# block 1

$ cat src/rtl/mmcm_reconfig_ctrl.sv
// ---------------------------------------------------------------------------
// mmcm_reconfig_ctrl
//
// Brings an MMCM out of reset, waits for lock (with bounded retries), and
// then serves single DRP read/write requests from a level-style requester.
// A DRP write holds the MMCM in reset across the transaction and is followed
// by a full reset/relock sequence. Any unrecoverable condition (lock never
// achieved, DRDY never returned) parks the controller in a sticky fault
// state until RST_N is asserted.
//
// Optional feature macro: MMCM_CTRL_LOSS_RECOVERY_EN
//   defined   : lock loss while idle restarts the reset/relock sequence
//   undefined : lock loss while idle is a fault
//
// Parameters
//   RST_CYCLES   cycles MMCM_RST is held high per reset sequence
//   LOCK_TIMEOUT cycles allowed for MMCM_LOCKED to rise
//   DRP_TIMEOUT  cycles allowed for DRDY, counted from the DEN cycle
//   MAX_RETRY    lock attempts before declaring a fault
//
// Ports
//   CLK, RST_N            clock (also DRP DCLK), async active-low reset
//   CFG_REQ/WE/ADDR/WDATA request side: level request, direction, address, data
//   CFG_ACK, CFG_RDATA    one-cycle completion pulse, read data (held)
//   MMCM_RST, MMCM_LOCKED MMCM reset out, lock in
//   DADDR, DI, DEN, DWE   DRP request outputs
//   DO, DRDY              DRP response inputs
//   READY                 locked and idle
//   FAULT                 sticky fault flag
// ---------------------------------------------------------------------------
module mmcm_reconfig_ctrl #(
  parameter int RST_CYCLES   = 16,
  parameter int LOCK_TIMEOUT = 1024,
  parameter int DRP_TIMEOUT  = 64,
  parameter int MAX_RETRY    = 3
) (
  input  logic        CLK,
  input  logic        RST_N,
  input  logic        CFG_REQ,
  input  logic        CFG_WE,
  input  logic [6:0]  CFG_ADDR,
  input  logic [15:0] CFG_WDATA,
  output logic        CFG_ACK,
  output logic [15:0] CFG_RDATA,
  output logic        MMCM_RST,
  input  logic        MMCM_LOCKED,
  output logic [6:0]  DADDR,
  output logic [15:0] DI,
  output logic        DEN,
  output logic        DWE,
  input  logic [15:0] DO,
  input  logic        DRDY,
  output logic        READY,
  output logic        FAULT
);

  localparam int CNT_MAX_A = (RST_CYCLES > LOCK_TIMEOUT) ? RST_CYCLES : LOCK_TIMEOUT;
  localparam int CNT_MAX   = (CNT_MAX_A > DRP_TIMEOUT) ? CNT_MAX_A : DRP_TIMEOUT;
  localparam int CNT_W     = $clog2(CNT_MAX + 1);
  localparam int RTY_W     = $clog2(MAX_RETRY + 1);

  localparam logic [CNT_W-1:0] RST_LAST  = CNT_W'(RST_CYCLES - 1);
  localparam logic [CNT_W-1:0] LOCK_LAST = CNT_W'(LOCK_TIMEOUT - 1);
  localparam logic [CNT_W-1:0] DRP_LAST  = CNT_W'(DRP_TIMEOUT - 1);
  localparam logic [RTY_W-1:0] RTY_MAX   = RTY_W'(MAX_RETRY);

  typedef enum logic [2:0] {
    ST_RST_HOLD  = 3'd0,
    ST_WAIT_LOCK = 3'd1,
    ST_IDLE      = 3'd2,
    ST_DRP_ISSUE = 3'd3,
    ST_DRP_WAIT  = 3'd4,
    ST_FAULT     = 3'd5
  } state_t;

  state_t            state_q, state_d;
  logic [CNT_W-1:0]  cnt_q;
  logic [RTY_W-1:0]  retry_q, retry_d;
  logic              cnt_clr;
  logic              load;
  logic              done;
  logic              we_q;
  logic [6:0]        addr_q;
  logic [15:0]       wdata_q;
  logic              ack_q;
  logic [15:0]       rdata_q;

  function automatic logic [CNT_W-1:0] cnt_inc(input logic [CNT_W-1:0] v);
    return (v == {CNT_W{1'b1}}) ? v : v + CNT_W'(1);
  endfunction

  function automatic logic [RTY_W-1:0] rty_inc(input logic [RTY_W-1:0] v);
    return (v >= RTY_MAX) ? v : v + RTY_W'(1);
  endfunction

  always_comb begin
    state_d = state_q;
    retry_d = retry_q;
    cnt_clr = 1'b0;
    load    = 1'b0;
    done    = 1'b0;
    case (state_q)
      ST_RST_HOLD: begin
        if (cnt_q >= RST_LAST) begin
          state_d = ST_WAIT_LOCK;
          cnt_clr = 1'b1;
        end
      end
      ST_WAIT_LOCK: begin
        if (MMCM_LOCKED) begin
          state_d = ST_IDLE;
          retry_d = '0;
          cnt_clr = 1'b1;
        end else if (cnt_q >= LOCK_LAST) begin
          retry_d = rty_inc(retry_q);
          cnt_clr = 1'b1;
          state_d = (rty_inc(retry_q) >= RTY_MAX) ? ST_FAULT : ST_RST_HOLD;
        end
      end
      ST_IDLE: begin
        if (!MMCM_LOCKED) begin
          cnt_clr = 1'b1;
`ifdef MMCM_CTRL_LOSS_RECOVERY_EN
          retry_d = '0;
          state_d = ST_RST_HOLD;
`else
          state_d = ST_FAULT;
`endif
        end else if (CFG_REQ && !ack_q) begin
          // While the ACK pulse is visible the requester has not yet had a
          // chance to drop its level request, so it is not a new request.
          load    = 1'b1;
          cnt_clr = 1'b1;
          state_d = ST_DRP_ISSUE;
        end
      end
      ST_DRP_ISSUE: begin
        // Counter keeps running so the DRDY timeout is measured from DEN.
        state_d = ST_DRP_WAIT;
      end
      ST_DRP_WAIT: begin
        if (DRDY) begin
          done    = 1'b1;
          cnt_clr = 1'b1;
          state_d = we_q ? ST_RST_HOLD : ST_IDLE;
        end else if (cnt_q >= DRP_LAST) begin
          cnt_clr = 1'b1;
          state_d = ST_FAULT;
        end
      end
      ST_FAULT: begin
        state_d = ST_FAULT;
      end
      default: begin
        state_d = ST_FAULT;
      end
    endcase
  end

  always_ff @(posedge CLK or negedge RST_N) begin
    if (!RST_N) begin
      state_q <= ST_RST_HOLD;
      cnt_q   <= '0;
      retry_q <= '0;
      ack_q   <= 1'b0;
    end else begin
      state_q <= state_d;
      cnt_q   <= cnt_clr ? '0 : cnt_inc(cnt_q);
      retry_q <= retry_d;
      ack_q   <= done;
    end
  end

  always_ff @(posedge CLK or negedge RST_N) begin
    if (!RST_N) begin
      we_q    <= 1'b0;
      addr_q  <= '0;
      wdata_q <= '0;
      rdata_q <= '0;
    end else begin
      if (load) begin
        we_q    <= CFG_WE;
        addr_q  <= CFG_ADDR;
        wdata_q <= CFG_WDATA;
      end
      if (done && !we_q) begin
        rdata_q <= DO;
      end
    end
  end

  // A write keeps the MMCM in reset for the whole DRP transaction.
  assign MMCM_RST  = (state_q == ST_RST_HOLD) || (state_q == ST_FAULT) ||
                     (((state_q == ST_DRP_ISSUE) || (state_q == ST_DRP_WAIT)) && we_q);
  assign DEN       = (state_q == ST_DRP_ISSUE);
  assign DWE       = (state_q == ST_DRP_ISSUE) && we_q;
  assign DADDR     = addr_q;
  assign DI        = wdata_q;
  assign READY     = (state_q == ST_IDLE) && MMCM_LOCKED;
  assign FAULT     = (state_q == ST_FAULT);
  assign CFG_ACK   = ack_q;
  assign CFG_RDATA = rdata_q;

endmodule

$ cat config.mk
export PLATFORM = sky130hd
export DESIGN_NAME = mmcm_reconfig_ctrl
export DESIGN_NICKNAME = d
export VERILOG_FILES = /design/src/rtl/mmcm_reconfig_ctrl.sv
export SDC_FILE = /design/constraint.sdc
export NUM_CORES = 1
export LEC_CHECK = 0
export ABC_AREA = 1
export CAP_MARGIN = 40
export CELL_PAD_IN_SITES_DETAIL_PLACEMENT = 1
export CELL_PAD_IN_SITES_GLOBAL_PLACEMENT = 1
export CORE_AREA = 2 2 81 122
export DETAILED_ROUTE_END_ITERATION = 7
export DIE_AREA = 0 0 83 124
export GPL_TIMING_DRIVEN = 0
export MAX_ROUTING_LAYER = met4
export PLACE_DENSITY_LB_ADDON = 0.3
export REMOVE_ABC_BUFFERS = 1
export SYNTH_ARGS = -nofsm -noshare
export SYNTH_HDL_FRONTEND = slang
export SYNTH_SLANG_ARGS = --single-unit
export TNS_END_PERCENT = 1
$ cat constraint.sdc
create_clock -name CLK -period 1.5 [get_ports CLK]
set_input_delay 0.225 -clock CLK [delete_from_list [all_inputs] [get_ports CLK]]
set_output_delay 0.225 -clock CLK [all_outputs]
set_load 0.02 [all_outputs]
# block 2

==> config.mk <==
export PLATFORM = sky130hd
export DESIGN_NAME = csp_clocked_fair_arbiter
export DESIGN_NICKNAME = d
export VERILOG_FILES = /design/src/rtl/csp_arb_pkg.sv /design/src/rtl/csp_arb_pick.sv /design/src/rtl/csp_clocked_fair_arbiter.sv
export SDC_FILE = /design/constraint.sdc
export NUM_CORES = 1
export LEC_CHECK = 0
export CORE_MARGIN = 4
export CORE_UTILIZATION = 65
export CTS_BUF_LIST = sky130_fd_sc_hd__clkbuf_4
export CTS_CLUSTER_SIZE = 24
export DETAILED_ROUTE_END_ITERATION = 16
export MAX_ROUTING_LAYER = met4
export PLACE_DENSITY = 0.85
export SETUP_SLACK_MARGIN = 0.5
export SLEW_MARGIN = 25
export SYNTH_ARGS = -nofsm -noshare
export SYNTH_HDL_FRONTEND = slang
export SYNTH_SLANG_ARGS = --single-unit
==> constraint.sdc <==
create_clock -name CLK -period 15.8 [get_ports CLK]
set_input_delay 3.16 -clock CLK [delete_from_list [all_inputs] [get_ports CLK]]
set_output_delay 3.16 -clock CLK [all_outputs]
set_load 0.01 [all_outputs]
==> src/rtl/csp_arb_pkg.sv <==
// Shared types and constants for the CSP clocked fair arbiter.
// Optional macro CSP_ARB_RANDOM_TIEBREAK_EN selects LFSR tie-breaking instead of the rotating pointer.
package csp_arb_pkg;

   typedef enum logic [0:0] {
      IDLE  = 1'b0,
      GRANT = 1'b1
   } arb_state_e;

   localparam logic [15:0] LFSR_SEED = 16'hACE1;
   // x^16+x^14+x^13+x^11+1 in right-shifting Galois form
   localparam logic [15:0] LFSR_TAPS = 16'hB400;

   function automatic int idx_width(input int n);
      return (n > 1) ? $clog2(n) : 1;
   endfunction

   function automatic logic [15:0] lfsr_step(input logic [15:0] cur);
      logic [15:0] nxt;
      nxt = {1'b0, cur[15:1]};
      if (cur[0]) begin
         nxt = nxt ^ LFSR_TAPS;
      end else begin
         nxt = nxt;
      end
      return nxt;
   endfunction

endpackage

==> src/rtl/csp_arb_pick.sv <==
// Combinational winner selection: longest-waiting true guard, ties broken by pointer or LFSR.
// Optional macro CSP_ARB_RANDOM_TIEBREAK_EN swaps the ptr input for an LFSR value.
module csp_arb_pick
   import csp_arb_pkg::*;
#(
   parameter int GUARDS = 4,
   parameter int CNT_W  = 8,
   parameter int IDX_W  = idx_width(GUARDS)
) (
   input  logic [GUARDS-1:0]       req,
   input  logic [GUARDS*CNT_W-1:0] cnt,
`ifdef CSP_ARB_RANDOM_TIEBREAK_EN
   input  logic [15:0]             lfsr,
`else
   input  logic [IDX_W-1:0]        ptr,
`endif
   output logic [IDX_W-1:0]        winner_idx,
   output logic [GUARDS-1:0]       winner_onehot
);

   logic [CNT_W-1:0]  max_cnt_s;
   logic [GUARDS-1:0] cand_s;
   logic              found_s;

   // Find the largest wait count among true guards and mark every true guard holding it.
   always_comb begin
      max_cnt_s = '0;
      cand_s    = '0;
      for (int g = 0; g < GUARDS; g++) begin
         if (req[g] && (cnt[g*CNT_W +: CNT_W] > max_cnt_s)) begin
            max_cnt_s = cnt[g*CNT_W +: CNT_W];
         end else begin
            max_cnt_s = max_cnt_s;
         end
      end
      for (int g = 0; g < GUARDS; g++) begin
         cand_s[g] = req[g] && (cnt[g*CNT_W +: CNT_W] == max_cnt_s);
      end
   end

`ifdef CSP_ARB_RANDOM_TIEBREAK_EN
   int num_cand_s;
   int target_s;
   int seen_s;

   // Take candidate number (lfsr mod candidate count), counting upward from guard 0.
   always_comb begin
      num_cand_s = 0;
      seen_s     = 0;
      found_s    = 1'b0;
      winner_idx = '0;
      for (int g = 0; g < GUARDS; g++) begin
         if (cand_s[g]) begin
            num_cand_s = num_cand_s + 1;
         end else begin
            num_cand_s = num_cand_s;
         end
      end
      target_s = (num_cand_s > 0) ? (int'(lfsr) % num_cand_s) : 0;
      for (int g = 0; g < GUARDS; g++) begin
         if (cand_s[g]) begin
            if (!found_s && (seen_s == target_s)) begin
               winner_idx = IDX_W'(g);
               found_s    = 1'b1;
            end else begin
               found_s = found_s;
            end
            seen_s = seen_s + 1;
         end else begin
            seen_s = seen_s;
         end
      end
   end
`else
   // First candidate scanning upward from ptr, wrapping at GUARDS.
   always_comb begin
      found_s    = 1'b0;
      winner_idx = '0;
      for (int k = 0; k < GUARDS; k++) begin
         if (!found_s && cand_s[(int'(ptr) + k) % GUARDS]) begin
            winner_idx = IDX_W'((int'(ptr) + k) % GUARDS);
            found_s    = 1'b1;
         end else begin
            found_s = found_s;
         end
      end
   end
`endif

   // One-hot form of the winner; all zero when no guard is true.
   always_comb begin
      winner_onehot = '0;
      if (|cand_s) begin
         winner_onehot[winner_idx] = 1'b1;
      end else begin
         winner_onehot = '0;
      end
   end

endmodule

==> src/rtl/csp_clocked_fair_arbiter.sv <==
// Clocked fair arbiter for CSP guarded selection: grants one true guard and holds it until release.
// Optional macro CSP_ARB_RANDOM_TIEBREAK_EN enables LFSR tie-breaking in place of the rotating pointer.
module csp_clocked_fair_arbiter
   import csp_arb_pkg::*;
#(
   parameter int GUARDS = 4,
   parameter int CNT_W  = 8,
   parameter int IDX_W  = idx_width(GUARDS)
) (
   input  logic              CLK,
   input  logic              RESET,
   input  logic [GUARDS-1:0] req,
   input  logic              release_pulse,
   output logic [GUARDS-1:0] grant,
   output logic              grant_valid,
   output logic [IDX_W-1:0]  grant_idx,
   output logic              busy
);

   arb_state_e              state_r, state_nxt_s;
   logic [GUARDS-1:0]       grant_r, grant_nxt_s;
   logic [IDX_W-1:0]        idx_r, idx_nxt_s;
   logic                    valid_r;
   logic [GUARDS*CNT_W-1:0] cnt_r, cnt_nxt_s;
   logic [IDX_W-1:0]        win_idx_s;
   logic [GUARDS-1:0]       win_oh_s;
   logic                    arb_s;
`ifdef CSP_ARB_RANDOM_TIEBREAK_EN
   logic [15:0]             lfsr_r, lfsr_nxt_s;
`else
   logic [IDX_W-1:0]        ptr_r, ptr_nxt_s;
`endif

   csp_arb_pick #(
      .GUARDS (GUARDS),
      .CNT_W  (CNT_W),
      .IDX_W  (IDX_W)
   ) u_pick (
      .req           (req),
      .cnt           (cnt_r),
`ifdef CSP_ARB_RANDOM_TIEBREAK_EN
      .lfsr          (lfsr_r),
`else
      .ptr           (ptr_r),
`endif
      .winner_idx    (win_idx_s),
      .winner_onehot (win_oh_s)
   );

   // Next state, grant and fairness updates; counters move only on an arbitration edge.
   always_comb begin
      state_nxt_s = state_r;
      grant_nxt_s = grant_r;
      idx_nxt_s   = idx_r;
      cnt_nxt_s   = cnt_r;
      arb_s       = 1'b0;
`ifndef CSP_ARB_RANDOM_TIEBREAK_EN
      ptr_nxt_s   = ptr_r;
`endif
      case (state_r)
         IDLE: begin
            if (|req) begin
               arb_s       = 1'b1;
               state_nxt_s = GRANT;
               grant_nxt_s = win_oh_s;
               idx_nxt_s   = win_idx_s;
               for (int g = 0; g < GUARDS; g++) begin
                  if (g == int'(win_idx_s)) begin
                     cnt_nxt_s[g*CNT_W +: CNT_W] = '0;
                  end else if (req[g]) begin
                     if (cnt_r[g*CNT_W +: CNT_W] == {CNT_W{1'b1}}) begin
                        cnt_nxt_s[g*CNT_W +: CNT_W] = cnt_r[g*CNT_W +: CNT_W];
                     end else begin
                        cnt_nxt_s[g*CNT_W +: CNT_W] = cnt_r[g*CNT_W +: CNT_W] + {{(CNT_W-1){1'b0}}, 1'b1};
                     end
                  end else begin
                     cnt_nxt_s[g*CNT_W +: CNT_W] = '0;
                  end
               end
`ifndef CSP_ARB_RANDOM_TIEBREAK_EN
               ptr_nxt_s = (win_idx_s == IDX_W'(GUARDS - 1)) ? '0 : (win_idx_s + {{(IDX_W-1){1'b0}}, 1'b1});
`endif
            end else begin
               state_nxt_s = IDLE;
            end
         end
         // The committed branch keeps its grant regardless of req until it releases.
         GRANT: begin
            if (release_pulse) begin
               state_nxt_s = IDLE;
               grant_nxt_s = '0;
               idx_nxt_s   = '0;
            end else begin
               state_nxt_s = GRANT;
            end
         end
         default: begin
            state_nxt_s = IDLE;
            grant_nxt_s = '0;
            idx_nxt_s   = '0;
         end
      endcase
   end

`ifdef CSP_ARB_RANDOM_TIEBREAK_EN
   assign lfsr_nxt_s = arb_s ? lfsr_step(lfsr_r) : lfsr_r;
`endif

   // State, grant and fairness registers; RESET clears all of them, even mid-grant.
   always_ff @(posedge CLK) begin
      if (RESET) begin
         state_r <= IDLE;
         grant_r <= '0;
         idx_r   <= '0;
         valid_r <= 1'b0;
         cnt_r   <= '0;
`ifdef CSP_ARB_RANDOM_TIEBREAK_EN
         lfsr_r  <= LFSR_SEED;
`else
         ptr_r   <= '0;
`endif
      end else begin
         state_r <= state_nxt_s;
         grant_r <= grant_nxt_s;
         idx_r   <= idx_nxt_s;
         valid_r <= (state_nxt_s == GRANT);
         cnt_r   <= cnt_nxt_s;
`ifdef CSP_ARB_RANDOM_TIEBREAK_EN
         lfsr_r  <= lfsr_nxt_s;
`else
         ptr_r   <= ptr_nxt_s;
`endif
      end
   end

   assign grant       = grant_r;
   assign grant_valid = valid_r;
   assign grant_idx   = idx_r;
   assign busy        = valid_r;

endmodule

# block 3

[src/rtl/bf16_pkg.sv]
// bf16_pkg: shared float-format constants and converter state type
package bf16_pkg;
    localparam int BF16_BIAS = 127;
    localparam int BF16_EXP_W = 8;
    localparam int BF16_FRAC_W = 7;
    localparam int E4M3_BIAS = 7;
    localparam int E4M3_EXP_W = 4;
    localparam int E4M3_FRAC_W = 3;
    localparam logic [7:0] E4M3_MAX = 8'h7E;
    localparam logic [7:0] E4M3_NAN = 8'h7F;
    typedef enum logic [1:0] {IDLE, NORM, ROUND} cvt_state_t;
endpackage

[src/rtl/bf16_rne_round.sv]
// bf16_rne_round: round-to-nearest-even on a 7-bit fraction, carrying into the exponent
module bf16_rne_round import bf16_pkg::*; (
    input  logic [BF16_FRAC_W-1:0] frac,
    input  logic                   guard,
    input  logic                   sticky,
    input  logic [BF16_EXP_W-1:0]  exp,
    output logic [BF16_FRAC_W-1:0] frac_rnd,
    output logic [BF16_EXP_W-1:0]  exp_rnd
);
    logic [BF16_FRAC_W:0] sum;
    // a fraction carry-out leaves the low bits at zero and bumps the exponent
    always_comb begin
        sum = {1'b0, frac} + {{BF16_FRAC_W{1'b0}}, guard & (sticky | frac[0])};
        frac_rnd = sum[BF16_FRAC_W-1:0];
        exp_rnd = exp + {{(BF16_EXP_W-1){1'b0}}, sum[BF16_FRAC_W]};
    end
endmodule

[src/rtl/int_to_float_bf16.sv]
// int_to_float_bf16: iterative signed integer to bf16 converter, one normalise step per cycle
module int_to_float_bf16 import bf16_pkg::*; #(
    parameter int INT_W = 16
) (
    input  logic             clock,
    input  logic             reset,
    input  logic             start,
    input  logic [INT_W-1:0] a,
    output logic [15:0]      y,
    output logic             busy,
    output logic             is_output_valid
);
    localparam logic [BF16_EXP_W-1:0] EXP_INIT = BF16_EXP_W'(BF16_BIAS + INT_W - 1);
    cvt_state_t state;
    logic sign, zero;
    logic [INT_W-1:0] mag, mag_in;
    logic [BF16_EXP_W-1:0] exp, exp_rnd;
    logic [INT_W:0] ext;
    logic [BF16_FRAC_W-1:0] frac_rnd;
    // magnitude as unsigned INT_W so the most negative input maps to 2^(INT_W-1);
    // ext drops the hidden bit and pads two zeros so guard/sticky exist for INT_W=8
    always_comb begin
        mag_in = a[INT_W-1] ? -a : a;
        ext = {mag[INT_W-2:0], 2'b00};
    end
    bf16_rne_round u_round (
        .frac     (ext[INT_W -: BF16_FRAC_W]),
        .guard    (ext[INT_W-BF16_FRAC_W]),
        .sticky   (|ext[INT_W-BF16_FRAC_W-1:0]),
        .exp      (exp),
        .frac_rnd (frac_rnd),
        .exp_rnd  (exp_rnd)
    );
    // capture, shift left until the top bit is set, then round and publish
    always_ff @(posedge clock) begin
        if (reset) begin
            state <= IDLE;
            y <= '0;
            busy <= 1'b0;
            is_output_valid <= 1'b0;
            sign <= 1'b0;
            zero <= 1'b0;
            mag <= '0;
            exp <= '0;
        end else begin
            is_output_valid <= 1'b0;
            case (state)
                IDLE: if (start) begin
                    sign <= a[INT_W-1];
                    mag <= mag_in;
                    exp <= EXP_INIT;
                    zero <= mag_in == '0;
                    busy <= 1'b1;
                    state <= mag_in == '0 ? ROUND : NORM;
                end
                NORM: if (mag[INT_W-1]) state <= ROUND;
                else begin
                    mag <= mag << 1;
                    exp <= exp - 8'd1;
                end
                ROUND: begin
                    y <= zero ? 16'h0000 : {sign, exp_rnd, frac_rnd};
                    is_output_valid <= 1'b1;
                    busy <= 1'b0;
                    state <= IDLE;
                end
                default: state <= IDLE;
            endcase
        end
    end
endmodule
[config.mk]
export PLATFORM = sky130hd
export DESIGN_NAME = int_to_float_bf16
export DESIGN_NICKNAME = d
export VERILOG_FILES = /design/src/rtl/bf16_pkg.sv /design/src/rtl/bf16_rne_round.sv /design/src/rtl/int_to_float_bf16.sv
export SDC_FILE = /design/constraint.sdc
export NUM_CORES = 1
export LEC_CHECK = 0
export ABC_CLOCK_PERIOD_IN_PS = 4100
export CAP_MARGIN = 10
export CORE_MARGIN = 2
export CORE_UTILIZATION = 55
export CTS_BUF_LIST = sky130_fd_sc_hd__clkbuf_4
export DETAILED_ROUTE_END_ITERATION = 7
export PLACE_DENSITY = 0.88
export SKIP_LAST_GASP = 1
export SLEW_MARGIN = 20
export SYNTH_ARGS = -nofsm -noshare
export SYNTH_HDL_FRONTEND = slang
export SYNTH_HIERARCHICAL = 1
export SYNTH_SLANG_ARGS = --single-unit
[constraint.sdc]
create_clock -name clock -period 4.1 [get_ports clock]
set_input_delay 0.41 -clock clock [delete_from_list [all_inputs] [get_ports clock]]
set_output_delay 0.41 -clock clock [all_outputs]
set_load 0.02 [all_outputs]
==> block_3/clock_wires.png <==
Scale bar: 20 µm.
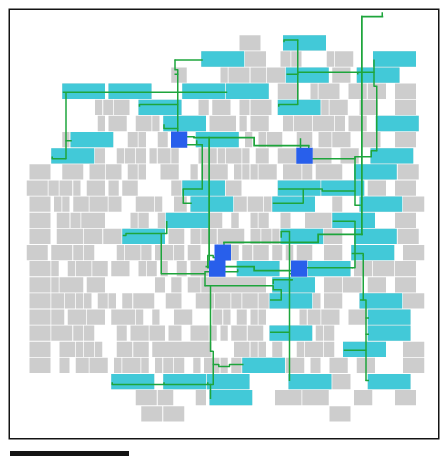
[cyan] flip-flops | count: 46
[green] clock wires | length: 500 µm
[blue] clock-net drivers | count: 5
routed clock nets: 6

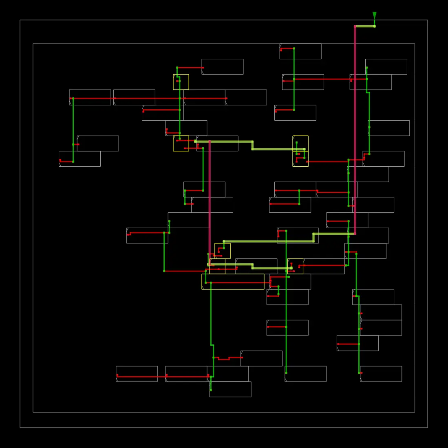
(block_3/clock_nets.png)
Num CTS Buffers: 5
Late-Pin Clk Latency: 350 ps

==> flow_summary_export.csv, block 3 <==
group,metric,value,unit
logic_synthesis,floorplan.nets,324,
logic_synthesis,flop_cell,"dfxtp_1",
grt,grt.overflow.total,0,
logic_synthesis,yosysWarnings,6,
power_and_ir_drop,seq-power,517,µW
grt,grt.busiest_layer,"met2",
setup_path,cp.required,4360,ps
cts,clock_sinks,46,
sta,rsz0062_at_grt,"false",
hold_path,min_to,"busy",
grt,grt_max_degree,32,
cells_and_area,reg_top3,"mag: 16 flops, y: 16 flops, exp: 8 flops",
setup_path,cp-start-kind,"primary input",
routing,wl_met3,290,µm
run_status,outcome,"complete, no violations",
cells_and_area,post-route-util,67.5,%
routing,dr_wl_met2,2790,µm
cts,cts_setup_buffers,0,
cells_and_area,comb-cell-share,50.5,%
floorplan,die_h,72.2,µm
floorplan,core_area,0.00441,mm²
logic_synthesis,topCellsByArea,"dfxtp_1 36%, xnor2_1 6.5%, a22o_1 5.5%",
setup_path,r2r-start,"mag[3]",
cells_and_area,syn2layout_area_growth,16.5,%
hold_path,min_path_type,"flip-flop to flip-flop",
power_and_ir_drop,p_comb_share,21.5,%
setup_path,r2r_setup_slack,1800,ps
sta,holdWs,483,ps
cells_and_area,final_area,0.00298,mm²
setup_path,max_stage_delay,470,ps
sta,setup_viol,0,
logic_synthesis,syn_area_per_cell,8.55,µm²
logic_synthesis,synth-seq-cells,46,
setup_path,endpoint,"state[0]",
power_and_ir_drop,pwr.group.clock,277,µW
power_and_ir_drop,pg_comb,217,µW
placed_design,dpl_worst_slack,1210,ps
cells_and_area,final_cells,380,
logic_synthesis,top_cells_by_count,"46 x dfxtp_1, 29 x nand2_1, 28 x nor2_1, 19 x xnor2_1",
-- block 3: cell families (layout without fill, tap and decap cells) --
family / after synthesis / in the layout / synth area share (%)
and+or+nand+nor: 116 / 116 / 23.5
AOI/OAI and AO/OA: 74 / 74 / 20.8
DFF: 46 / 46 / 36.0
xor gates and xnor gates: 30 / 30 / 10.3
buffers and inverters: 24 / 53 / 5.23
adders and majority gates: 6 / 6 / 2.94
muxes: 3 / 3 / 1.22
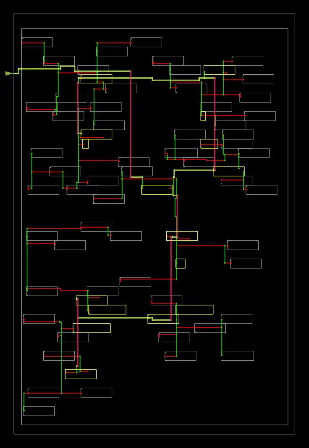
(block_1/clock_nets.png)
registers: 57
final setup skew: 7.64 ps
Clock buffer cells: 11
Num CTS Buffers: 9
Sinks on Clock Net: 57

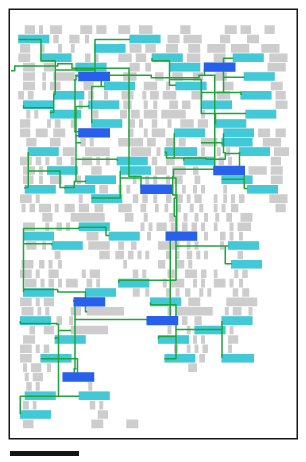
(block_1/clock_wires.png)
Scale bar: 20 µm.
[cyan] flip-flops | count: 57
[green] clock wires | length: 925 µm
[blue] clock-net drivers | count: 9
routed clock nets: 10

==> flow_summary_export.csv, block 1 <==
group,metric,value,unit
run_status,outcome,"finished, violations left",
run_status,violations,"negative setup slack",
cts,cts_setup_buffers,7,
sta,worst_slew_pin_slew,564,ps
logic_synthesis,synth_stat.cells,298,
sta,setup_slack,-332,ps
logic_synthesis,synthArstFlopShare,100,%
placed_design,dp_cells,494,
cells_and_area,regArea,0.00143,mm²
logic_synthesis,flop_cell,"dfrtp_1",
setup_path,endpoint,"MMCM_RST",
floorplan,die-area,0.0103,mm²
sta,final_hold_viol_count,0,
sta,slew_headroom,62.4,%
setup_path,cp.required,1270,ps
logic_synthesis,netlist_instances,298,
cts,htree_levels,3,
cells_and_area,post-route-util,45.9,%
logic_synthesis,top_cells_by_count,"58 x nand2_1, 57 x dfrtp_1, 42 x inv_1, 35 x nor2_1, 18 x o21ai_1",
placed_design,gp_congestion,0.800,
placed_design,io_buffers,89,
sta,setup_viol,33,
placed_design,dp_hpwl,5330,µm
sta,holdWs,434,ps
cells_and_area,nMultiInputCombCells,191,
routing,vias,2421,
logic_synthesis,edf_count,0,
power_and_ir_drop,leakage,0.00211,µW
power_and_ir_drop,total_power,8270,µW
==> block 1: metal layers <==
metal  vias up  wire length [µm]  GRT usage (%)
met2        73              4250           28.2
li1       1168                 -              -
met3        15               444           4.57
met4         0               155           7.48
met5         -                 0              -
met1      1165              2890           16.0
==> block 1: cell families (layout without fill, tap and decap cells) <==
logic type,count (synthesis),after routing,share of synthesized area (%)
muxes,16,16,7.84
DFF,57,57,52.2
adders and majority gates,1,1,0.458
buffers and inverters,51,162,8.29
AOI/OAI and AO/OA,43,43,8.80
and+or+nand+nor,129,130,22.0
xor gates and xnor gates,1,1,0.321
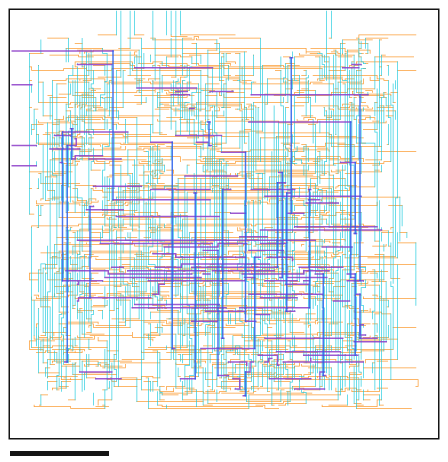
(block_2/layers.png)
Scale bar: 20 µm.
[orange] M1 | wire length: 5010 µm
[cyan] M2 | wire length: 5440 µm
[blue] M4 | wire length: 569 µm
[purple] M3 | wire length: 955 µm

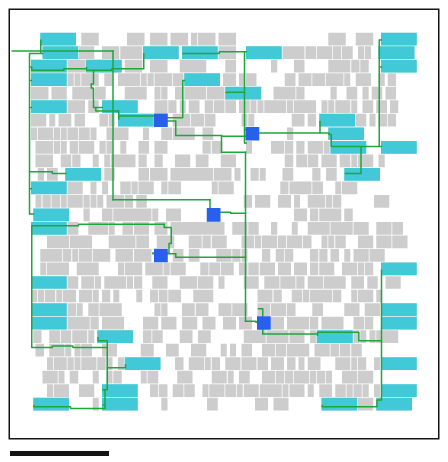
(block_2/clock_wires.png)
Scale bar: 20 µm.
[blue] clock-net drivers | count: 5
[green] clock wires | length: 563 µm
[cyan] flip-flops | count: 41
flops lie: spread over the die
routed clock nets: 6

==> flow_summary_export.csv, block 2 <==
group,metric,value,unit
run_status,outcome,"complete, no violations",
sta,worst_slew_pin_slew,919,ps
setup_path,crit_buf_inv,5,
logic_synthesis,synth.area.mux_share,2.68,%
grt,grt_pass1_wl,19300,µm
logic_synthesis,adder_share,10.4,%
grt,antenna_found_initial,0,
cells_and_area,regArea,821,µm²
setup_path,cpMostUsedCell,"ha_1",
logic_synthesis,top_cell,"nor2_1",
setup_path,cp.required,16060,ps
setup_path,end_kind,"flip-flop",
logic_synthesis,yosys.area_share.simple,26.6,%
cells_and_area,final_common_cell,"nor2_1",
logic_synthesis,syn_area,0.00396,mm²
logic_synthesis,flop_cell,"dfxtp_1",
cells_and_area,syn2layout_area_growth,5.21,%
sta,fin_crit,13060,ps
power_and_ir_drop,total_power,704,µW
logic_synthesis,top_cells_by_count,"53 x nor2_1, 41 x dfxtp_1, 38 x nand2_1, 33 x ha_1, 33 x inv_1",
logic_synthesis,synth_stat.cells,521,
floorplan,ioPinCount,15,
cells_and_area,largest_class,"logic gates",
logic_synthesis,yosysWarnings,0,
routing,vias,4033,
routing,dr.first_iter.drc_count,449,
routing,routedWlPerCell,20.2,µm
cells_and_area,logic_area,0.00289,mm²
sta,max_freq,76.6,MHz
logic_synthesis,synth_cell_type_count,69,
setup_path,critPathArrivalTime,13310,ps
routing,dr.pass1.iters,5,
cells_and_area,nNonClkInverters,33,
hold_path,min_to,"grant_idx[0]",
hold_path,hold_depth,1,
cells_and_area,nMultiInputCombCells,418,
cells_and_area,post-route-util,70.4,%
logic_synthesis,topCellsByArea,"dfxtp_1 21%, ha_1 10%, xnor2_1 5.5%",
cells_and_area,drive_above_1_share,5.03,%
setup_path,cp_top_family,"simple AND/OR/NAND/NOR gates",
sta,final_hold_viol_count,0,
grt,grt_max_degree,30,
cells_and_area,clk_share,1.89,%
cells_and_area,antenna_cells,0,
-- block 2: registers in the layout, indices dropped and copies added, names as in the netlist --
signal     flops
busy           1
cnt_r         32
grant          4
grant_idx      2
ptr_r          2
-- block 2: metal layers --
metal / wire (µm) / up-vias
met4: 569 / 0
met1: 5010 / 1869
met3: 955 / 54
li1: - / 1897
met5: 0 / -
met2: 5440 / 213
-- block 2: where the power goes --
part	internal (µW)	total, µW	switching [µW]
sequential	116	137	21.3
clock	32.8	70.8	38.1
combinational	205	496	291
total	354	704	351

==> gallery <==
Register map, names as in the netlist.
shot_01.png
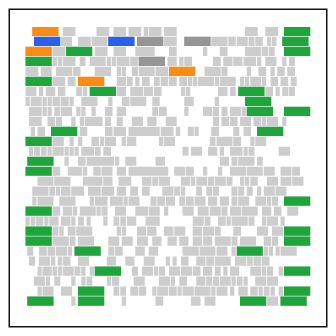
shot_02.png
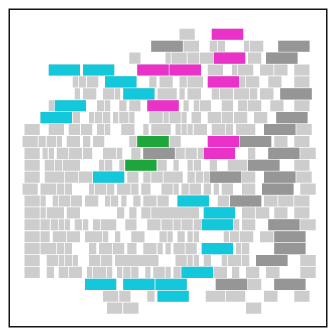
shot_03.png
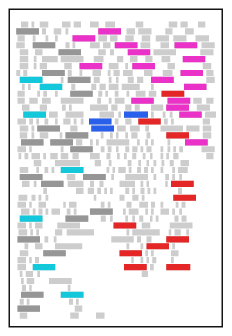
- block 3 = shot_02.png
- block 1 = shot_03.png
- block 2 = shot_01.png


# block 4

==> block_4/ff_map.png <==
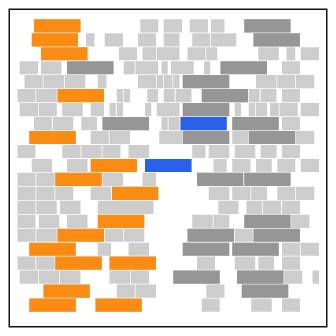

$ cat config.mk
export PLATFORM = sky130hd
export DESIGN_NAME = sram_port_client
export DESIGN_NICKNAME = d
export VERILOG_FILES = /design/src/rtl/sram_client_pkg.sv /design/src/rtl/sram_port_client_packer.sv /design/src/rtl/sram_port_client.sv
export SDC_FILE = /design/constraint.sdc
export NUM_CORES = 1
export LEC_CHECK = 0
export CORE_UTILIZATION = 47
export CTS_CLUSTER_SIZE = 12
export DETAILED_ROUTE_END_ITERATION = 10
export PLACE_DENSITY = 0.92
export SLEW_MARGIN = 20
export SYNTH_ARGS = -nofsm -noshare
export SYNTH_HDL_FRONTEND = slang
export SYNTH_SLANG_ARGS = --single-unit
$ cat constraint.sdc
create_clock -name clk -period 2.9 [get_ports clk]
set_clock_uncertainty 0.05 [all_clocks]
set_input_delay 0.29 -clock clk [delete_from_list [all_inputs] [get_ports clk]]
set_output_delay 0.29 -clock clk [all_outputs]
set_load 0.02 [all_outputs]
$ cat src/rtl/sram_client_pkg.sv
// Shared types and widths for the SRAM arbiter port client.
package sram_client_pkg;
  localparam int BYTE_W      = 8;
  localparam int WORD_W      = 16;
  localparam int TIMEOUT_DEF = 64;

  typedef enum logic [1:0] {
    IDLE   = 2'd0,
    WR_REQ = 2'd1,
    RD_REQ = 2'd2
  } state_e;
endpackage

$ cat src/rtl/sram_port_client_packer.sv
// Write-side byte pairing: low byte first, then high byte; flush pads an odd byte.
module byte_word_packer
  import sram_client_pkg::*;
#(
  parameter logic [BYTE_W-1:0] PAD_BYTE = 8'h00
) (
  input  logic              clk,
  input  logic              rst_n,
  input  logic [BYTE_W-1:0] byte_i,
  input  logic              valid_i,
  input  logic              flush_i,
  input  logic              hold_i,
  input  logic              clear_i,
  output logic              ready_o,
  output logic [WORD_W-1:0] word_o,
  output logic              pending_o
);
  logic              held_q, held_d;
  logic              pend_q, pend_d;
  logic              rdy_q;
  logic [WORD_W-1:0] word_q, word_d;
  logic              acc;

  assign acc = valid_i & rdy_q;

  // A completing real byte takes precedence over a same-cycle flush.
  always_comb begin
    held_d = held_q;
    pend_d = pend_q;
    word_d = word_q;
    if (acc) begin
      if (!held_q) begin
        word_d[BYTE_W-1:0] = byte_i;
        held_d             = 1'b1;
      end else begin
        word_d[WORD_W-1:BYTE_W] = byte_i;
        held_d                  = 1'b0;
        pend_d                  = 1'b1;
      end
    end else if (flush_i && held_q) begin
      word_d[WORD_W-1:BYTE_W] = PAD_BYTE;
      held_d                  = 1'b0;
      pend_d                  = 1'b1;
    end
    if (clear_i) pend_d = 1'b0;
  end

  always_ff @(posedge clk or negedge rst_n) begin
    if (!rst_n) begin
      held_q <= 1'b0;
      pend_q <= 1'b0;
      rdy_q  <= 1'b0;
      word_q <= '0;
    end else begin
      held_q <= held_d;
      pend_q <= pend_d;
      rdy_q  <= !pend_d && !hold_i;
      word_q <= word_d;
    end
  end

  assign ready_o   = rdy_q;
  assign word_o    = word_q;
  assign pending_o = pend_q;
endmodule

$ cat src/rtl/sram_port_client.sv
// Requester endpoint for the SRAM arbiter: byte-stream writes, prefetching reads.
// Optional hint watchdog: define SRAM_CLIENT_HINT_TIMEOUT_EN.
module sram_port_client
  import sram_client_pkg::*;
#(
  parameter logic [BYTE_W-1:0] PAD_BYTE    = 8'h00,
  parameter int                TIMEOUT_CYC = TIMEOUT_DEF
) (
  input  logic              clk,
  input  logic              rst_n,
  input  logic [BYTE_W-1:0] wr_byte,
  input  logic              wr_valid,
  output logic              wr_ready,
  input  logic              wr_flush,
  output logic [BYTE_W-1:0] rd_byte,
  output logic              rd_valid,
  input  logic              rd_ready,
  input  logic              rd_en,
  output logic              req_write,
  output logic              req_read,
  output logic [WORD_W-1:0] data_to_sram,
  input  logic [WORD_W-1:0] data_from_sram,
  input  logic              hint,
  input  logic              fifo_full,
  input  logic              fifo_empty,
  output logic              busy,
  output logic              err_timeout
);
  state_e            state_q, state_d;
  logic              wr_pend, wr_done, rd_done, to_hit, ack;
  logic [WORD_W-1:0] rbuf_q, rbuf_d;
  logic              rfull_q, rfull_d, rhi_q, rhi_d;

  assign ack = hint;

  byte_word_packer #(.PAD_BYTE(PAD_BYTE)) u_pack (
    .clk      (clk),
    .rst_n    (rst_n),
    .byte_i   (wr_byte),
    .valid_i  (wr_valid),
    .flush_i  (wr_flush),
    .hold_i   (state_d == WR_REQ),
    .clear_i  (wr_done),
    .ready_o  (wr_ready),
    .word_o   (data_to_sram),
    .pending_o(wr_pend)
  );

  // Flags are only consulted in IDLE; once raised, a request waits for hint.
  always_comb begin
    state_d = state_q;
    wr_done = 1'b0;
    rd_done = 1'b0;
    case (state_q)
      IDLE: begin
        if (wr_pend && !fifo_full)                  state_d = WR_REQ;
        else if (rd_en && !rfull_q && !fifo_empty)  state_d = RD_REQ;
      end
      WR_REQ: begin
        if (ack) begin
          state_d = IDLE;
          wr_done = 1'b1;
        end else if (to_hit) state_d = IDLE;
      end
      RD_REQ: begin
        if (ack) begin
          state_d = IDLE;
          rd_done = 1'b1;
        end else if (to_hit) state_d = IDLE;
      end
      default: state_d = IDLE;
    endcase
  end

  always_comb begin
    rbuf_d  = rbuf_q;
    rfull_d = rfull_q;
    rhi_d   = rhi_q;
    if (rd_done) begin
      rbuf_d  = data_from_sram;
      rfull_d = 1'b1;
      rhi_d   = 1'b0;
    end else if (rfull_q && rd_ready) begin
      rhi_d   = !rhi_q;
      rfull_d = !rhi_q;
    end
  end

  always_ff @(posedge clk or negedge rst_n) begin
    if (!rst_n) begin
      state_q <= IDLE;
      rbuf_q  <= '0;
      rfull_q <= 1'b0;
      rhi_q   <= 1'b0;
    end else begin
      state_q <= state_d;
      rbuf_q  <= rbuf_d;
      rfull_q <= rfull_d;
      rhi_q   <= rhi_d;
    end
  end

`ifdef SRAM_CLIENT_HINT_TIMEOUT_EN
  localparam int CNT_W = $clog2(TIMEOUT_CYC + 1);
  logic [CNT_W-1:0] to_cnt_q;
  logic             err_q;

  assign to_hit = (to_cnt_q == CNT_W'(TIMEOUT_CYC - 1));

  // Counter restarts on every request; a timed-out write keeps its word for retry.
  always_ff @(posedge clk or negedge rst_n) begin
    if (!rst_n) begin
      to_cnt_q <= '0;
      err_q    <= 1'b0;
    end else begin
      to_cnt_q <= (state_q != IDLE && state_d == state_q) ? to_cnt_q + 1'b1 : '0;
      if (state_q != IDLE && !ack && to_hit) err_q <= 1'b1;
    end
  end
  assign err_timeout = err_q;
`else
  assign to_hit      = 1'b0;
  assign err_timeout = 1'b0;
`endif

  assign req_write = (state_q == WR_REQ);
  assign req_read  = (state_q == RD_REQ);
  assign busy      = (state_q != IDLE);
  assign rd_valid  = rfull_q;
  assign rd_byte   = rhi_q ? rbuf_q[WORD_W-1:BYTE_W] : rbuf_q[BYTE_W-1:0];
endmodule

# block 5

$ cat src/rtl/quantum_scheduler_pkg.sv
// Shared state encoding and size defaults for the round-robin quantum scheduler.
package quantum_scheduler_pkg;
  localparam int NUM_TASKS_DEF = 4;
  localparam int TASK_W_DEF    = 2;

  typedef enum logic [1:0] {
    S_IDLE   = 2'd0,
    S_RUN    = 2'd1,
    S_IRQ    = 2'd2,
    S_SWITCH = 2'd3
  } sched_state_t;
endpackage

$ cat src/rtl/quantum_scheduler_if.sv
// Scheduler bundle: OS ready mask, CPU IRQ handshake and deadline-timer control.
// SCHED_YIELD_EN adds yield_req / preempt_cause.
interface quantum_scheduler_if #(
  parameter int NUM_TASKS = quantum_scheduler_pkg::NUM_TASKS_DEF,
  parameter int TASK_W    = quantum_scheduler_pkg::TASK_W_DEF
);
  logic                 enable;
  logic [NUM_TASKS-1:0] task_ready;
  logic                 dl_timeout;
  logic                 irq_ack;
  logic                 ctx_done;
  logic                 dl_start;
  logic                 dl_stop;
  logic                 preempt_irq;
  logic [TASK_W-1:0]    cur_task;
  logic [TASK_W-1:0]    next_task;
  logic                 running;
`ifdef SCHED_YIELD_EN
  logic                 yield_req;
  logic                 preempt_cause;
`endif

  modport master (
`ifdef SCHED_YIELD_EN
    input  yield_req,
    output preempt_cause,
`endif
    input  enable, task_ready, dl_timeout, irq_ack, ctx_done,
    output dl_start, dl_stop, preempt_irq, cur_task, next_task, running
  );

  modport slave (
`ifdef SCHED_YIELD_EN
    output yield_req,
    input  preempt_cause,
`endif
    output enable, task_ready, dl_timeout, irq_ack, ctx_done,
    input  dl_start, dl_stop, preempt_irq, cur_task, next_task, running
  );
endinterface

$ cat src/rtl/quantum_scheduler_rr_pick.sv
// Combinational round-robin finder: first ready task after cur_task, cur_task last.
// from_zero starts the search at index 0; pick falls back to cur_task when nothing is ready.
module rr_pick #(
  parameter int NUM_TASKS = 4,
  parameter int TASK_W    = 2
) (
  input  logic [NUM_TASKS-1:0] task_ready,
  input  logic [TASK_W-1:0]    cur_task,
  input  logic                 from_zero,
  output logic [TASK_W-1:0]    pick,
  output logic                 any
);
  logic [TASK_W-1:0] base;
  logic [TASK_W-1:0] idx;

  // Scan offsets from farthest to nearest so the nearest ready slot wins.
  always_comb begin
    base = from_zero ? TASK_W'(NUM_TASKS - 1) : cur_task;
    pick = cur_task;
    idx  = '0;
    for (int off = NUM_TASKS; off >= 1; off--) begin
      idx = TASK_W'((int'(base) + off) % NUM_TASKS);
      if (task_ready[idx]) pick = idx;
    end
  end

  assign any = |task_ready;
endmodule

$ cat src/rtl/quantum_scheduler.sv
// Round-robin time-slice scheduler driving one deadline timer and the CPU preempt IRQ.
// Optional SCHED_YIELD_EN: voluntary yield_req preempts like a timeout, reported via preempt_cause.
module quantum_scheduler
  import quantum_scheduler_pkg::*;
#(
  parameter int NUM_TASKS = NUM_TASKS_DEF,
  parameter int TASK_W    = $clog2(NUM_TASKS)
) (
  input  logic                cpu_clk,
  input  logic                reset,
  quantum_scheduler_if.master bus
);
  sched_state_t      state;
  logic              dl_start, dl_stop, preempt_irq, running;
  logic [TASK_W-1:0] cur_task, next_task, pick;
  logic              any, tmo_eff, preempt;

  rr_pick #(.NUM_TASKS(NUM_TASKS), .TASK_W(TASK_W)) u_pick (
    .task_ready (bus.task_ready),
    .cur_task   (cur_task),
    .from_zero  (state == S_IDLE),
    .pick       (pick),
    .any        (any)
  );

  // Timer count is stale in the arming cycle, so its expiry is not trusted then.
  assign tmo_eff = bus.dl_timeout & ~dl_start;

`ifdef SCHED_YIELD_EN
  logic cause;
  assign preempt           = tmo_eff | bus.yield_req;
  assign bus.preempt_cause = cause;
`else
  assign preempt = tmo_eff;
`endif

  always_ff @(posedge cpu_clk) begin
    if (reset) begin
      state       <= S_IDLE;
      dl_start    <= 1'b0;
      dl_stop     <= 1'b0;
      preempt_irq <= 1'b0;
      running     <= 1'b0;
      cur_task    <= '0;
      next_task   <= '0;
`ifdef SCHED_YIELD_EN
      cause       <= 1'b0;
`endif
    end else begin
      dl_start <= 1'b0;
      dl_stop  <= 1'b0;
      case (state)
        S_IDLE: if (bus.enable && any) begin
          cur_task <= pick;
          dl_start <= 1'b1;
          running  <= 1'b1;
          state    <= S_RUN;
        end
        S_RUN: if (!bus.enable) begin
          dl_stop <= 1'b1;
          running <= 1'b0;
          state   <= S_IDLE;
        end else if (preempt) begin
          dl_stop     <= 1'b1;
          preempt_irq <= 1'b1;
          next_task   <= any ? pick : cur_task;
`ifdef SCHED_YIELD_EN
          cause       <= ~tmo_eff;
`endif
          state       <= S_IRQ;
        end
        S_IRQ: if (bus.irq_ack) begin
          preempt_irq <= 1'b0;
          state       <= S_SWITCH;
        end
        S_SWITCH: if (bus.ctx_done) begin
          if (bus.task_ready[next_task] && bus.enable) begin
            cur_task <= next_task;
            dl_start <= 1'b1;
            state    <= S_RUN;
          end else begin
            running <= 1'b0;
            state   <= S_IDLE;
          end
        end
        default: state <= S_IDLE;
      endcase
    end
  end

  assign bus.dl_start    = dl_start;
  assign bus.dl_stop     = dl_stop;
  assign bus.preempt_irq = preempt_irq;
  assign bus.cur_task    = cur_task;
  assign bus.next_task   = next_task;
  assign bus.running     = running;
endmodule

$ cat src/flat_wrapper.sv
// flat-port wrapper written by rule: the top's interface ports become plain ports
module quantum_scheduler_flat import quantum_scheduler_pkg::*;
#(
  parameter int NUM_TASKS = NUM_TASKS_DEF,
  parameter int TASK_W    = $clog2(NUM_TASKS)
)
  (cpu_clk, reset, bus_enable, bus_task_ready, bus_dl_timeout, bus_irq_ack, bus_ctx_done, bus_dl_start, bus_dl_stop, bus_preempt_irq, bus_cur_task, bus_next_task, bus_running);
  quantum_scheduler_if #(.NUM_TASKS(NUM_TASKS), .TASK_W(TASK_W)) bus_i ();
  input  logic cpu_clk;
  input  logic reset;
  input wire logic [$bits(bus_i.enable)-1:0] bus_enable;
  input wire logic [$bits(bus_i.task_ready)-1:0] bus_task_ready;
  input wire logic [$bits(bus_i.dl_timeout)-1:0] bus_dl_timeout;
  input wire logic [$bits(bus_i.irq_ack)-1:0] bus_irq_ack;
  input wire logic [$bits(bus_i.ctx_done)-1:0] bus_ctx_done;
  output wire logic [$bits(bus_i.dl_start)-1:0] bus_dl_start;
  output wire logic [$bits(bus_i.dl_stop)-1:0] bus_dl_stop;
  output wire logic [$bits(bus_i.preempt_irq)-1:0] bus_preempt_irq;
  output wire logic [$bits(bus_i.cur_task)-1:0] bus_cur_task;
  output wire logic [$bits(bus_i.next_task)-1:0] bus_next_task;
  output wire logic [$bits(bus_i.running)-1:0] bus_running;
  assign bus_i.enable = bus_enable;
  assign bus_i.task_ready = bus_task_ready;
  assign bus_i.dl_timeout = bus_dl_timeout;
  assign bus_i.irq_ack = bus_irq_ack;
  assign bus_i.ctx_done = bus_ctx_done;
  assign bus_dl_start = bus_i.dl_start;
  assign bus_dl_stop = bus_i.dl_stop;
  assign bus_preempt_irq = bus_i.preempt_irq;
  assign bus_cur_task = bus_i.cur_task;
  assign bus_next_task = bus_i.next_task;
  assign bus_running = bus_i.running;
  quantum_scheduler #(.NUM_TASKS(NUM_TASKS), .TASK_W(TASK_W)) u_core (.cpu_clk(cpu_clk), .reset(reset), .bus(bus_i));
endmodule
$ cat config.mk
export PLATFORM = sky130hd
export DESIGN_NAME = quantum_scheduler_flat
export DESIGN_NICKNAME = d
export VERILOG_FILES = /design/src/rtl/quantum_scheduler_pkg.sv /design/src/rtl/quantum_scheduler_if.sv /design/src/rtl/quantum_scheduler_rr_pick.sv /design/src/rtl/quantum_scheduler.sv /design/src/flat_wrapper.sv
export SDC_FILE = /design/constraint.sdc
export NUM_CORES = 1
export LEC_CHECK = 0
export CAP_MARGIN = 10
export CORE_MARGIN = 3
export CORE_UTILIZATION = 47
export DETAILED_ROUTE_END_ITERATION = 6
export HOLD_SLACK_MARGIN = 0.02
export PLACE_DENSITY = 0.75
export RECOVER_POWER = 25
export REMOVE_ABC_BUFFERS = 1
export SLEW_MARGIN = 15
export SYNTH_ARGS = -nofsm -noshare
export SYNTH_HDL_FRONTEND = slang
export SYNTH_SLANG_ARGS = --single-unit
$ cat constraint.sdc
create_clock -name cpu_clk -period 2.2 [get_ports cpu_clk]
set_clock_uncertainty 0.2 [all_clocks]
set_input_delay 0.44 -clock cpu_clk [delete_from_list [all_inputs] [get_ports cpu_clk]]
set_output_delay 0.44 -clock cpu_clk [all_outputs]
set_load 0.05 [all_outputs]

==> gallery <==
I/O pins on the die edge.
Pins as bars across the die edge, other pins in grey.
(a)
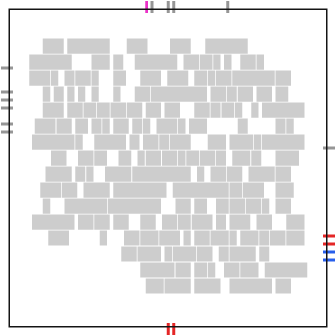
(b)
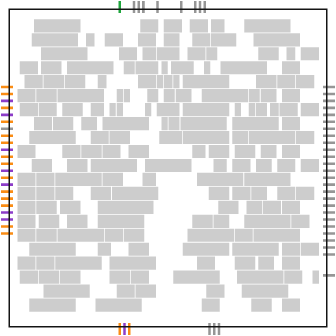
(b) is block 4.
(a) is block 5.

Key to (a):
[magenta] `bus_running` | pins: 1 | direction: output | edge: top
[red] `bus_task_ready` | pins: 4 | direction: input | edge: 2 bottom, 2 right
[blue] `bus_cur_task` | pins: 2 | direction: output | edge: right

==> block_4/clock_wires.png <==
Scale bar: 20 µm.
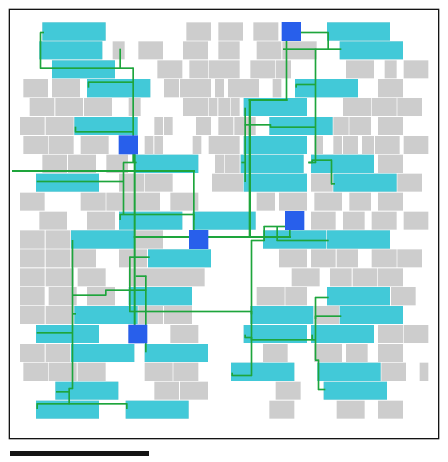
[blue] clock-net drivers | count: 5
[cyan] flip-flops | count: 39
[green] clock wires | length: 443 µm
flops lie: spread over the die

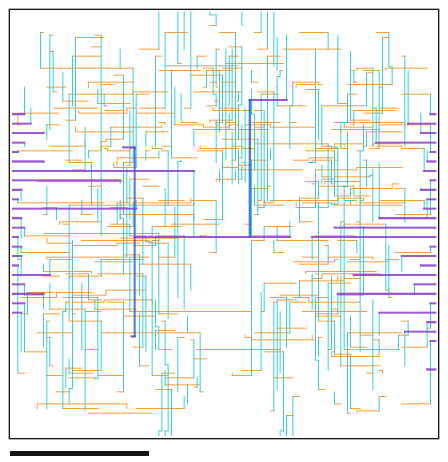
(block_4/layers.png)
Scale bar: 20 µm.
[cyan] M2 | wire length: 1670 µm
[blue] M4 | wire length: 46.9 µm
[purple] M3 | wire length: 243 µm
[orange] M1 | wire length: 1370 µm

## Picture notes: block_4/ff_map.png
[orange] `rbuf_q` | sequential cells: 16
[blue] `state_q` | sequential cells: 2
not coloured: 21

==> flow_summary_export.csv, block 4 <==
group,metric,value,unit
logic_synthesis,syn_area_per_cell,14.1,µm²
grt,use_met3,5.25,%
routing,wl_met3,242,µm
grt,grt_pass1_vias,1230,
sta,max_freq,445,MHz
logic_synthesis,adder_share,3.00,%
power_and_ir_drop,p_switching,963,µW
routing,dr_wl_met2,1670,µm
logic_synthesis,logic_family,"multiplexers",
setup_path,cp_num_cells,2,
placed_design,dp_cells,220,
sta,setup_viol,0,
power_and_ir_drop,p_seq_share,36.0,%
cells_and_area,nMultiInputCombCells,70,
sta,report.final.slew_viol_count,0,
cts,cts_setup_buffers,0,
run,cap_violations,0,
cells_and_area,largest_class,"flip-flops and latches",
setup_path,max_stage_delay,620,ps
grt,antenna_found_initial,0,
routing,drc,0,
hold_path,hp-start,"u_pack.word_o[0]",
logic_synthesis,synth.area.mux_share,21.6,%
cts,clk_pin_slew,120,ps
cells_and_area,syn2layout_area_growth,43.2,%
cts,clock_sinks,39,
run_status,outcome,"complete, no violations",
logic_synthesis,synth_cell_type_count,26,
floorplan,core_area,0.00336,mm²
floorplan,row_count,21,
power_and_ir_drop,pg_comb,1360,µW
power_and_ir_drop,powerDensity,1140,mW/mm²
logic_synthesis,xor_area_share,0.525,%
grt,grt_max_degree,40,
sta,tns,0,ps
grt,grt_pass1_wl,5220,µm
cells_and_area,final_area,0.00239,mm²
cts,htree_levels,2,
setup_path,cp-start-kind,"flip-flop",
grt,use_met1,20.4,%
cts,cts_resized,0,
hold_path,min_to,"u_pack.word_o[0]",
routing,routedWlPerCell,14.5,µm
cells_and_area,logic_area,638,µm²
setup_path,endpoint,"rd_byte[4]",
setup_path,crit_fanout,10,
grt,gr-usage-met2,35.8,%
routing,via_per_inst,5.04,
cells_and_area,drive_above_1_share,25.1,%
sta,worst_slew_pin_slew,827,ps
power_and_ir_drop,seq-power,981,µW
setup_path,crit_buf_inv,1,
## block 4: synthesized netlist by cell type (2+ instances only)
library cell / count / share of area, %
buf_6: 2 / 1.4
mux2_2: 32 / 22
nand2_1: 7 / 1.6
a22o_1: 9 / 4.7
ha_1: 4 / 3.0
nand2b_1: 2 / 0.75
inv_1: 4 / 0.90
dfrtp_1: 39 / 59
a21oi_1: 2 / 0.60
## block 4: worst reg2reg max path, delay by kind of cell (launching register included)
family,cells,cell delay [ps]
muxes,1,400
buffers and inverters,1,100
adders and majority gates,1,250
and+or+nand+nor,1,330
DFF,1,420
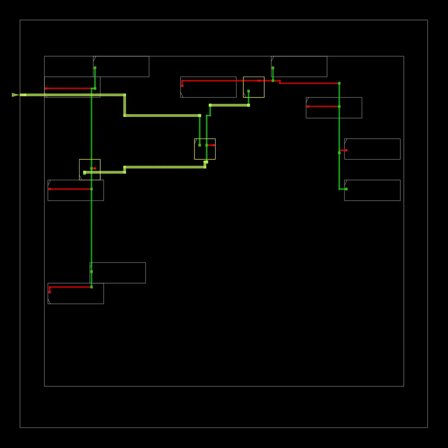
(block_5/clock_nets.png)
Sinks on Clock Net: 10
Num CTS Buffers: 3
Clock buffer cells: 3
registers: 10

==> flow_summary_export.csv, block 5 <==
group,metric,value,unit
routing,wirelength,2920,µm
setup_path,cp_cell_sequence,"inv_2 -> ha_4 -> nor2b_2 -> a2111oi_4 -> or2_1 -> o41a_1 -> nand4_1 -> o211ai_1",
grt,grt.busiest_layer,"met2",
cells_and_area,final_common_cell,"buf_4",
routing,drc,0,
power_and_ir_drop,ir_drop,528,µV
cts,clkLatencyLatePin,260,ps
run_status,outcome,"complete, no violations",
floorplan,die_h,53.7,µm
sta,slew_headroom,60.5,%
logic_synthesis,netlist_instances,131,
grt,antenna_found_initial,0,
setup_path,max_stage_delay,400,ps
power_and_ir_drop,total_power,1220,µW
routing,ant_nets,0,
## block 5: power by group through the flow
stage                     logic (µW)  registers [µW]  clock network (µW)
after global placement           764             266                   0
final                            828             269                 126
after global routing             895             274                 136
after floorplan                  372             366                   0
after detailed placement         787             268                   0
after CTS                        791             263                 130
## block 5: flip-flops by register name (all words and copies together), names as in the netlist, named ones only
signal and cells:
u_core.bus.cur_task 2, u_core.bus.next_task 2, u_core.bus.dl_start 1, u_core.bus.dl_stop 1
u_core.bus.preempt_irq 1, u_core.bus.running 1, u_core.state 1

# block 6

==> block_6/clock_nets.png <==
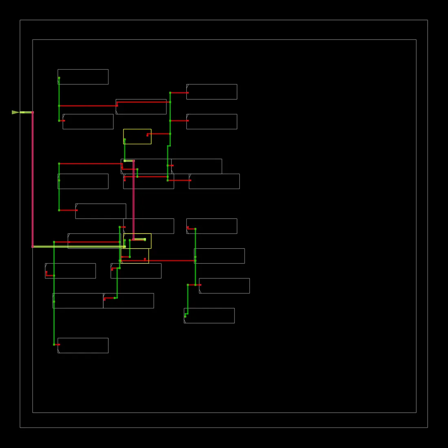

**src/rtl/pipeline_ctrl.sv**
```systemverilog
// Hazard interlock / stall sequencer beside decode; optional perf counters under PIPELINE_CTRL_PERF_EN.
// Latency: stall/bubble_ex/redirect are zero-latency combinational; scoreboard updates on the clock edge.
// Backpressure: ext_stall freezes everything (HOLD); hazards hold ID and inject one EX bubble per cycle.
module pipeline_ctrl #(
    parameter int MAX_STALL = 4,
    parameter int CNT_W     = 32
) (
    input  logic             clk,
    input  logic             rst_n,
    input  logic             ext_stall,
    input  logic             valid_id,
    input  logic [4:0]       reg_s_addr,
    input  logic [4:0]       reg_t_addr,
    input  logic             use_s,
    input  logic             use_t,
    input  logic             cmp_id,
    input  logic             jump,
    input  logic             dst_we_id,
    input  logic [4:0]       dst_addr_id,
    input  logic             load_id,
    output logic             stall,
    output logic             bubble_ex,
    output logic             redirect,
    output logic             deadlock,
    output logic [CNT_W-1:0] stall_cnt,
    output logic [CNT_W-1:0] hold_cnt
);

    localparam int RC_W = $clog2(MAX_STALL + 1);
    localparam logic [RC_W-1:0] RC_MAX = RC_W'(MAX_STALL);

    typedef struct packed {
        logic       valid;
        logic       we;
        logic [4:0] addr;
        logic       load;
    } sb_entry_t;

    typedef enum logic [1:0] {ST_RUN, ST_INTERLOCK, ST_HOLD} state_t;

    state_t          state_q, state_d;
    sb_entry_t       ex_q, mem_q;
    logic [RC_W-1:0] run_cnt_q, run_cnt_inc;
    logic            deadlock_q;
    logic            s_ex, t_ex, s_mem, t_mem, ex_hit, mem_hit, haz;

    // Register $0 is hardwired zero, so it can never carry a true dependency.
    function automatic logic src_match(input logic used, input logic [4:0] src, input sb_entry_t e);
        return used && e.valid && e.we && (e.addr != 5'd0) && (e.addr == src);
    endfunction

    assign s_ex    = src_match(use_s, reg_s_addr, ex_q);
    assign t_ex    = src_match(use_t, reg_t_addr, ex_q);
    assign s_mem   = src_match(use_s, reg_s_addr, mem_q);
    assign t_mem   = src_match(use_t, reg_t_addr, mem_q);
    assign ex_hit  = s_ex | t_ex;
    assign mem_hit = s_mem | t_mem;
    assign haz     = valid_id & ((ex_q.load & ex_hit) | (cmp_id & ex_hit) | (cmp_id & mem_q.load & mem_hit));

    assign run_cnt_inc = run_cnt_q + RC_W'(1);

    always_comb begin
        state_d   = ST_RUN;
        stall     = 1'b0;
        bubble_ex = 1'b0;
        if (ext_stall) begin
            state_d = ST_HOLD;
            stall   = 1'b1;
        end else if (haz) begin
            state_d   = ST_INTERLOCK;
            stall     = 1'b1;
            bubble_ex = 1'b1;
        end
        redirect = jump & ~stall;
    end

    always_ff @(posedge clk or negedge rst_n) begin
        if (!rst_n) begin
            state_q    <= ST_RUN;
            ex_q       <= '0;
            mem_q      <= '0;
            run_cnt_q  <= '0;
            deadlock_q <= 1'b0;
        end else begin
            state_q <= state_d;
            case (state_d)
                ST_HOLD: ;
                ST_INTERLOCK: begin
                    ex_q  <= '0;
                    mem_q <= ex_q;
                    if (run_cnt_q != RC_MAX)
                        run_cnt_q <= run_cnt_inc;
                    if (run_cnt_inc == RC_MAX)
                        deadlock_q <= 1'b1;
                end
                default: begin
                    ex_q  <= {valid_id, dst_we_id, dst_addr_id, load_id};
                    mem_q <= ex_q;
                    // The run counter is already zero after a RUN cycle; only clear when leaving a stall.
                    if (state_q != ST_RUN)
                        run_cnt_q <= '0;
                end
            endcase
        end
    end

    assign deadlock = deadlock_q;

`ifdef PIPELINE_CTRL_PERF_EN
    logic [CNT_W-1:0] stall_cnt_q, hold_cnt_q;

    always_ff @(posedge clk or negedge rst_n) begin
        if (!rst_n) begin
            stall_cnt_q <= '0;
            hold_cnt_q  <= '0;
        end else begin
            if (state_d == ST_INTERLOCK)
                stall_cnt_q <= stall_cnt_q + CNT_W'(1);
            if (state_d == ST_HOLD)
                hold_cnt_q <= hold_cnt_q + CNT_W'(1);
        end
    end

    assign stall_cnt = stall_cnt_q;
    assign hold_cnt  = hold_cnt_q;
`else
    assign stall_cnt = '0;
    assign hold_cnt  = '0;
`endif

endmodule

```
**config.mk**
```make
export PLATFORM = sky130hd
export DESIGN_NAME = pipeline_ctrl
export DESIGN_NICKNAME = d
export VERILOG_FILES = /design/src/rtl/pipeline_ctrl.sv
export SDC_FILE = /design/constraint.sdc
export NUM_CORES = 1
export LEC_CHECK = 0
export CAP_MARGIN = 25
export CORE_MARGIN = 2
export CORE_UTILIZATION = 35
export CTS_CLUSTER_DIAMETER = 40
export DETAILED_ROUTE_END_ITERATION = 8
export GPL_ROUTABILITY_DRIVEN = 1
export HOLD_SLACK_MARGIN = 0.03
export PLACE_DENSITY = 0.74
export SLEW_MARGIN = 30
export SYNTH_ARGS = -nofsm -noshare
export SYNTH_HDL_FRONTEND = slang
export SYNTH_SLANG_ARGS = --single-unit
```
**constraint.sdc**
```tcl
create_clock -name clk -period 2.35 [get_ports clk]
set_input_delay 0.235 -clock clk [delete_from_list [all_inputs] [get_ports clk]]
set_output_delay 0.235 -clock clk [all_outputs]
set_load 0.05 [all_outputs]
```
# block 7

[src/rtl/ps2_receiver.sv]
// ---------------------------------------------------------------------------
// ps2_receiver
//   Deserialises the raw PS/2 keyboard clock/data lines into one 11-bit
//   frame (start, 8 data bits LSB first, odd parity, stop). The pin clock is
//   synchronised and debounced; data is sampled on each filtered falling
//   edge. Completed frames are checked for stop bit and odd parity, and an
//   inter-bit timeout aborts stalled frames.
//
// Ports
//   clk        in   system clock, all state on the rising edge
//   reset_n    in   asynchronous active-low reset
//   ps2Clk     in   raw PS/2 clock pin (asynchronous)
//   ps2Data    in   raw PS/2 data pin (asynchronous)
//   frameOut   out  last accepted frame, first received bit in [10]
//   scanCode   out  data byte of the last accepted frame (bit 7 = frameOut[2])
//   frameValid out  one-cycle pulse when frameOut/scanCode update
//   frameError out  one-cycle pulse on start, stop, parity or timeout error
//   busy       out  high while a frame is being received
// ---------------------------------------------------------------------------
module ps2_receiver #(
  parameter int FILTER_LEN     = 4,
  parameter int TIMEOUT_CYCLES = 50000
) (
  input  logic        clk,
  input  logic        reset_n,
  input  logic        ps2Clk,
  input  logic        ps2Data,
  output logic [10:0] frameOut,
  output logic [7:0]  scanCode,
  output logic        frameValid,
  output logic        frameError,
  output logic        busy
);

  localparam int FW = $clog2(FILTER_LEN + 1);
  localparam int TW = $clog2(TIMEOUT_CYCLES + 1);

  typedef enum logic [1:0] {
    IDLE  = 2'd0,
    RECV  = 2'd1,
    CHECK = 2'd2
  } state_e;

  // Stop bit must be 1 and data plus parity must carry an odd number of ones.
  function automatic logic frame_ok(input logic [9:0] f);
    frame_ok = f[0] & (^f[9:1]);
  endfunction

  // Data arrives LSB first, so frame bit 9 is scan bit 0 and bit 2 is scan bit 7.
  function automatic logic [7:0] scan_of(input logic [7:0] d);
    for (int i = 0; i < 8; i++) begin
      scan_of[i] = d[7 - i];
    end
  endfunction

  logic [1:0]    clk_sync_q;
  logic [1:0]    data_sync_q;
  logic          filt_clk_q;
  logic          filt_prev_q;
  logic [FW-1:0] filt_cnt_q;

  state_e        state_q;
  logic [10:0]   shreg_q;
  logic [3:0]    bit_cnt_q;
  logic [TW-1:0] to_cnt_q;
  logic [10:0]   frame_out_q;
  logic [7:0]    scan_code_q;
  logic          frame_valid_q;
  logic          frame_error_q;
  logic          busy_q;

  logic          fall_s;
  logic          data_s;

  assign fall_s = filt_prev_q & ~filt_clk_q;
  assign data_s = data_sync_q[1];

  // Two-flop synchronisers and the PS/2 clock glitch filter.
  always_ff @(posedge clk or negedge reset_n) begin
    if (!reset_n) begin
      clk_sync_q  <= 2'b11;
      data_sync_q <= 2'b11;
      filt_clk_q  <= 1'b1;
      filt_prev_q <= 1'b1;
      filt_cnt_q  <= {FW{1'b0}};
    end else begin
      clk_sync_q  <= {clk_sync_q[0], ps2Clk};
      data_sync_q <= {data_sync_q[0], ps2Data};
      filt_prev_q <= filt_clk_q;
      // Only a run of FILTER_LEN disagreeing samples moves the filtered clock.
      if (clk_sync_q[1] != filt_clk_q) begin
        if (filt_cnt_q == FW'(FILTER_LEN - 1)) begin
          filt_clk_q <= clk_sync_q[1];
          filt_cnt_q <= {FW{1'b0}};
        end else begin
          filt_cnt_q <= filt_cnt_q + FW'(1);
        end
      end else begin
        filt_cnt_q <= {FW{1'b0}};
      end
    end
  end

  // Frame receive state machine with registered outputs.
  always_ff @(posedge clk or negedge reset_n) begin
    if (!reset_n) begin
      state_q       <= IDLE;
      shreg_q       <= 11'd0;
      bit_cnt_q     <= 4'd0;
      to_cnt_q      <= {TW{1'b0}};
      frame_out_q   <= 11'd0;
      scan_code_q   <= 8'd0;
      frame_valid_q <= 1'b0;
      frame_error_q <= 1'b0;
      busy_q        <= 1'b0;
    end else begin
      frame_valid_q <= 1'b0;
      frame_error_q <= 1'b0;
      case (state_q)
        IDLE: begin
          to_cnt_q <= {TW{1'b0}};
          busy_q   <= 1'b0;
          if (fall_s) begin
            if (!data_s) begin
              shreg_q   <= 11'd0;
              bit_cnt_q <= 4'd1;
              busy_q    <= 1'b1;
              state_q   <= RECV;
            end else begin
              frame_error_q <= 1'b1;
            end
          end
        end
        RECV: begin
          if (fall_s) begin
            shreg_q   <= {shreg_q[9:0], data_s};
            bit_cnt_q <= bit_cnt_q + 4'd1;
            to_cnt_q  <= {TW{1'b0}};
            if (bit_cnt_q == 4'd10) begin
              busy_q  <= 1'b0;
              state_q <= CHECK;
            end
          end else if (to_cnt_q >= TW'(TIMEOUT_CYCLES - 1)) begin
            // TIMEOUT_CYCLES cycles without a falling edge: abandon the frame.
            frame_error_q <= 1'b1;
            bit_cnt_q     <= 4'd0;
            to_cnt_q      <= {TW{1'b0}};
            busy_q        <= 1'b0;
            state_q       <= IDLE;
          end else begin
            to_cnt_q <= to_cnt_q + TW'(1);
          end
        end
        CHECK: begin
          if (frame_ok(shreg_q[9:0])) begin
            frame_out_q   <= shreg_q;
            scan_code_q   <= scan_of(shreg_q[9:2]);
            frame_valid_q <= 1'b1;
          end else begin
            frame_error_q <= 1'b1;
          end
          bit_cnt_q <= 4'd0;
          to_cnt_q  <= {TW{1'b0}};
          busy_q    <= 1'b0;
          state_q   <= IDLE;
        end
        default: begin
          bit_cnt_q <= 4'd0;
          to_cnt_q  <= {TW{1'b0}};
          busy_q    <= 1'b0;
          state_q   <= IDLE;
        end
      endcase
    end
  end

  assign frameOut   = frame_out_q;
  assign scanCode   = scan_code_q;
  assign frameValid = frame_valid_q;
  assign frameError = frame_error_q;
  assign busy       = busy_q;

endmodule

[config.mk]
export PLATFORM = sky130hd
export DESIGN_NAME = ps2_receiver
export DESIGN_NICKNAME = d
export VERILOG_FILES = /design/src/rtl/ps2_receiver.sv
export SDC_FILE = /design/constraint.sdc
export NUM_CORES = 1
export LEC_CHECK = 0
export CELL_PAD_IN_SITES_DETAIL_PLACEMENT = 2
export CELL_PAD_IN_SITES_GLOBAL_PLACEMENT = 2
export CORE_ASPECT_RATIO = 0.9
export CORE_MARGIN = 3
export CORE_UTILIZATION = 38
export DETAILED_ROUTE_END_ITERATION = 16
export PLACE_DENSITY = 0.82
export RECOVER_POWER = 50
export SLEW_MARGIN = 20
export SYNTH_ARGS = -nofsm -noshare
export SYNTH_HDL_FRONTEND = slang
export SYNTH_SLANG_ARGS = --single-unit
[constraint.sdc]
create_clock -name clk -period 3 [get_ports clk]
set_clock_uncertainty 0.2 [all_clocks]
set_input_delay 0.6 -clock clk [delete_from_list [all_inputs] [get_ports clk]]
set_output_delay 0.6 -clock clk [all_outputs]
set_load 0.02 [all_outputs]
==> block_6/ff_map.png <==
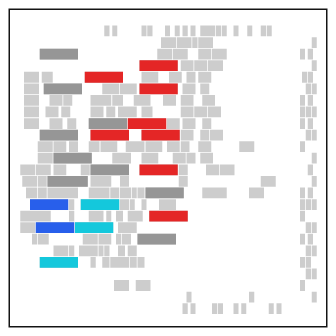
[blue] `state_q` | sequential cells: 2
[cyan] `run_cnt_q` | sequential cells: 3
[red] `mem_q` | sequential cells: 8

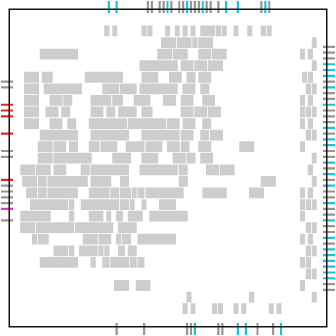
(block_6/pinout.png)
Pins as bars across the die edge, other pins in grey.
[red] `dst_addr_id` | pins: 5 | direction: input | edge: left
[cyan] `stall_cnt` | pins: 32 | direction: output | edge: 20 right, 8 top, 4 bottom
[magenta] `bubble_ex` | pins: 1 | direction: output | edge: left

Notes on block_6/clock_nets.png above:
Num CTS Buffers: 3
registers: 22

==> flow_summary_export.csv, block 6 <==
group,metric,value,unit
run_status,outcome,"complete, no violations",
power_and_ir_drop,total_power,1150,µW
logic_synthesis,topCellsByArea,"dfrtp_1 32%, buf_4 28%, xnor2_1 10%",
logic_synthesis,ys_chip_area,0.00173,mm²
cells_and_area,num-fill-cells,469,
cells_and_area,drive_above_1_share,12.0,%
floorplan,row_count,25,
placed_design,dpl_worst_slack,113,ps
floorplan,ioPinCount,93,
cells_and_area,antenna_cells,0,
cts,tritoncts,"built",
sta,fin_crit,2260,ps
routing,wl_met1,1360,µm
sta,setup_viol,0,
run,cap_violations,0,
cts,cts_setup_buffers,0,
logic_synthesis,xor_area_share,10.1,%
setup_path,max_stage_delay,560,ps
logic_synthesis,synth.area.mux_share,5.21,%
logic_synthesis,logic_family,"buffers and inverters",
cells_and_area,final_area,0.00193,mm²
setup_path,endpoint,"redirect",
routing,wl_met3,216,µm
floorplan,fp_util,36.4,%
setup_path,crit_fanout,5,
logic_synthesis,synth_stat.cells,179,
logic_synthesis,flop_cell,"dfrtp_1",
power_and_ir_drop,powerDensity,596,mW/mm²
logic_synthesis,yosysWarnings,0,
logic_synthesis,synth_cell_type_count,22,
logic_synthesis,edf_count,0,
power_and_ir_drop,intPower,670,µW
setup_path,cp_num_cells,6,
logic_synthesis,yosys.area.top_type,"dfrtp_1",
cells_and_area,syn2layout_area_growth,11.8,%
grt,grt_pass1_vias,1045,
cts,clock_path_buffers,2,
setup_path,critPathArrivalTime,2020,ps
logic_synthesis,top_cell_area_share,31.8,%
logic_synthesis,netlist_instances,179,
[block 6: cell type report]
| type | instances | area [µm²] | share of cell area, % |
|---|---|---|---|
| multi-input cells | 148 | 913 | 47.2 |
| flip-flops and latches | 22 | 552 | 28.5 |
| repair buffers | 32 | 328 | 17.0 |
| well taps | 67 | 83.8 | 4.34 |
| clock buffers | 3 | 41.3 | 2.14 |
| inverters | 4 | 15.0 | 0.777 |
[block 6: per-layer routing]
layer,up-vias,track usage (%)
met2,66,18.7
met4,0,5.56
met5,-,0
li1,545,-
met1,543,16.1
met3,8,1.49
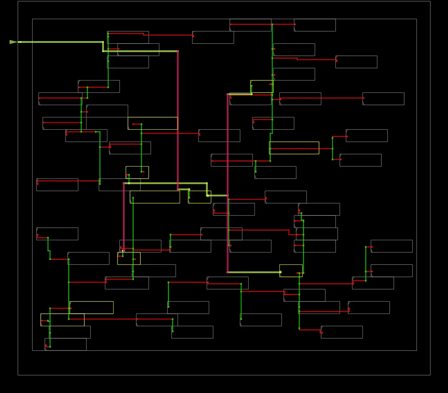
(block_7/clock_nets.png)
Late-Pin Clk Latency: 320 ps
registers: 56
Sinks on Clock Net: 56

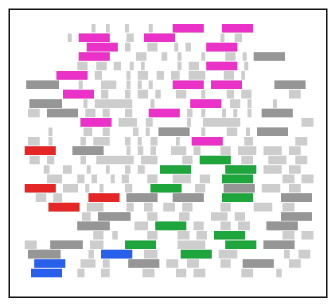
(block_7/ff_map.png)
[magenta] `to_cnt_q` | sequential cells: 16
[red] `bit_cnt_q` | sequential cells: 4
[green] `shreg_q` | sequential cells: 11
[blue] `filt_cnt_q` | sequential cells: 3

==> flow_summary_export.csv, block 7 <==
group,metric,value,unit
logic_synthesis,synth_stat.cells,210,
cts,clk_pin_slew,110,ps
setup_path,r2r_setup_slack,360,ps
logic_synthesis,xor_area_share,7.94,%
cells_and_area,antenna_cells,0,
logic_synthesis,topCellsByArea,"dfrtp_1 50%, dfstp_2 6.3%, mux2_4 4.8%",
cts,clock_path_buffers,2,
grt,grt.busiest_layer,"met2",
logic_synthesis,top_cell_area_share,50.2,%
cells_and_area,num-fill-cells,633,
grt,gr-usage-met2,26.7,%
logic_synthesis,synth_seq_share,56.6,%
routing,dr.pass1.iters,4,
run_status,outcome,"complete, no violations",
routing,dr_wl_met2,2770,µm
power_and_ir_drop,total_power,2230,µW
logic_synthesis,yosys.area.top_type,"dfrtp_1",
logic_synthesis,edf_count,0,
cells_and_area,nonClkBufAreaFrac,8.80,%
routing,dr.first_iter.drc_count,86,
cells_and_area,comb-cell-share,33.4,%
sta,rsz0062_at_grt,"false",
logic_synthesis,netlist_instances,210,
floorplan,row_count,27,
cts,cts-buffers-inserted,5,
cts,cts_setup_buffers,0,
block 7: power by group:
| group | internal (µW) | leakage [µW] | switching, µW |
|---|---|---|---|
| registers | 877 | 0.000748 | 126 |
| logic | 234 | 0.000510 | 315 |
| clock network | 417 | 0.0000784 | 260 |
| total | 1530 | 0.00134 | 701 |
block 7: worst max-delay path: stages (launching register included):
cell and delay [ps]:
dfrtp_1 460, xnor2_1 190, xnor3_1 440, xnor2_1 280
nand4_2 480, mux2_4 470

==> notes/layouts.md <==
Pictures saved along the way, in no particular order.

Clock distribution.
Scale bar: 20 µm.
image #1
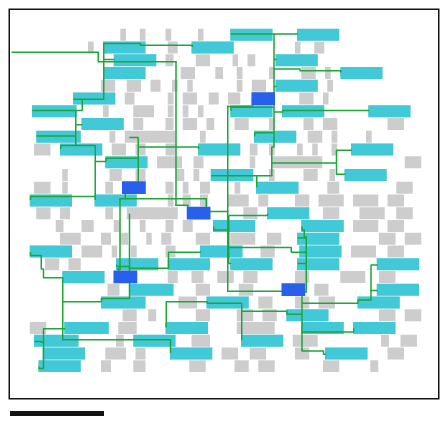
image #2
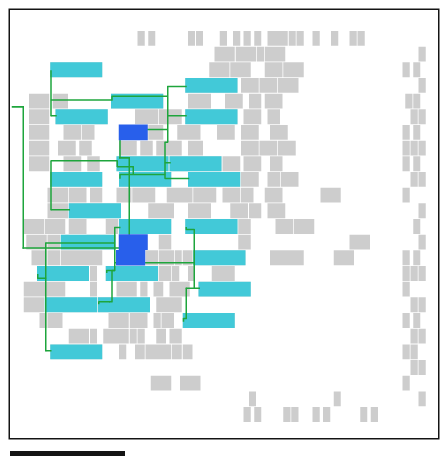
image #2 -> block 6
image #1 -> block 7
The one with the most sequential cells is image #1.
The one with the largest die is image #1.

Key to image #2:
[green] clock wires | length: 259 µm
[cyan] flip-flops | count: 22
[blue] clock-net drivers | count: 3
routed clock nets: 4


# block 8

==> block_8/layers.png <==
Scale bar: 20 µm.
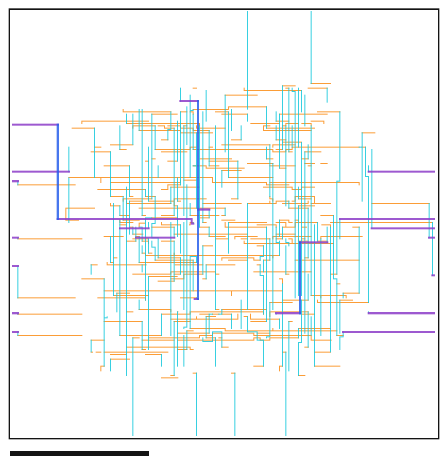

===== src/rtl/ser8_pkg.sv =====
// Shared definitions for the 8-bit serializer: word/select widths and FSM states.
package ser8_pkg;
    localparam int WORD_W = 8;
    localparam int SEL_W  = 3;

    typedef enum logic {
        IDLE  = 1'b0,
        SHIFT = 1'b1
    } state_t;
endpackage


===== src/rtl/serializer8_mux8to1.sv =====
// 8-to-1 bit multiplexer: presents in[sel] on out.
module mux8to1
    import ser8_pkg::*;
(
    input  logic [WORD_W-1:0] in,
    input  logic [SEL_W-1:0]  sel,
    output logic              out
);
    // Pure combinational bit pick.
    always_comb begin
        out = in[sel];
    end
endmodule


===== src/rtl/serializer8.sv =====
// Parallel-to-serial converter. One word shifts out of active_word while a
// second word may wait in a one-entry pending register, so consecutive words
// stream without an idle cycle between them.
//
// Handshake: a word moves upstream->block when in_valid && in_ready on a rising
// clk edge; a bit moves block->downstream when out_valid && out_ready on a
// rising edge. in_ready and out_valid depend on registered state only, never on
// the partner's valid/ready in the same cycle.
module serializer8
    import ser8_pkg::*;
#(
    parameter bit LSB_FIRST = 1'b1
) (
    input  logic              clk,
    input  logic              rst,
    input  logic [WORD_W-1:0] in_data,
    input  logic              in_valid,
    output logic              in_ready,
    output logic [SEL_W-1:0]  sel,
    output logic              out_bit,
    output logic              out_valid,
    input  logic              out_ready,
    output logic              last,
    output logic              busy
);
    // First and final bit index of a word for the chosen bit order.
    localparam logic [SEL_W-1:0] START_SEL = LSB_FIRST ? 3'd0 : 3'd7;
    localparam logic [SEL_W-1:0] FINAL_SEL = LSB_FIRST ? 3'd7 : 3'd0;

    state_t             state_q, state_d;
    logic [SEL_W-1:0]   sel_q, sel_d;
    logic [WORD_W-1:0]  active_q, active_d;
    logic [WORD_W-1:0]  pend_q, pend_d;
    logic               pend_full_q, pend_full_d;
    logic               in_fire;
    logic               out_fire;

    // Handshake outputs derived from registered state only.
    always_comb begin
        busy      = (state_q == SHIFT);
        out_valid = (state_q == SHIFT);
        in_ready  = (state_q == IDLE) || !pend_full_q;
        last      = (state_q == SHIFT) && (sel_q == FINAL_SEL);
        sel       = sel_q;
        in_fire   = in_valid && in_ready;
        out_fire  = out_valid && out_ready;
    end

    // State, select and word registers; reset discards any word in flight.
    always_ff @(posedge clk or posedge rst) begin
        if (rst) begin
            state_q     <= IDLE;
            sel_q       <= START_SEL;
            active_q    <= '0;
            pend_q      <= '0;
            pend_full_q <= 1'b0;
        end else begin
            state_q     <= state_d;
            sel_q       <= sel_d;
            active_q    <= active_d;
            pend_q      <= pend_d;
            pend_full_q <= pend_full_d;
        end
    end

    // Next-state logic: load, step, reload from pending/bypass, or go idle.
    always_comb begin
        state_d     = state_q;
        sel_d       = sel_q;
        active_d    = active_q;
        pend_d      = pend_q;
        pend_full_d = pend_full_q;
        case (state_q)
            IDLE: begin
                if (in_fire) begin
                    active_d = in_data;
                    sel_d    = START_SEL;
                    state_d  = SHIFT;
                end
            end
            SHIFT: begin
                if (out_fire && last) begin
                    sel_d = START_SEL;
                    if (pend_full_q) begin
                        // in_ready is low here, so no input can arrive this cycle.
                        active_d    = pend_q;
                        pend_full_d = 1'b0;
                    end else if (in_fire) begin
                        active_d = in_data;
                    end else begin
                        state_d = IDLE;
                    end
                end else begin
                    if (out_fire) begin
                        sel_d = LSB_FIRST ? sel_q + 3'd1 : sel_q - 3'd1;
                    end
                    if (in_fire) begin
                        pend_d      = in_data;
                        pend_full_d = 1'b1;
                    end
                end
            end
            default: begin
                state_d = IDLE;
            end
        endcase
    end

    mux8to1 u_mux (
        .in  (active_q),
        .sel (sel_q),
        .out (out_bit)
    );
endmodule


===== config.mk =====
export PLATFORM = sky130hd
export DESIGN_NAME = serializer8
export DESIGN_NICKNAME = d
export VERILOG_FILES = /design/src/rtl/ser8_pkg.sv /design/src/rtl/serializer8_mux8to1.sv /design/src/rtl/serializer8.sv
export SDC_FILE = /design/constraint.sdc
export NUM_CORES = 1
export LEC_CHECK = 0
export CAP_MARGIN = 25
export CORE_MARGIN = 8
export CORE_UTILIZATION = 50
export CTS_CLUSTER_DIAMETER = 120
export DETAILED_ROUTE_END_ITERATION = 16
export GPL_TIMING_DRIVEN = 1
export PLACE_DENSITY = 0.77
export SYNTH_ARGS = -nofsm -noshare
export SYNTH_HDL_FRONTEND = slang
export SYNTH_SLANG_ARGS = --single-unit

===== constraint.sdc =====
create_clock -name clk -period 2.05 [get_ports clk]
set_clock_uncertainty 0.05 [all_clocks]
set_input_delay 0.41 -clock clk [delete_from_list [all_inputs] [get_ports clk]]
set_output_delay 0.41 -clock clk [all_outputs]
set_load 0.05 [all_outputs]

# block 9

==> src/rtl/uart_tx_fifo.sv <==
// Byte FIFO that feeds a uart_tx transmitter. It accepts bytes on a write strobe,
// then drains them one frame at a time through a send/ready handshake.
module uart_tx_fifo #(
    parameter  int DEPTH = 16,
    localparam int AW    = $clog2(DEPTH)
) (
    input  logic          clk,
    input  logic          rst,
    input  logic [7:0]    wr_data,
    input  logic          wr_en,
    output logic          full,
    output logic          empty,
    output logic [AW:0]   count,
    output logic          overflow,
    input  logic          clear_err,
    output logic [7:0]    tx_data,
    output logic          send,
    input  logic          tx_ready,
    output logic          busy
);

    typedef enum logic [1:0] {
        IDLE,
        REQ,
        BUSY
    } state_t;

    state_t        state;
    state_t        state_next;

    logic [7:0]    mem [DEPTH];
    logic [AW-1:0] wr_ptr;
    logic [AW-1:0] rd_ptr;
    logic          rdy_meta;
    logic          rdy_s;
    logic          push;
    logic          pop;
    logic          load;

    assign full  = (count == (AW+1)'(DEPTH));
    assign empty = (count == '0);

    // full is evaluated against the registered count, so a write to a full FIFO
    // is dropped even when the head is popped on the same edge.
    assign push = wr_en & ~full;
    assign pop  = (state == BUSY) & rdy_s;
    assign load = (state == IDLE) & ~empty & rdy_s;

    // NOTE: sequential state uses non-blocking assignments so every flop samples
    // pre-edge values, whatever order the simulator evaluates the blocks in.
    always_ff @(posedge clk or negedge rst) begin
        if (!rst) begin
            rdy_meta <= 1'b0;
            rdy_s    <= 1'b0;
        end else begin
            rdy_meta <= tx_ready;
            rdy_s    <= rdy_meta;
        end
    end

    // NOTE: the storage array has no reset; only pointers and count define which
    // entries are valid, and leaving it unreset lets it map onto plain RAM.
    always_ff @(posedge clk) begin
        if (push) begin
            mem[wr_ptr] <= wr_data;
        end
    end

    always_ff @(posedge clk or negedge rst) begin
        if (!rst) begin
            wr_ptr <= '0;
            rd_ptr <= '0;
            count  <= '0;
        end else begin
            if (push) begin
                wr_ptr <= wr_ptr + AW'(1);
            end
            if (pop) begin
                rd_ptr <= rd_ptr + AW'(1);
            end
            case ({push, pop})
                2'b10:   count <= count + (AW+1)'(1);
                2'b01:   count <= count - (AW+1)'(1);
                default: count <= count;
            endcase
        end
    end

    // The set condition wins over clear_err in the same cycle.
    always_ff @(posedge clk or negedge rst) begin
        if (!rst) begin
            overflow <= 1'b0;
        end else if (wr_en && full) begin
            overflow <= 1'b1;
        end else if (clear_err) begin
            overflow <= 1'b0;
        end
    end

    // tx_data holds until the next load, so the transmitter sees a stable byte
    // when it latches one bit time after leaving READY.
    always_ff @(posedge clk or negedge rst) begin
        if (!rst) begin
            tx_data <= 8'h00;
        end else if (load) begin
            tx_data <= mem[rd_ptr];
        end
    end

    always_ff @(posedge clk or negedge rst) begin
        if (!rst) begin
            state <= IDLE;
        end else begin
            state <= state_next;
        end
    end

    // NOTE: state_next gets a default before the case so no path leaves it
    // unassigned, which would otherwise infer a latch.
    always_comb begin
        state_next = state;
        case (state)
            IDLE: if (load)   state_next = REQ;
            REQ:  if (!rdy_s) state_next = BUSY;
            BUSY: if (rdy_s)  state_next = IDLE;
            default:          state_next = IDLE;
        endcase
    end

    assign send = (state == REQ);
    assign busy = (state != IDLE);

endmodule

==> config.mk <==
export PLATFORM = sky130hd
export DESIGN_NAME = uart_tx_fifo
export DESIGN_NICKNAME = d
export VERILOG_FILES = /design/src/rtl/uart_tx_fifo.sv
export SDC_FILE = /design/constraint.sdc
export NUM_CORES = 1
export LEC_CHECK = 0
export ABC_AREA = 1
export CAP_MARGIN = 40
export CORE_ASPECT_RATIO = 1.25
export CORE_MARGIN = 5
export CORE_UTILIZATION = 32
export CTS_BUF_LIST = sky130_fd_sc_hd__clkbuf_8
export DETAILED_ROUTE_END_ITERATION = 12
export PLACE_DENSITY = 0.52
export REMOVE_ABC_BUFFERS = 1
export SYNTH_ARGS = -nofsm -noshare
export SYNTH_HDL_FRONTEND = slang
export SYNTH_SLANG_ARGS = --single-unit
export TNS_END_PERCENT = 10
==> constraint.sdc <==
create_clock -name clk -period 4.4 [get_ports clk]
set_input_delay 0.66 -clock clk [delete_from_list [all_inputs] [get_ports clk]]
set_output_delay 0.66 -clock clk [all_outputs]
set_load 0.03 [all_outputs]
==> block_8/pinout.png <==
Pins as bars across the die edge, other pins in grey.
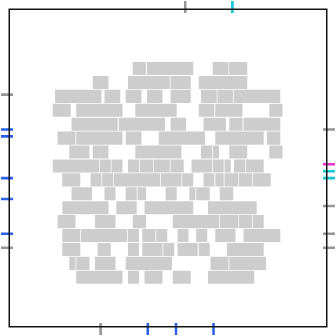
[blue] `in_data` | pins: 8 | direction: input | edge: 5 left, 3 bottom
[magenta] `out_ready` | pins: 1 | direction: input | edge: right
[cyan] `sel` | pins: 3 | direction: output | edge: 2 right, 1 top

About block_8/layers.png:
[purple] M3 | wire length: 115 µm
[cyan] M2 | wire length: 1160 µm
[orange] M1 | wire length: 1010 µm
[blue] M4 | wire length: 52.4 µm

==> flow_summary_export.csv, block 8 <==
group,metric,value,unit
run_status,outcome,"finished, violations left",
run_status,violations,"negative setup slack",
cts,cts_resized,2,
power_and_ir_drop,leakage,0.000609,µW
sta,setup_slack,-104,ps
cts,clock_sinks,21,
routing,wl_met1,1010,µm
grt,grt_max_degree,22,
cells_and_area,syn2layout_area_growth,31.8,%
logic_synthesis,edf_count,0,
routing,dr_wl_met2,1160,µm
logic_synthesis,synth_cell_type_count,23,
cts,clock_path_buffers,2,
power_and_ir_drop,p_comb_share,46.7,%
grt,gr-usage-met2,23.8,%
sta,max_freq,464,MHz
grt,grt.busiest_layer,"met2",
run,cap_violations,0,
setup_path,r2r_setup_slack,150,ps
power_and_ir_drop,seq-power,714,µW
grt,use_met1,15.9,%
logic_synthesis,syn_area_per_cell,12.6,µm²
sta,holdWs,365,ps
sta,report.final.slew_viol_count,0,
cells_and_area,clk_share,1.99,%
logic_synthesis,flop_cell,"dfrtp_1",
logic_synthesis,logic_family,"AND-OR/OR-AND gates",
cells_and_area,num-fill-cells,171,
logic_synthesis,yosys.area_share.simple,8.72,%
cells_and_area,antenna_cells,0,
setup_path,cp.required,1590,ps
setup_path,critical-path-slowest-cell,"mux4_2",
cells_and_area,final_common_cell,"dfrtp_1",
cells_and_area,drive_above_1_share,36.9,%
cells_and_area,nMultiInputCombCells,55,
logic_synthesis,synth_seq_share,50.2,%
cells_and_area,comb-cell-share,35.9,%
setup_path,critPathArrivalTime,1690,ps
cts,tritoncts,"built",
routing,via_per_inst,5.80,
power_and_ir_drop,switching_share,37.0,%
routing,wl_met3,114,µm
setup_path,max_stage_delay,500,ps
logic_synthesis,floorplan.nets,97,
setup_path,crit_fanout,5,
setup_path,cp_cell_sequence,"mux4_2 -> mux2_2 -> buf_6",
routing,drc,0,
cells_and_area,final_nets,126,
routing,wirelength,2340,µm
sta,setup_viol,1,
cells_and_area,buffers,28,
logic_synthesis,synth.area.mux_share,15.9,%
placed_design,dpl_worst_slack,39.9,ps
logic_synthesis,synth-seq-cells,21,
floorplan,ioPinCount,20,
routing,top_layer,"met4",
power_and_ir_drop,p_seq_share,41.5,%
power_and_ir_drop,pg_comb,804,µW
power_and_ir_drop,pwr.group.clock,204,µW
routing,routedWlPerCell,16.9,µm
placed_design,dp_cells,133,
power_and_ir_drop,ir_drop,755,µV
routing,vias,800,
cts,cts_hold_buf,0,
==> block 8: state kept, by name, summed over array words and instances, names as in the netlist <==
name and flops:
active_q 8, pend_q 8, sel 3, busy 1
pend_full_q 1
==> block 8: final timing paths <==
path	from	to	depth (start not counted)
setup / recovery	sel[0]	out_bit	3
hold / removal	rst	pend_q[4]	3
setup reg to reg	sel[0]	pend_q[5]	4
hold reg to reg	active_q[0]	active_q[0]	1
max in group asynchronous	rst	pend_full_q	3
min in group clk	active_q[0]	active_q[0]	1
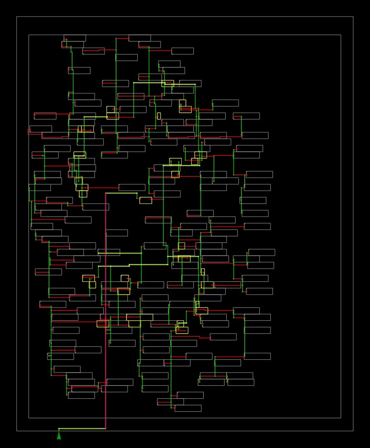
(block_9/clock_nets.png)
Sinks on Clock Net: 154
Late-Pin Clk Latency: 440 ps

==> flow_summary_export.csv, block 9 <==
group,metric,value,unit
cells_and_area,final_cells,1010,
cts,cts_setup_buffers,0,
sta,fin_worst_skew,12.4,ps
logic_synthesis,top_cell_area_share,56.1,%
run,cap_violations,0,
routing,dr.pass1.iters,4,
run_status,outcome,"complete, no violations",
setup_path,critical-path-slowest-cell,"clkdlybuf4s50_1",
sta,final_hold_viol_count,0,
power_and_ir_drop,total_power,4660,µW
logic_synthesis,synth_cell_type_count,26,
cells_and_area,final_common_cell,"nand2_1",
logic_synthesis,yosys.area.top_type,"edfxtp_1",
cells_and_area,regArea,0.00450,mm²
power_and_ir_drop,p_seq_share,41.4,%
setup_path,crit_buf_inv,1,
floorplan,core_area,0.0210,mm²
logic_synthesis,ys_sh_aoi,0.694,%
floorplan,die-area,0.0244,mm²
setup_path,cp_top_family,"buffers and inverters",
floorplan,ioPinCount,31,
grt,grt_max_degree,68,
placed_design,dp_cells,978,
power_and_ir_drop,intPower,2790,µW
block 9: power groups by stage:
stage | registers, µW | clock network, µW | logic [µW]
2_1_floorplan | 2120 | 0 | 918
3_3_place_gp | 1970 | 0 | 1750
3_5_place_dp | 1960 | 0 | 1770
4_1_cts | 1930 | 1020 | 1770
5_1_grt | 1960 | 1080 | 1950
6_report | 1930 | 995 | 1740
block 9: layout make-up:
cell class	count	share of cell area, %
tap	274	4.39
sequential	154	57.5
timing repair buffer	48	5.48
inverter	121	5.81
clock inverter	15	1.62
clock buffer	17	2.99
multi-input combinational	381	22.2

# block 10

==> block_10/layers.png <==
Scale bar: 20 µm.
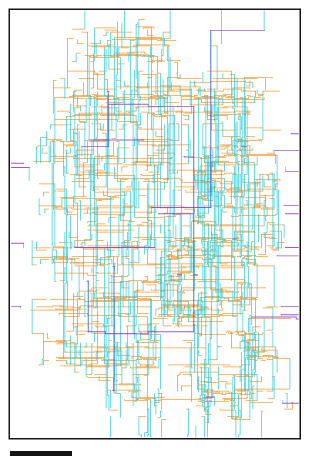

File: config.mk
export PLATFORM = sky130hd
export DESIGN_NAME = uart_tx_frame_sequencer
export DESIGN_NICKNAME = d
export VERILOG_FILES = /design/src/rtl/uart_tx_frame_sequencer.sv
export SDC_FILE = /design/constraint.sdc
export NUM_CORES = 1
export LEC_CHECK = 0
export CAP_MARGIN = 30
export CELL_PAD_IN_SITES_DETAIL_PLACEMENT = 0
export CELL_PAD_IN_SITES_GLOBAL_PLACEMENT = 1
export CORE_ASPECT_RATIO = 1.5
export CORE_MARGIN = 2
export CORE_UTILIZATION = 40
export CTS_BUF_LIST = sky130_fd_sc_hd__clkbuf_8
export DETAILED_ROUTE_END_ITERATION = 10
export HOLD_SLACK_MARGIN = 0.02
export PLACE_DENSITY = 0.72
export SLEW_MARGIN = 20
export SYNTH_ARGS = -nofsm -noshare
export SYNTH_HDL_FRONTEND = slang
export SYNTH_SLANG_ARGS = --single-unit
File: constraint.sdc
create_clock -name i_Clock -period 2.5 [get_ports i_Clock]
set_clock_uncertainty 0.05 [all_clocks]
set_input_delay 0.5 -clock i_Clock [delete_from_list [all_inputs] [get_ports i_Clock]]
set_output_delay 0.5 -clock i_Clock [all_outputs]
set_load 0.05 [all_outputs]
File: src/rtl/uart_tx_frame_sequencer.sv
// Frame sequencer for a single uart_tx: sends SYNC, LEN, payload[0..LEN-1], then an
// additive checksum over LEN and payload, pacing each byte off uart_tx active/done.
module uart_tx_frame_sequencer #(
  parameter int          DEPTH     = 8,
  parameter int          ADDR_W    = 3,
  parameter logic [7:0]  SYNC_BYTE = 8'hA5
) (
  input  logic              i_Clock,
  input  logic              i_Rst_n,
  input  logic              i_Wr_En,
  input  logic [ADDR_W-1:0] i_Wr_Addr,
  input  logic [7:0]        i_Wr_Data,
  input  logic [ADDR_W:0]   i_Len,
  input  logic              i_Start,
  output logic              o_Busy,
  output logic              o_Done,
  output logic              o_Err,
  output logic              o_Tx_DV,
  output logic [7:0]        o_Tx_Byte,
  input  logic              i_Tx_Active,
  input  logic              i_Tx_Done
);

  localparam logic [ADDR_W:0] DEPTH_L = (ADDR_W+1)'(DEPTH);

  typedef enum logic [2:0] {S_IDLE, S_READY, S_ISSUE, S_WAIT, S_FINISH} state_t;
  typedef enum logic [1:0] {PH_SYNC, PH_LEN, PH_PAYLOAD, PH_CSUM} phase_t;

  state_t          state, state_next;
  phase_t          phase;
  logic [ADDR_W:0] len, idx;
  logic [7:0]      csum, tx_byte, cur_byte;
  logic [7:0]      mem [DEPTH];
  logic            done_q, err;
  logic            accept, reject, load_byte, issue, advance;
  logic            done_rise, len_ok;

  function automatic logic [7:0] csum_add(input logic [7:0] acc, input logic [7:0] b);
    return acc + b;
  endfunction

  assign done_rise = i_Tx_Done & ~done_q;
  assign len_ok    = (i_Len != '0) && (i_Len <= DEPTH_L);

  assign o_Busy    = (state == S_READY) || (state == S_ISSUE) ||
                     (state == S_WAIT)  || (state == S_FINISH);
  assign o_Tx_DV   = (state == S_ISSUE);
  assign o_Done    = (state == S_FINISH);
  assign o_Err     = err;
  assign o_Tx_Byte = tx_byte;

  always_comb begin
    cur_byte = SYNC_BYTE;
    unique case (phase)
      PH_SYNC:    cur_byte = SYNC_BYTE;
      PH_LEN:     cur_byte = 8'(len);
      PH_PAYLOAD: cur_byte = mem[idx[ADDR_W-1:0]];
      PH_CSUM:    cur_byte = csum;
    endcase
  end

  always_ff @(posedge i_Clock or negedge i_Rst_n) begin
    if (!i_Rst_n) state <= S_IDLE;
    else          state <= state_next;
  end

  // READY waits for uart_tx to be fully idle (not in its done/cleanup cycle) before issuing
  always_comb begin
    state_next = state;
    accept     = 1'b0;
    reject     = 1'b0;
    load_byte  = 1'b0;
    issue      = 1'b0;
    advance    = 1'b0;
    case (state)
      S_IDLE: begin
        if (i_Start) begin
          if (len_ok) begin
            accept     = 1'b1;
            state_next = S_READY;
          end else begin
            reject = 1'b1;
          end
        end
      end
      S_READY: begin
        if (!i_Tx_Active && !i_Tx_Done) begin
          load_byte  = 1'b1;
          state_next = S_ISSUE;
        end
      end
      S_ISSUE: begin
        issue      = 1'b1;
        state_next = S_WAIT;
      end
      S_WAIT: begin
        if (done_rise) begin
          advance    = 1'b1;
          state_next = (phase == PH_CSUM) ? S_FINISH : S_READY;
        end
      end
      S_FINISH: state_next = S_IDLE;
      default:  state_next = S_IDLE;
    endcase
  end

  always_ff @(posedge i_Clock or negedge i_Rst_n) begin
    if (!i_Rst_n) begin
      phase   <= PH_SYNC;
      len     <= '0;
      idx     <= '0;
      csum    <= '0;
      tx_byte <= '0;
      done_q  <= 1'b0;
      err     <= 1'b0;
    end else begin
      done_q <= i_Tx_Done;
      err    <= reject;
      if (accept) begin
        len   <= i_Len;
        csum  <= '0;
        phase <= PH_SYNC;
        idx   <= '0;
      end
      if (load_byte) tx_byte <= cur_byte;
      if (issue && (phase == PH_LEN || phase == PH_PAYLOAD))
        csum <= csum_add(csum, tx_byte);
      if (advance) begin
        unique case (phase)
          PH_SYNC: phase <= PH_LEN;
          PH_LEN: begin
            phase <= PH_PAYLOAD;
            idx   <= '0;
          end
          PH_PAYLOAD: begin
            // idx is one bit wider than the buffer address so len == DEPTH terminates cleanly
            if (idx + 1'b1 == len) phase <= PH_CSUM;
            else                   idx   <= idx + 1'b1;
          end
          PH_CSUM: phase <= PH_SYNC;
        endcase
      end
    end
  end

  always_ff @(posedge i_Clock or negedge i_Rst_n) begin
    if (!i_Rst_n) begin
      for (int i = 0; i < DEPTH; i++) mem[i] <= '0;
    end else if (i_Wr_En && !o_Busy) begin
      mem[i_Wr_Addr] <= i_Wr_Data;
    end
  end

endmodule

# block 11

## src/rtl/trace_capture_sequencer_if.sv

```systemverilog
// Bus bundle for trace_capture_sequencer: host control/config, trigger
// sources, datapath handshake and status outputs.
//   master: host/datapath side (drives *_i, observes *_o)
//   slave : the sequencer itself (observes *_i, drives *_o)
// Clock (trace_clk) and reset stay plain ports on the sequencer.
interface trace_capture_sequencer_if #(
  parameter int unsigned pMATCH_RULES = 8,
  parameter int unsigned pCOUNT_WIDTH = 32,
  parameter int unsigned pDELAY_WIDTH = 20,
  parameter int unsigned pPULSE_WIDTH = 16
) ();
  logic                    arm_i;
  logic                    abort_i;
  logic [1:0]              trig_src_i;
  logic [pMATCH_RULES-1:0] match_mask_i;
  logic [pCOUNT_WIDTH-1:0] capture_len_i;
  logic [pDELAY_WIDTH-1:0] trig_delay_i;
  logic [pPULSE_WIDTH-1:0] trig_width_i;
  logic                    m3_trig_i;
  logic [pMATCH_RULES-1:0] match_hit_i;
  logic                    data_valid_i;
  logic                    fifo_full_i;
  logic                    armed_o;
  logic                    capturing_o;
  logic                    done_o;
  logic                    overflow_o;
  logic                    trig_out_o;
  logic [pCOUNT_WIDTH-1:0] word_count_o;
  logic [1:0]              state_o;

  modport master (
    output arm_i, abort_i, trig_src_i, match_mask_i, capture_len_i,
           trig_delay_i, trig_width_i, m3_trig_i, match_hit_i,
           data_valid_i, fifo_full_i,
    input  armed_o, capturing_o, done_o, overflow_o, trig_out_o,
           word_count_o, state_o
  );

  modport slave (
    input  arm_i, abort_i, trig_src_i, match_mask_i, capture_len_i,
           trig_delay_i, trig_width_i, m3_trig_i, match_hit_i,
           data_valid_i, fifo_full_i,
    output armed_o, capturing_o, done_o, overflow_o, trig_out_o,
           word_count_o, state_o
  );
endinterface

```

## src/rtl/trace_capture_sequencer.sv

```systemverilog
// Capture-control FSM in the trace_clk domain. Arms on host request, waits
// for a trigger (m3 rising edge, match-rule hit, either, or immediate), gates
// the trace datapath for a programmed number of words and produces a
// delayed/stretched trigger-out pulse.
// Ports:
//   trace_clk : clock, all logic on posedge
//   reset     : synchronous, active-high
//   bus       : trace_capture_sequencer_if.slave
//               inputs  arm_i, abort_i, trig_src_i, match_mask_i,
//                       capture_len_i (0 = unlimited), trig_delay_i,
//                       trig_width_i (0 = no pulse), m3_trig_i, match_hit_i,
//                       data_valid_i, fifo_full_i
//               outputs armed_o, capturing_o, done_o, overflow_o (sticky),
//                       trig_out_o, word_count_o, state_o
module trace_capture_sequencer #(
  parameter int unsigned pMATCH_RULES = 8,
  parameter int unsigned pCOUNT_WIDTH = 32,
  parameter int unsigned pDELAY_WIDTH = 20,
  parameter int unsigned pPULSE_WIDTH = 16
) (
  input  logic                        trace_clk,
  input  logic                        reset,
  trace_capture_sequencer_if.slave    bus
);

  typedef enum logic [1:0] {
    ST_IDLE    = 2'd0,
    ST_ARMED   = 2'd1,
    ST_CAPTURE = 2'd2,
    ST_DONE    = 2'd3
  } state_e;

  typedef enum logic [1:0] {
    PG_IDLE  = 2'd0,
    PG_DELAY = 2'd1,
    PG_PULSE = 2'd2
  } pgen_e;

  state_e                  state_q;
  logic                    m3_q;
  logic [1:0]              src_q;
  logic [pMATCH_RULES-1:0] mask_q;
  logic [pCOUNT_WIDTH-1:0] len_q;
  logic [pDELAY_WIDTH-1:0] dly_q;
  logic [pPULSE_WIDTH-1:0] wid_q;
  logic [pCOUNT_WIDTH-1:0] count_q;
  logic [pCOUNT_WIDTH-1:0] count_d;
  logic                    ovf_q;

  pgen_e                   pg_q;
  logic [pDELAY_WIDTH-1:0] dcnt_q;
  logic [pPULSE_WIDTH-1:0] wcnt_q;
  logic [pPULSE_WIDTH-1:0] pw_q;
  logic                    trig_out_q;

  logic m3_rise;
  logic match_any;
  logic trg;
  logic trg_fire;
  logic accept;
  logic len_reached;

  assign m3_rise   = bus.m3_trig_i & ~m3_q;
  assign match_any = |(bus.match_hit_i & mask_q);

  always_comb begin
    trg = 1'b0;
    unique case (src_q)
      2'd0:    trg = m3_rise;
      2'd1:    trg = match_any;
      2'd2:    trg = m3_rise | match_any;
      default: trg = 1'b1;
    endcase
  end

  // Abort outranks a trigger seen in the same cycle.
  assign trg_fire = (state_q == ST_ARMED) & trg & ~bus.abort_i;
  assign accept   = bus.data_valid_i & ~bus.fifo_full_i;

  // Saturating increment so an unlimited capture cannot wrap the count.
  assign count_d     = (count_q == '1) ? count_q : count_q + pCOUNT_WIDTH'(1);
  assign len_reached = (len_q != '0) && (count_d == len_q);

  always_ff @(posedge trace_clk) begin
    if (reset) begin
      state_q <= ST_IDLE;
      m3_q    <= 1'b0;
      src_q   <= '0;
      mask_q  <= '0;
      len_q   <= '0;
      dly_q   <= '0;
      wid_q   <= '0;
      count_q <= '0;
      ovf_q   <= 1'b0;
    end else begin
      m3_q <= bus.m3_trig_i;
      if (bus.abort_i) begin
        state_q <= ST_IDLE;
      end else begin
        unique case (state_q)
          ST_IDLE, ST_DONE: begin
            if (bus.arm_i) begin
              state_q <= ST_ARMED;
              count_q <= '0;
              ovf_q   <= 1'b0;
              src_q   <= bus.trig_src_i;
              mask_q  <= bus.match_mask_i;
              len_q   <= bus.capture_len_i;
              dly_q   <= bus.trig_delay_i;
              wid_q   <= bus.trig_width_i;
            end
          end
          ST_ARMED: begin
            if (trg) state_q <= ST_CAPTURE;
          end
          ST_CAPTURE: begin
            if (accept) count_q <= count_d;
            if (bus.data_valid_i && bus.fifo_full_i) ovf_q <= 1'b1;
            if (bus.fifo_full_i || (accept && len_reached)) state_q <= ST_DONE;
          end
          default: state_q <= ST_IDLE;
        endcase
      end
    end
  end

  // Trigger-out generator: runs on its own once started so the pulse can
  // outlive the capture; only abort or reset cut it short. A trigger while a
  // pulse is still pending/high is ignored so that pulse completes intact.
  always_ff @(posedge trace_clk) begin
    if (reset || bus.abort_i) begin
      pg_q       <= PG_IDLE;
      dcnt_q     <= '0;
      wcnt_q     <= '0;
      pw_q       <= '0;
      trig_out_q <= 1'b0;
    end else begin
      unique case (pg_q)
        PG_IDLE: begin
          if (trg_fire && (wid_q != '0)) begin
            pw_q <= wid_q;
            if (dly_q == '0) begin
              pg_q       <= PG_PULSE;
              trig_out_q <= 1'b1;
              wcnt_q     <= wid_q - pPULSE_WIDTH'(1);
            end else begin
              pg_q   <= PG_DELAY;
              dcnt_q <= dly_q - pDELAY_WIDTH'(1);
            end
          end
        end
        PG_DELAY: begin
          if (dcnt_q == '0) begin
            pg_q       <= PG_PULSE;
            trig_out_q <= 1'b1;
            wcnt_q     <= pw_q - pPULSE_WIDTH'(1);
          end else begin
            dcnt_q <= dcnt_q - pDELAY_WIDTH'(1);
          end
        end
        PG_PULSE: begin
          if (wcnt_q == '0) begin
            pg_q       <= PG_IDLE;
            trig_out_q <= 1'b0;
          end else begin
            wcnt_q <= wcnt_q - pPULSE_WIDTH'(1);
          end
        end
        default: begin
          pg_q       <= PG_IDLE;
          trig_out_q <= 1'b0;
        end
      endcase
    end
  end

  assign bus.armed_o      = (state_q == ST_ARMED);
  assign bus.capturing_o  = (state_q == ST_CAPTURE);
  assign bus.done_o       = (state_q == ST_DONE);
  assign bus.overflow_o   = ovf_q;
  assign bus.trig_out_o   = trig_out_q;
  assign bus.word_count_o = count_q;
  assign bus.state_o      = state_q;

endmodule
```

## src/flat_wrapper.sv

```systemverilog
// flat-port wrapper written by rule: the top's interface ports become plain ports
module trace_capture_sequencer_flat 
#(
  parameter int unsigned pMATCH_RULES = 8,
  parameter int unsigned pCOUNT_WIDTH = 32,
  parameter int unsigned pDELAY_WIDTH = 20,
  parameter int unsigned pPULSE_WIDTH = 16
)
  (trace_clk, reset, bus_arm_i, bus_abort_i, bus_trig_src_i, bus_match_mask_i, bus_capture_len_i, bus_trig_delay_i, bus_trig_width_i, bus_m3_trig_i, bus_match_hit_i, bus_data_valid_i, bus_fifo_full_i, bus_armed_o, bus_capturing_o, bus_done_o, bus_overflow_o, bus_trig_out_o, bus_word_count_o, bus_state_o);
  trace_capture_sequencer_if #(.pMATCH_RULES(pMATCH_RULES), .pCOUNT_WIDTH(pCOUNT_WIDTH), .pDELAY_WIDTH(pDELAY_WIDTH), .pPULSE_WIDTH(pPULSE_WIDTH)) bus_i ();
  input  logic trace_clk;
  input  logic reset;
  input wire logic [$bits(bus_i.arm_i)-1:0] bus_arm_i;
  input wire logic [$bits(bus_i.abort_i)-1:0] bus_abort_i;
  input wire logic [$bits(bus_i.trig_src_i)-1:0] bus_trig_src_i;
  input wire logic [$bits(bus_i.match_mask_i)-1:0] bus_match_mask_i;
  input wire logic [$bits(bus_i.capture_len_i)-1:0] bus_capture_len_i;
  input wire logic [$bits(bus_i.trig_delay_i)-1:0] bus_trig_delay_i;
  input wire logic [$bits(bus_i.trig_width_i)-1:0] bus_trig_width_i;
  input wire logic [$bits(bus_i.m3_trig_i)-1:0] bus_m3_trig_i;
  input wire logic [$bits(bus_i.match_hit_i)-1:0] bus_match_hit_i;
  input wire logic [$bits(bus_i.data_valid_i)-1:0] bus_data_valid_i;
  input wire logic [$bits(bus_i.fifo_full_i)-1:0] bus_fifo_full_i;
  output wire logic [$bits(bus_i.armed_o)-1:0] bus_armed_o;
  output wire logic [$bits(bus_i.capturing_o)-1:0] bus_capturing_o;
  output wire logic [$bits(bus_i.done_o)-1:0] bus_done_o;
  output wire logic [$bits(bus_i.overflow_o)-1:0] bus_overflow_o;
  output wire logic [$bits(bus_i.trig_out_o)-1:0] bus_trig_out_o;
  output wire logic [$bits(bus_i.word_count_o)-1:0] bus_word_count_o;
  output wire logic [$bits(bus_i.state_o)-1:0] bus_state_o;
  assign bus_i.arm_i = bus_arm_i;
  assign bus_i.abort_i = bus_abort_i;
  assign bus_i.trig_src_i = bus_trig_src_i;
  assign bus_i.match_mask_i = bus_match_mask_i;
  assign bus_i.capture_len_i = bus_capture_len_i;
  assign bus_i.trig_delay_i = bus_trig_delay_i;
  assign bus_i.trig_width_i = bus_trig_width_i;
  assign bus_i.m3_trig_i = bus_m3_trig_i;
  assign bus_i.match_hit_i = bus_match_hit_i;
  assign bus_i.data_valid_i = bus_data_valid_i;
  assign bus_i.fifo_full_i = bus_fifo_full_i;
  assign bus_armed_o = bus_i.armed_o;
  assign bus_capturing_o = bus_i.capturing_o;
  assign bus_done_o = bus_i.done_o;
  assign bus_overflow_o = bus_i.overflow_o;
  assign bus_trig_out_o = bus_i.trig_out_o;
  assign bus_word_count_o = bus_i.word_count_o;
  assign bus_state_o = bus_i.state_o;
  trace_capture_sequencer #(.pMATCH_RULES(pMATCH_RULES), .pCOUNT_WIDTH(pCOUNT_WIDTH), .pDELAY_WIDTH(pDELAY_WIDTH), .pPULSE_WIDTH(pPULSE_WIDTH)) u_core (.trace_clk(trace_clk), .reset(reset), .bus(bus_i));
endmodule
```

## config.mk

```make
export PLATFORM = sky130hd
export DESIGN_NAME = trace_capture_sequencer_flat
export DESIGN_NICKNAME = d
export VERILOG_FILES = /design/src/rtl/trace_capture_sequencer_if.sv /design/src/rtl/trace_capture_sequencer.sv /design/src/flat_wrapper.sv
export SDC_FILE = /design/constraint.sdc
export NUM_CORES = 1
export LEC_CHECK = 0
export CAP_MARGIN = 10
export CORE_UTILIZATION = 50
export DETAILED_ROUTE_END_ITERATION = 8
export HOLD_SLACK_MARGIN = 0.12
export PLACE_DENSITY_LB_ADDON = 0.1
export SYNTH_ARGS = -nofsm -noshare
export SYNTH_HDL_FRONTEND = slang
export SYNTH_SLANG_ARGS = --single-unit
```

## constraint.sdc

```tcl
create_clock -name trace_clk -period 5.5 [get_ports trace_clk]
set_clock_uncertainty 0.15 [all_clocks]
set_input_delay 0.825 -clock trace_clk [delete_from_list [all_inputs] [get_ports trace_clk]]
set_output_delay 0.825 -clock trace_clk [all_outputs]
set_load 0.05 [all_outputs]
```

==> block_11/ff_map.png <==
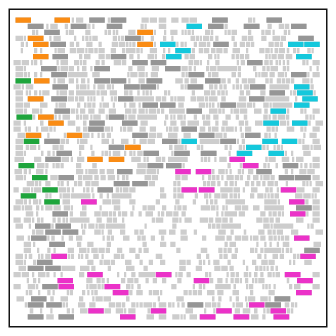
[magenta] `u_core.bus.word_count_o` | sequential cells: 32
[cyan] `u_core.dly_q` | sequential cells: 20
[orange] `u_core.wid_q` | sequential cells: 16
[green] `u_core.mask_q` | sequential cells: 8 | where: left middle

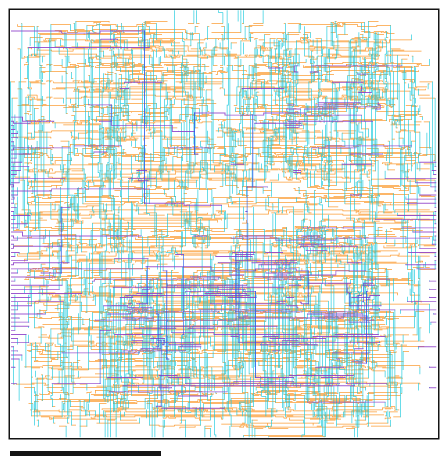
(block_11/layers.png)
Scale bar: 50 µm.
[blue] M4 | wire length: 396 µm
[purple] M3 | wire length: 2940 µm
[orange] M1 | wire length: 14900 µm
[cyan] M2 | wire length: 13100 µm

==> flow_summary_export.csv, block 11 <==
group,metric,value,unit
setup_path,crit_path_start,"u_core.bus.word_count_o[0]",
sta,setup_viol,0,
run_status,outcome,"complete, no violations",
run,cap_violations,0,
routing,wl_met1,14900,µm
cts,clk_pin_slew,80,ps
power_and_ir_drop,switching_share,30.9,%
logic_synthesis,topCellsByArea,"dfxtp_1 35%, nand2_1 9.6%, a21oi_1 7.5%",
cells_and_area,buffers,146,
placed_design,dpl_cell_area,0.0112,mm²
cells_and_area,design.seq.count,169,
grt,use_met1,46.1,%
cts,htree_levels,4,
power_and_ir_drop,p_comb_share,17.8,%
routing,routedWlPerCell,18.9,µm
logic_synthesis,floorplan.nets,1418,
sta,setup_slack,1720,ps
hold_path,hp-start,"u_core.mask_q[5]",
cts,clkLatencyLatePin,440,ps
routing,top_layer,"met4",
setup_path,cpMostUsedCell,"nand4_1",
routing,dr_wl_met2,13100,µm
setup_path,cp-start-kind,"flip-flop",
sta,worst_slew_pin_slew,1210,ps
sta,rsz0062_at_grt,"false",
routing,vias,9978,
grt,grt_pass1_vias,8802,
cells_and_area,comb-cell-share,50.8,%
cts,clock_path_buffers,2,
grt,grt_max_degree,72,
logic_synthesis,synth_stat.cells,1315,
sta,final_hold_viol_count,0,
cells_and_area,num-fill-cells,1800,
cells_and_area,drive_above_1_share,5.72,%
setup_path,r2r-start,"u_core.bus.word_count_o[0]",
cts,cts_setup_buffers,0,
logic_synthesis,ys_sh_aoi,20.6,%
power_and_ir_drop,intPower,2150,µW
grt,grt.overflow.total,0,
routing,dr.first_iter.drc_count,953,
setup_path,critical_path_class,"flip-flop to flip-flop",
run,warnings,31,
cts,clock_sinks,169,
setup_path,r2r-end,"u_core.bus.state_o[1]",
logic_synthesis,synth_cell_type_count,76,
cells_and_area,final_common_cell,"nand2_1",
floorplan,taps,260,
logic_synthesis,edf_count,0,
routing,dr.pass1.iters,6,
cells_and_area,antenna_cells,0,
grt,grt.busiest_layer,"met1",
power_and_ir_drop,p_switching,963,µW
placed_design,dp_cells,1626,
setup_path,reg2reg_depth,9,
logic_synthesis,adder_share,1.28,%
hold_path,hold_depth,2,
grt,track_usage,31.3,%
cells_and_area,final_nets,1489,
logic_synthesis,ys_chip_area,0.00979,mm²
cts,tritoncts,"built",
setup_path,crit_fanout,12,
[block 11: critical path: cells and delay by family (launching register included)]
kind	cells	cell delay, ps
simple gates	4	1550
flops	1	520
xor+xnor	1	190
fa+ha+maj	1	470
compound gates	3	730
[block 11: power groups by stage]
stage / clock network [µW] / registers, µW / logic, µW
after CTS: 1260 / 1320 / 552
after floorplan: 0 / 1330 / 373
final: 1240 / 1320 / 556
after global routing: 1310 / 1330 / 613
after global placement: 0 / 1350 / 542
after detailed placement: 0 / 1350 / 547
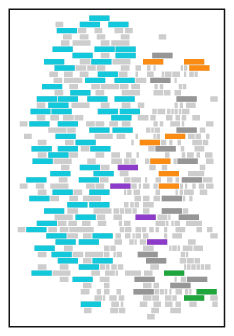
(block_10/ff_map.png)
[orange] `o_Tx_Byte` | sequential cells: 8
[green] `state` | sequential cells: 3
[cyan] `mem` | sequential cells: 64
[purple] `idx` | sequential cells: 4 | where: middle
not coloured: 16

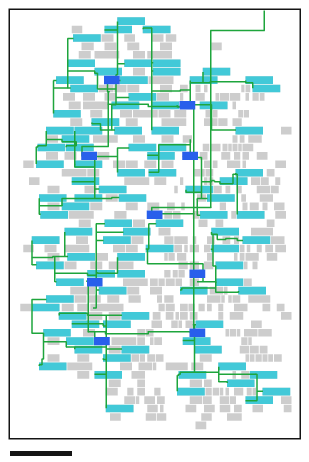
(block_10/clock_wires.png)
Scale bar: 20 µm.
[blue] clock-net drivers | count: 9
[cyan] flip-flops | count: 95
[green] clock wires | length: 1160 µm
routed clock nets: 10
flops lie: spread over the die

About block_10/layers.png:
[blue] M4 | wire length: 204 µm
[cyan] M2 | wire length: 5610 µm
[purple] M3 | wire length: 258 µm
[orange] M1 | wire length: 4400 µm

==> flow_summary_export.csv, block 10 <==
group,metric,value,unit
run_status,outcome,"complete, no violations",
grt,use_met3,2.83,%
grt,grt.busiest_layer,"met2",
floorplan,die-area,0.0129,mm²
routing,via_per_inst,5.45,
sta,setup_viol,0,
power_and_ir_drop,p_clk_share,16.5,%
power_and_ir_drop,p_switching,2350,µW
cts,clock_sinks,95,
sta,fin_crit,2310,ps
logic_synthesis,flop_cell,"dfrtp_1",
floorplan,die_x,93.5,µm
grt,gr-usage-met2,31.0,%
logic_synthesis,netlist_instances,370,
sta,tns,0,ps
placed_design,gp_congestion,0.818,
cells_and_area,top_register,"mem",
sta,final_hold_viol_count,0,
logic_synthesis,ys_chip_area,0.00480,mm²
grt,track_usage,17.7,%
cells_and_area,antenna_cells,0,
cells_and_area,final_area,0.00562,mm²
setup_path,crit_fanout,6,
setup_path,critPathArrivalTime,1760,ps
logic_synthesis,synth_seq_share,49.5,%
run,warnings,29,
cells_and_area,num-fill-cells,1093,
power_and_ir_drop,p_seq_share,40.7,%
logic_synthesis,synth.area.mux_share,26.2,%
hold_path,min_path_type,"primary input to async pin",
grt,grt_max_degree,55,
cells_and_area,nNonClkInverters,5,
setup_path,critical-path-slowest-cell,"dfrtp_1",
setup_path,r2r_setup_slack,310,ps
logic_synthesis,synthArstFlopShare,100,%
sta,finalClockPeriodUsage,92.4,%
floorplan,ioPinCount,33,
grt,grt_pass1_vias,3387,
logic_synthesis,ys_sh_aoi,7.58,%
routing,wirelength,10500,µm
setup_path,cp_num_cells,4,
floorplan,die_h,138,µm
setup_path,cp_cell_sequence,"nor2_1 -> xor2_1 -> inv_1 -> dlygate4sd2_1",
logic_synthesis,syn_area,0.00480,mm²
logic_synthesis,xor_area_share,2.01,%
logic_synthesis,syn_area_per_cell,13.0,µm²
setup_path,endpoint,"o_Busy",
routing,routedWlPerCell,18.2,µm
sta,setup_slack,191,ps
sta,worst_slew_pin_slew,608,ps
floorplan,row_count,49,
cells_and_area,largest_register_ffs,64,
setup_path,cp.required,1950,ps
grt,grt.overflow.total,0,
cells_and_area,largest_class,"flip-flops and latches",
power_and_ir_drop,pg_comb,2800,µW
power_and_ir_drop,total_power,6540,µW
-- block 10: repair_timing --
action | 4_1_cts | 5_1_grt
hold buffers | 1 | 0
endpoints found under the setup margin | 1 | 0
gates resized | 1 | 0
endpoints found under the hold margin | 9 | 0
-- block 10: layer usage --
layer / vias to the layer above / wire (µm)
met1: 1605 / 4400
met2: 45 / 5610
met5: - / 0
met3: 14 / 258
li1: 1464 / -
met4: 0 / 204

==> screenshots <==
Clock routing.
panel A
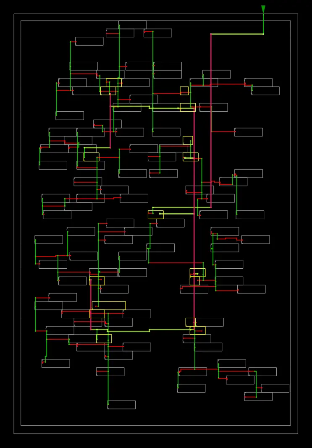
panel B
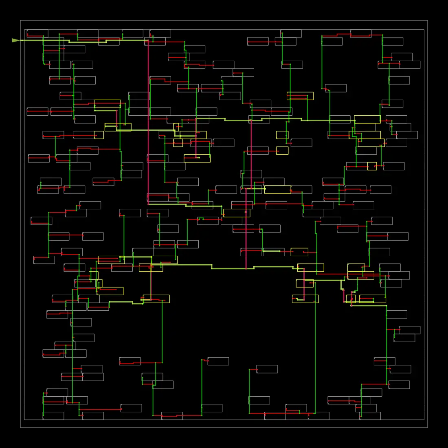
panel B -> block 11
panel A -> block 10



==> gallery <==
Clock routing.
Plate I
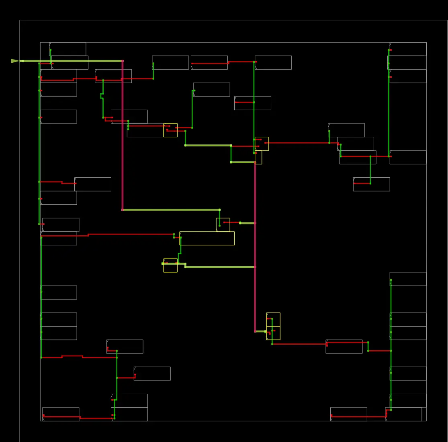
Plate II
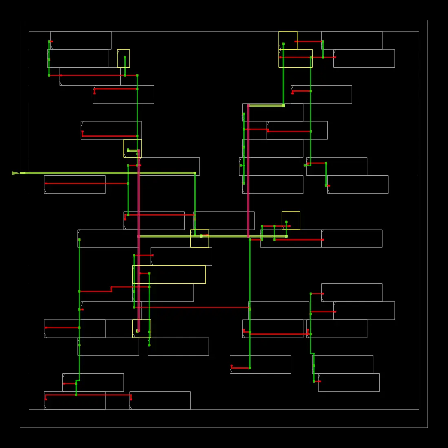
Plate III
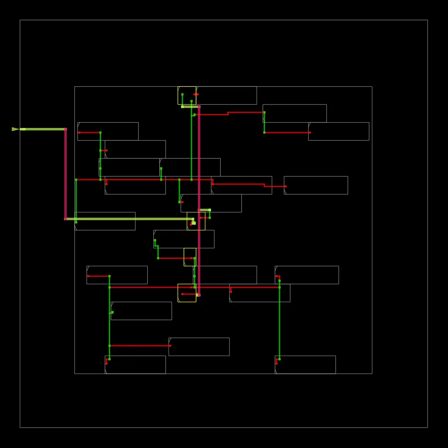
Of these, fewest sequential cells: Plate III
- block 4 = Plate II
- block 8 = Plate III
- block 2 = Plate I


==> layout pictures side by side <==
I/O pins on the die edge.
Pins as bars across the die edge, other pins in grey.
picture 1
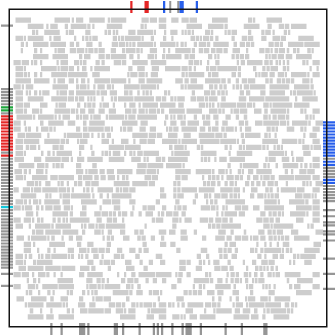
picture 2
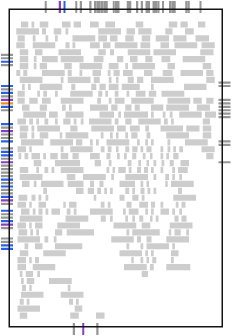
picture 3
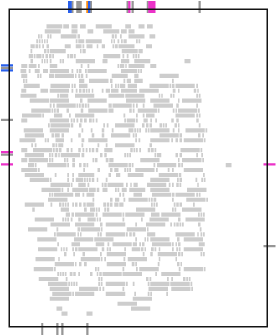
picture 4
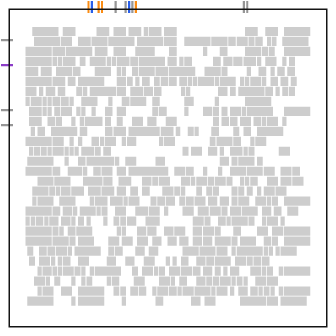
picture 5
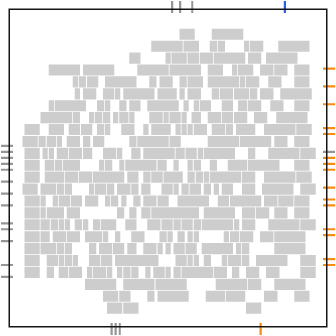
picture 6
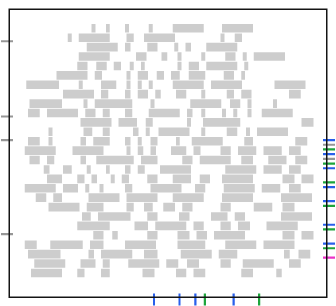
The one with the most pins is picture 1.
Picture 4 is block 2.
Picture 6 is block 7.
Picture 3 is block 9.
Picture 1 is block 11.
Picture 5 is block 3.
Picture 2 is block 1.

No activity file was given, so power comes from the tool's default toggle rates.
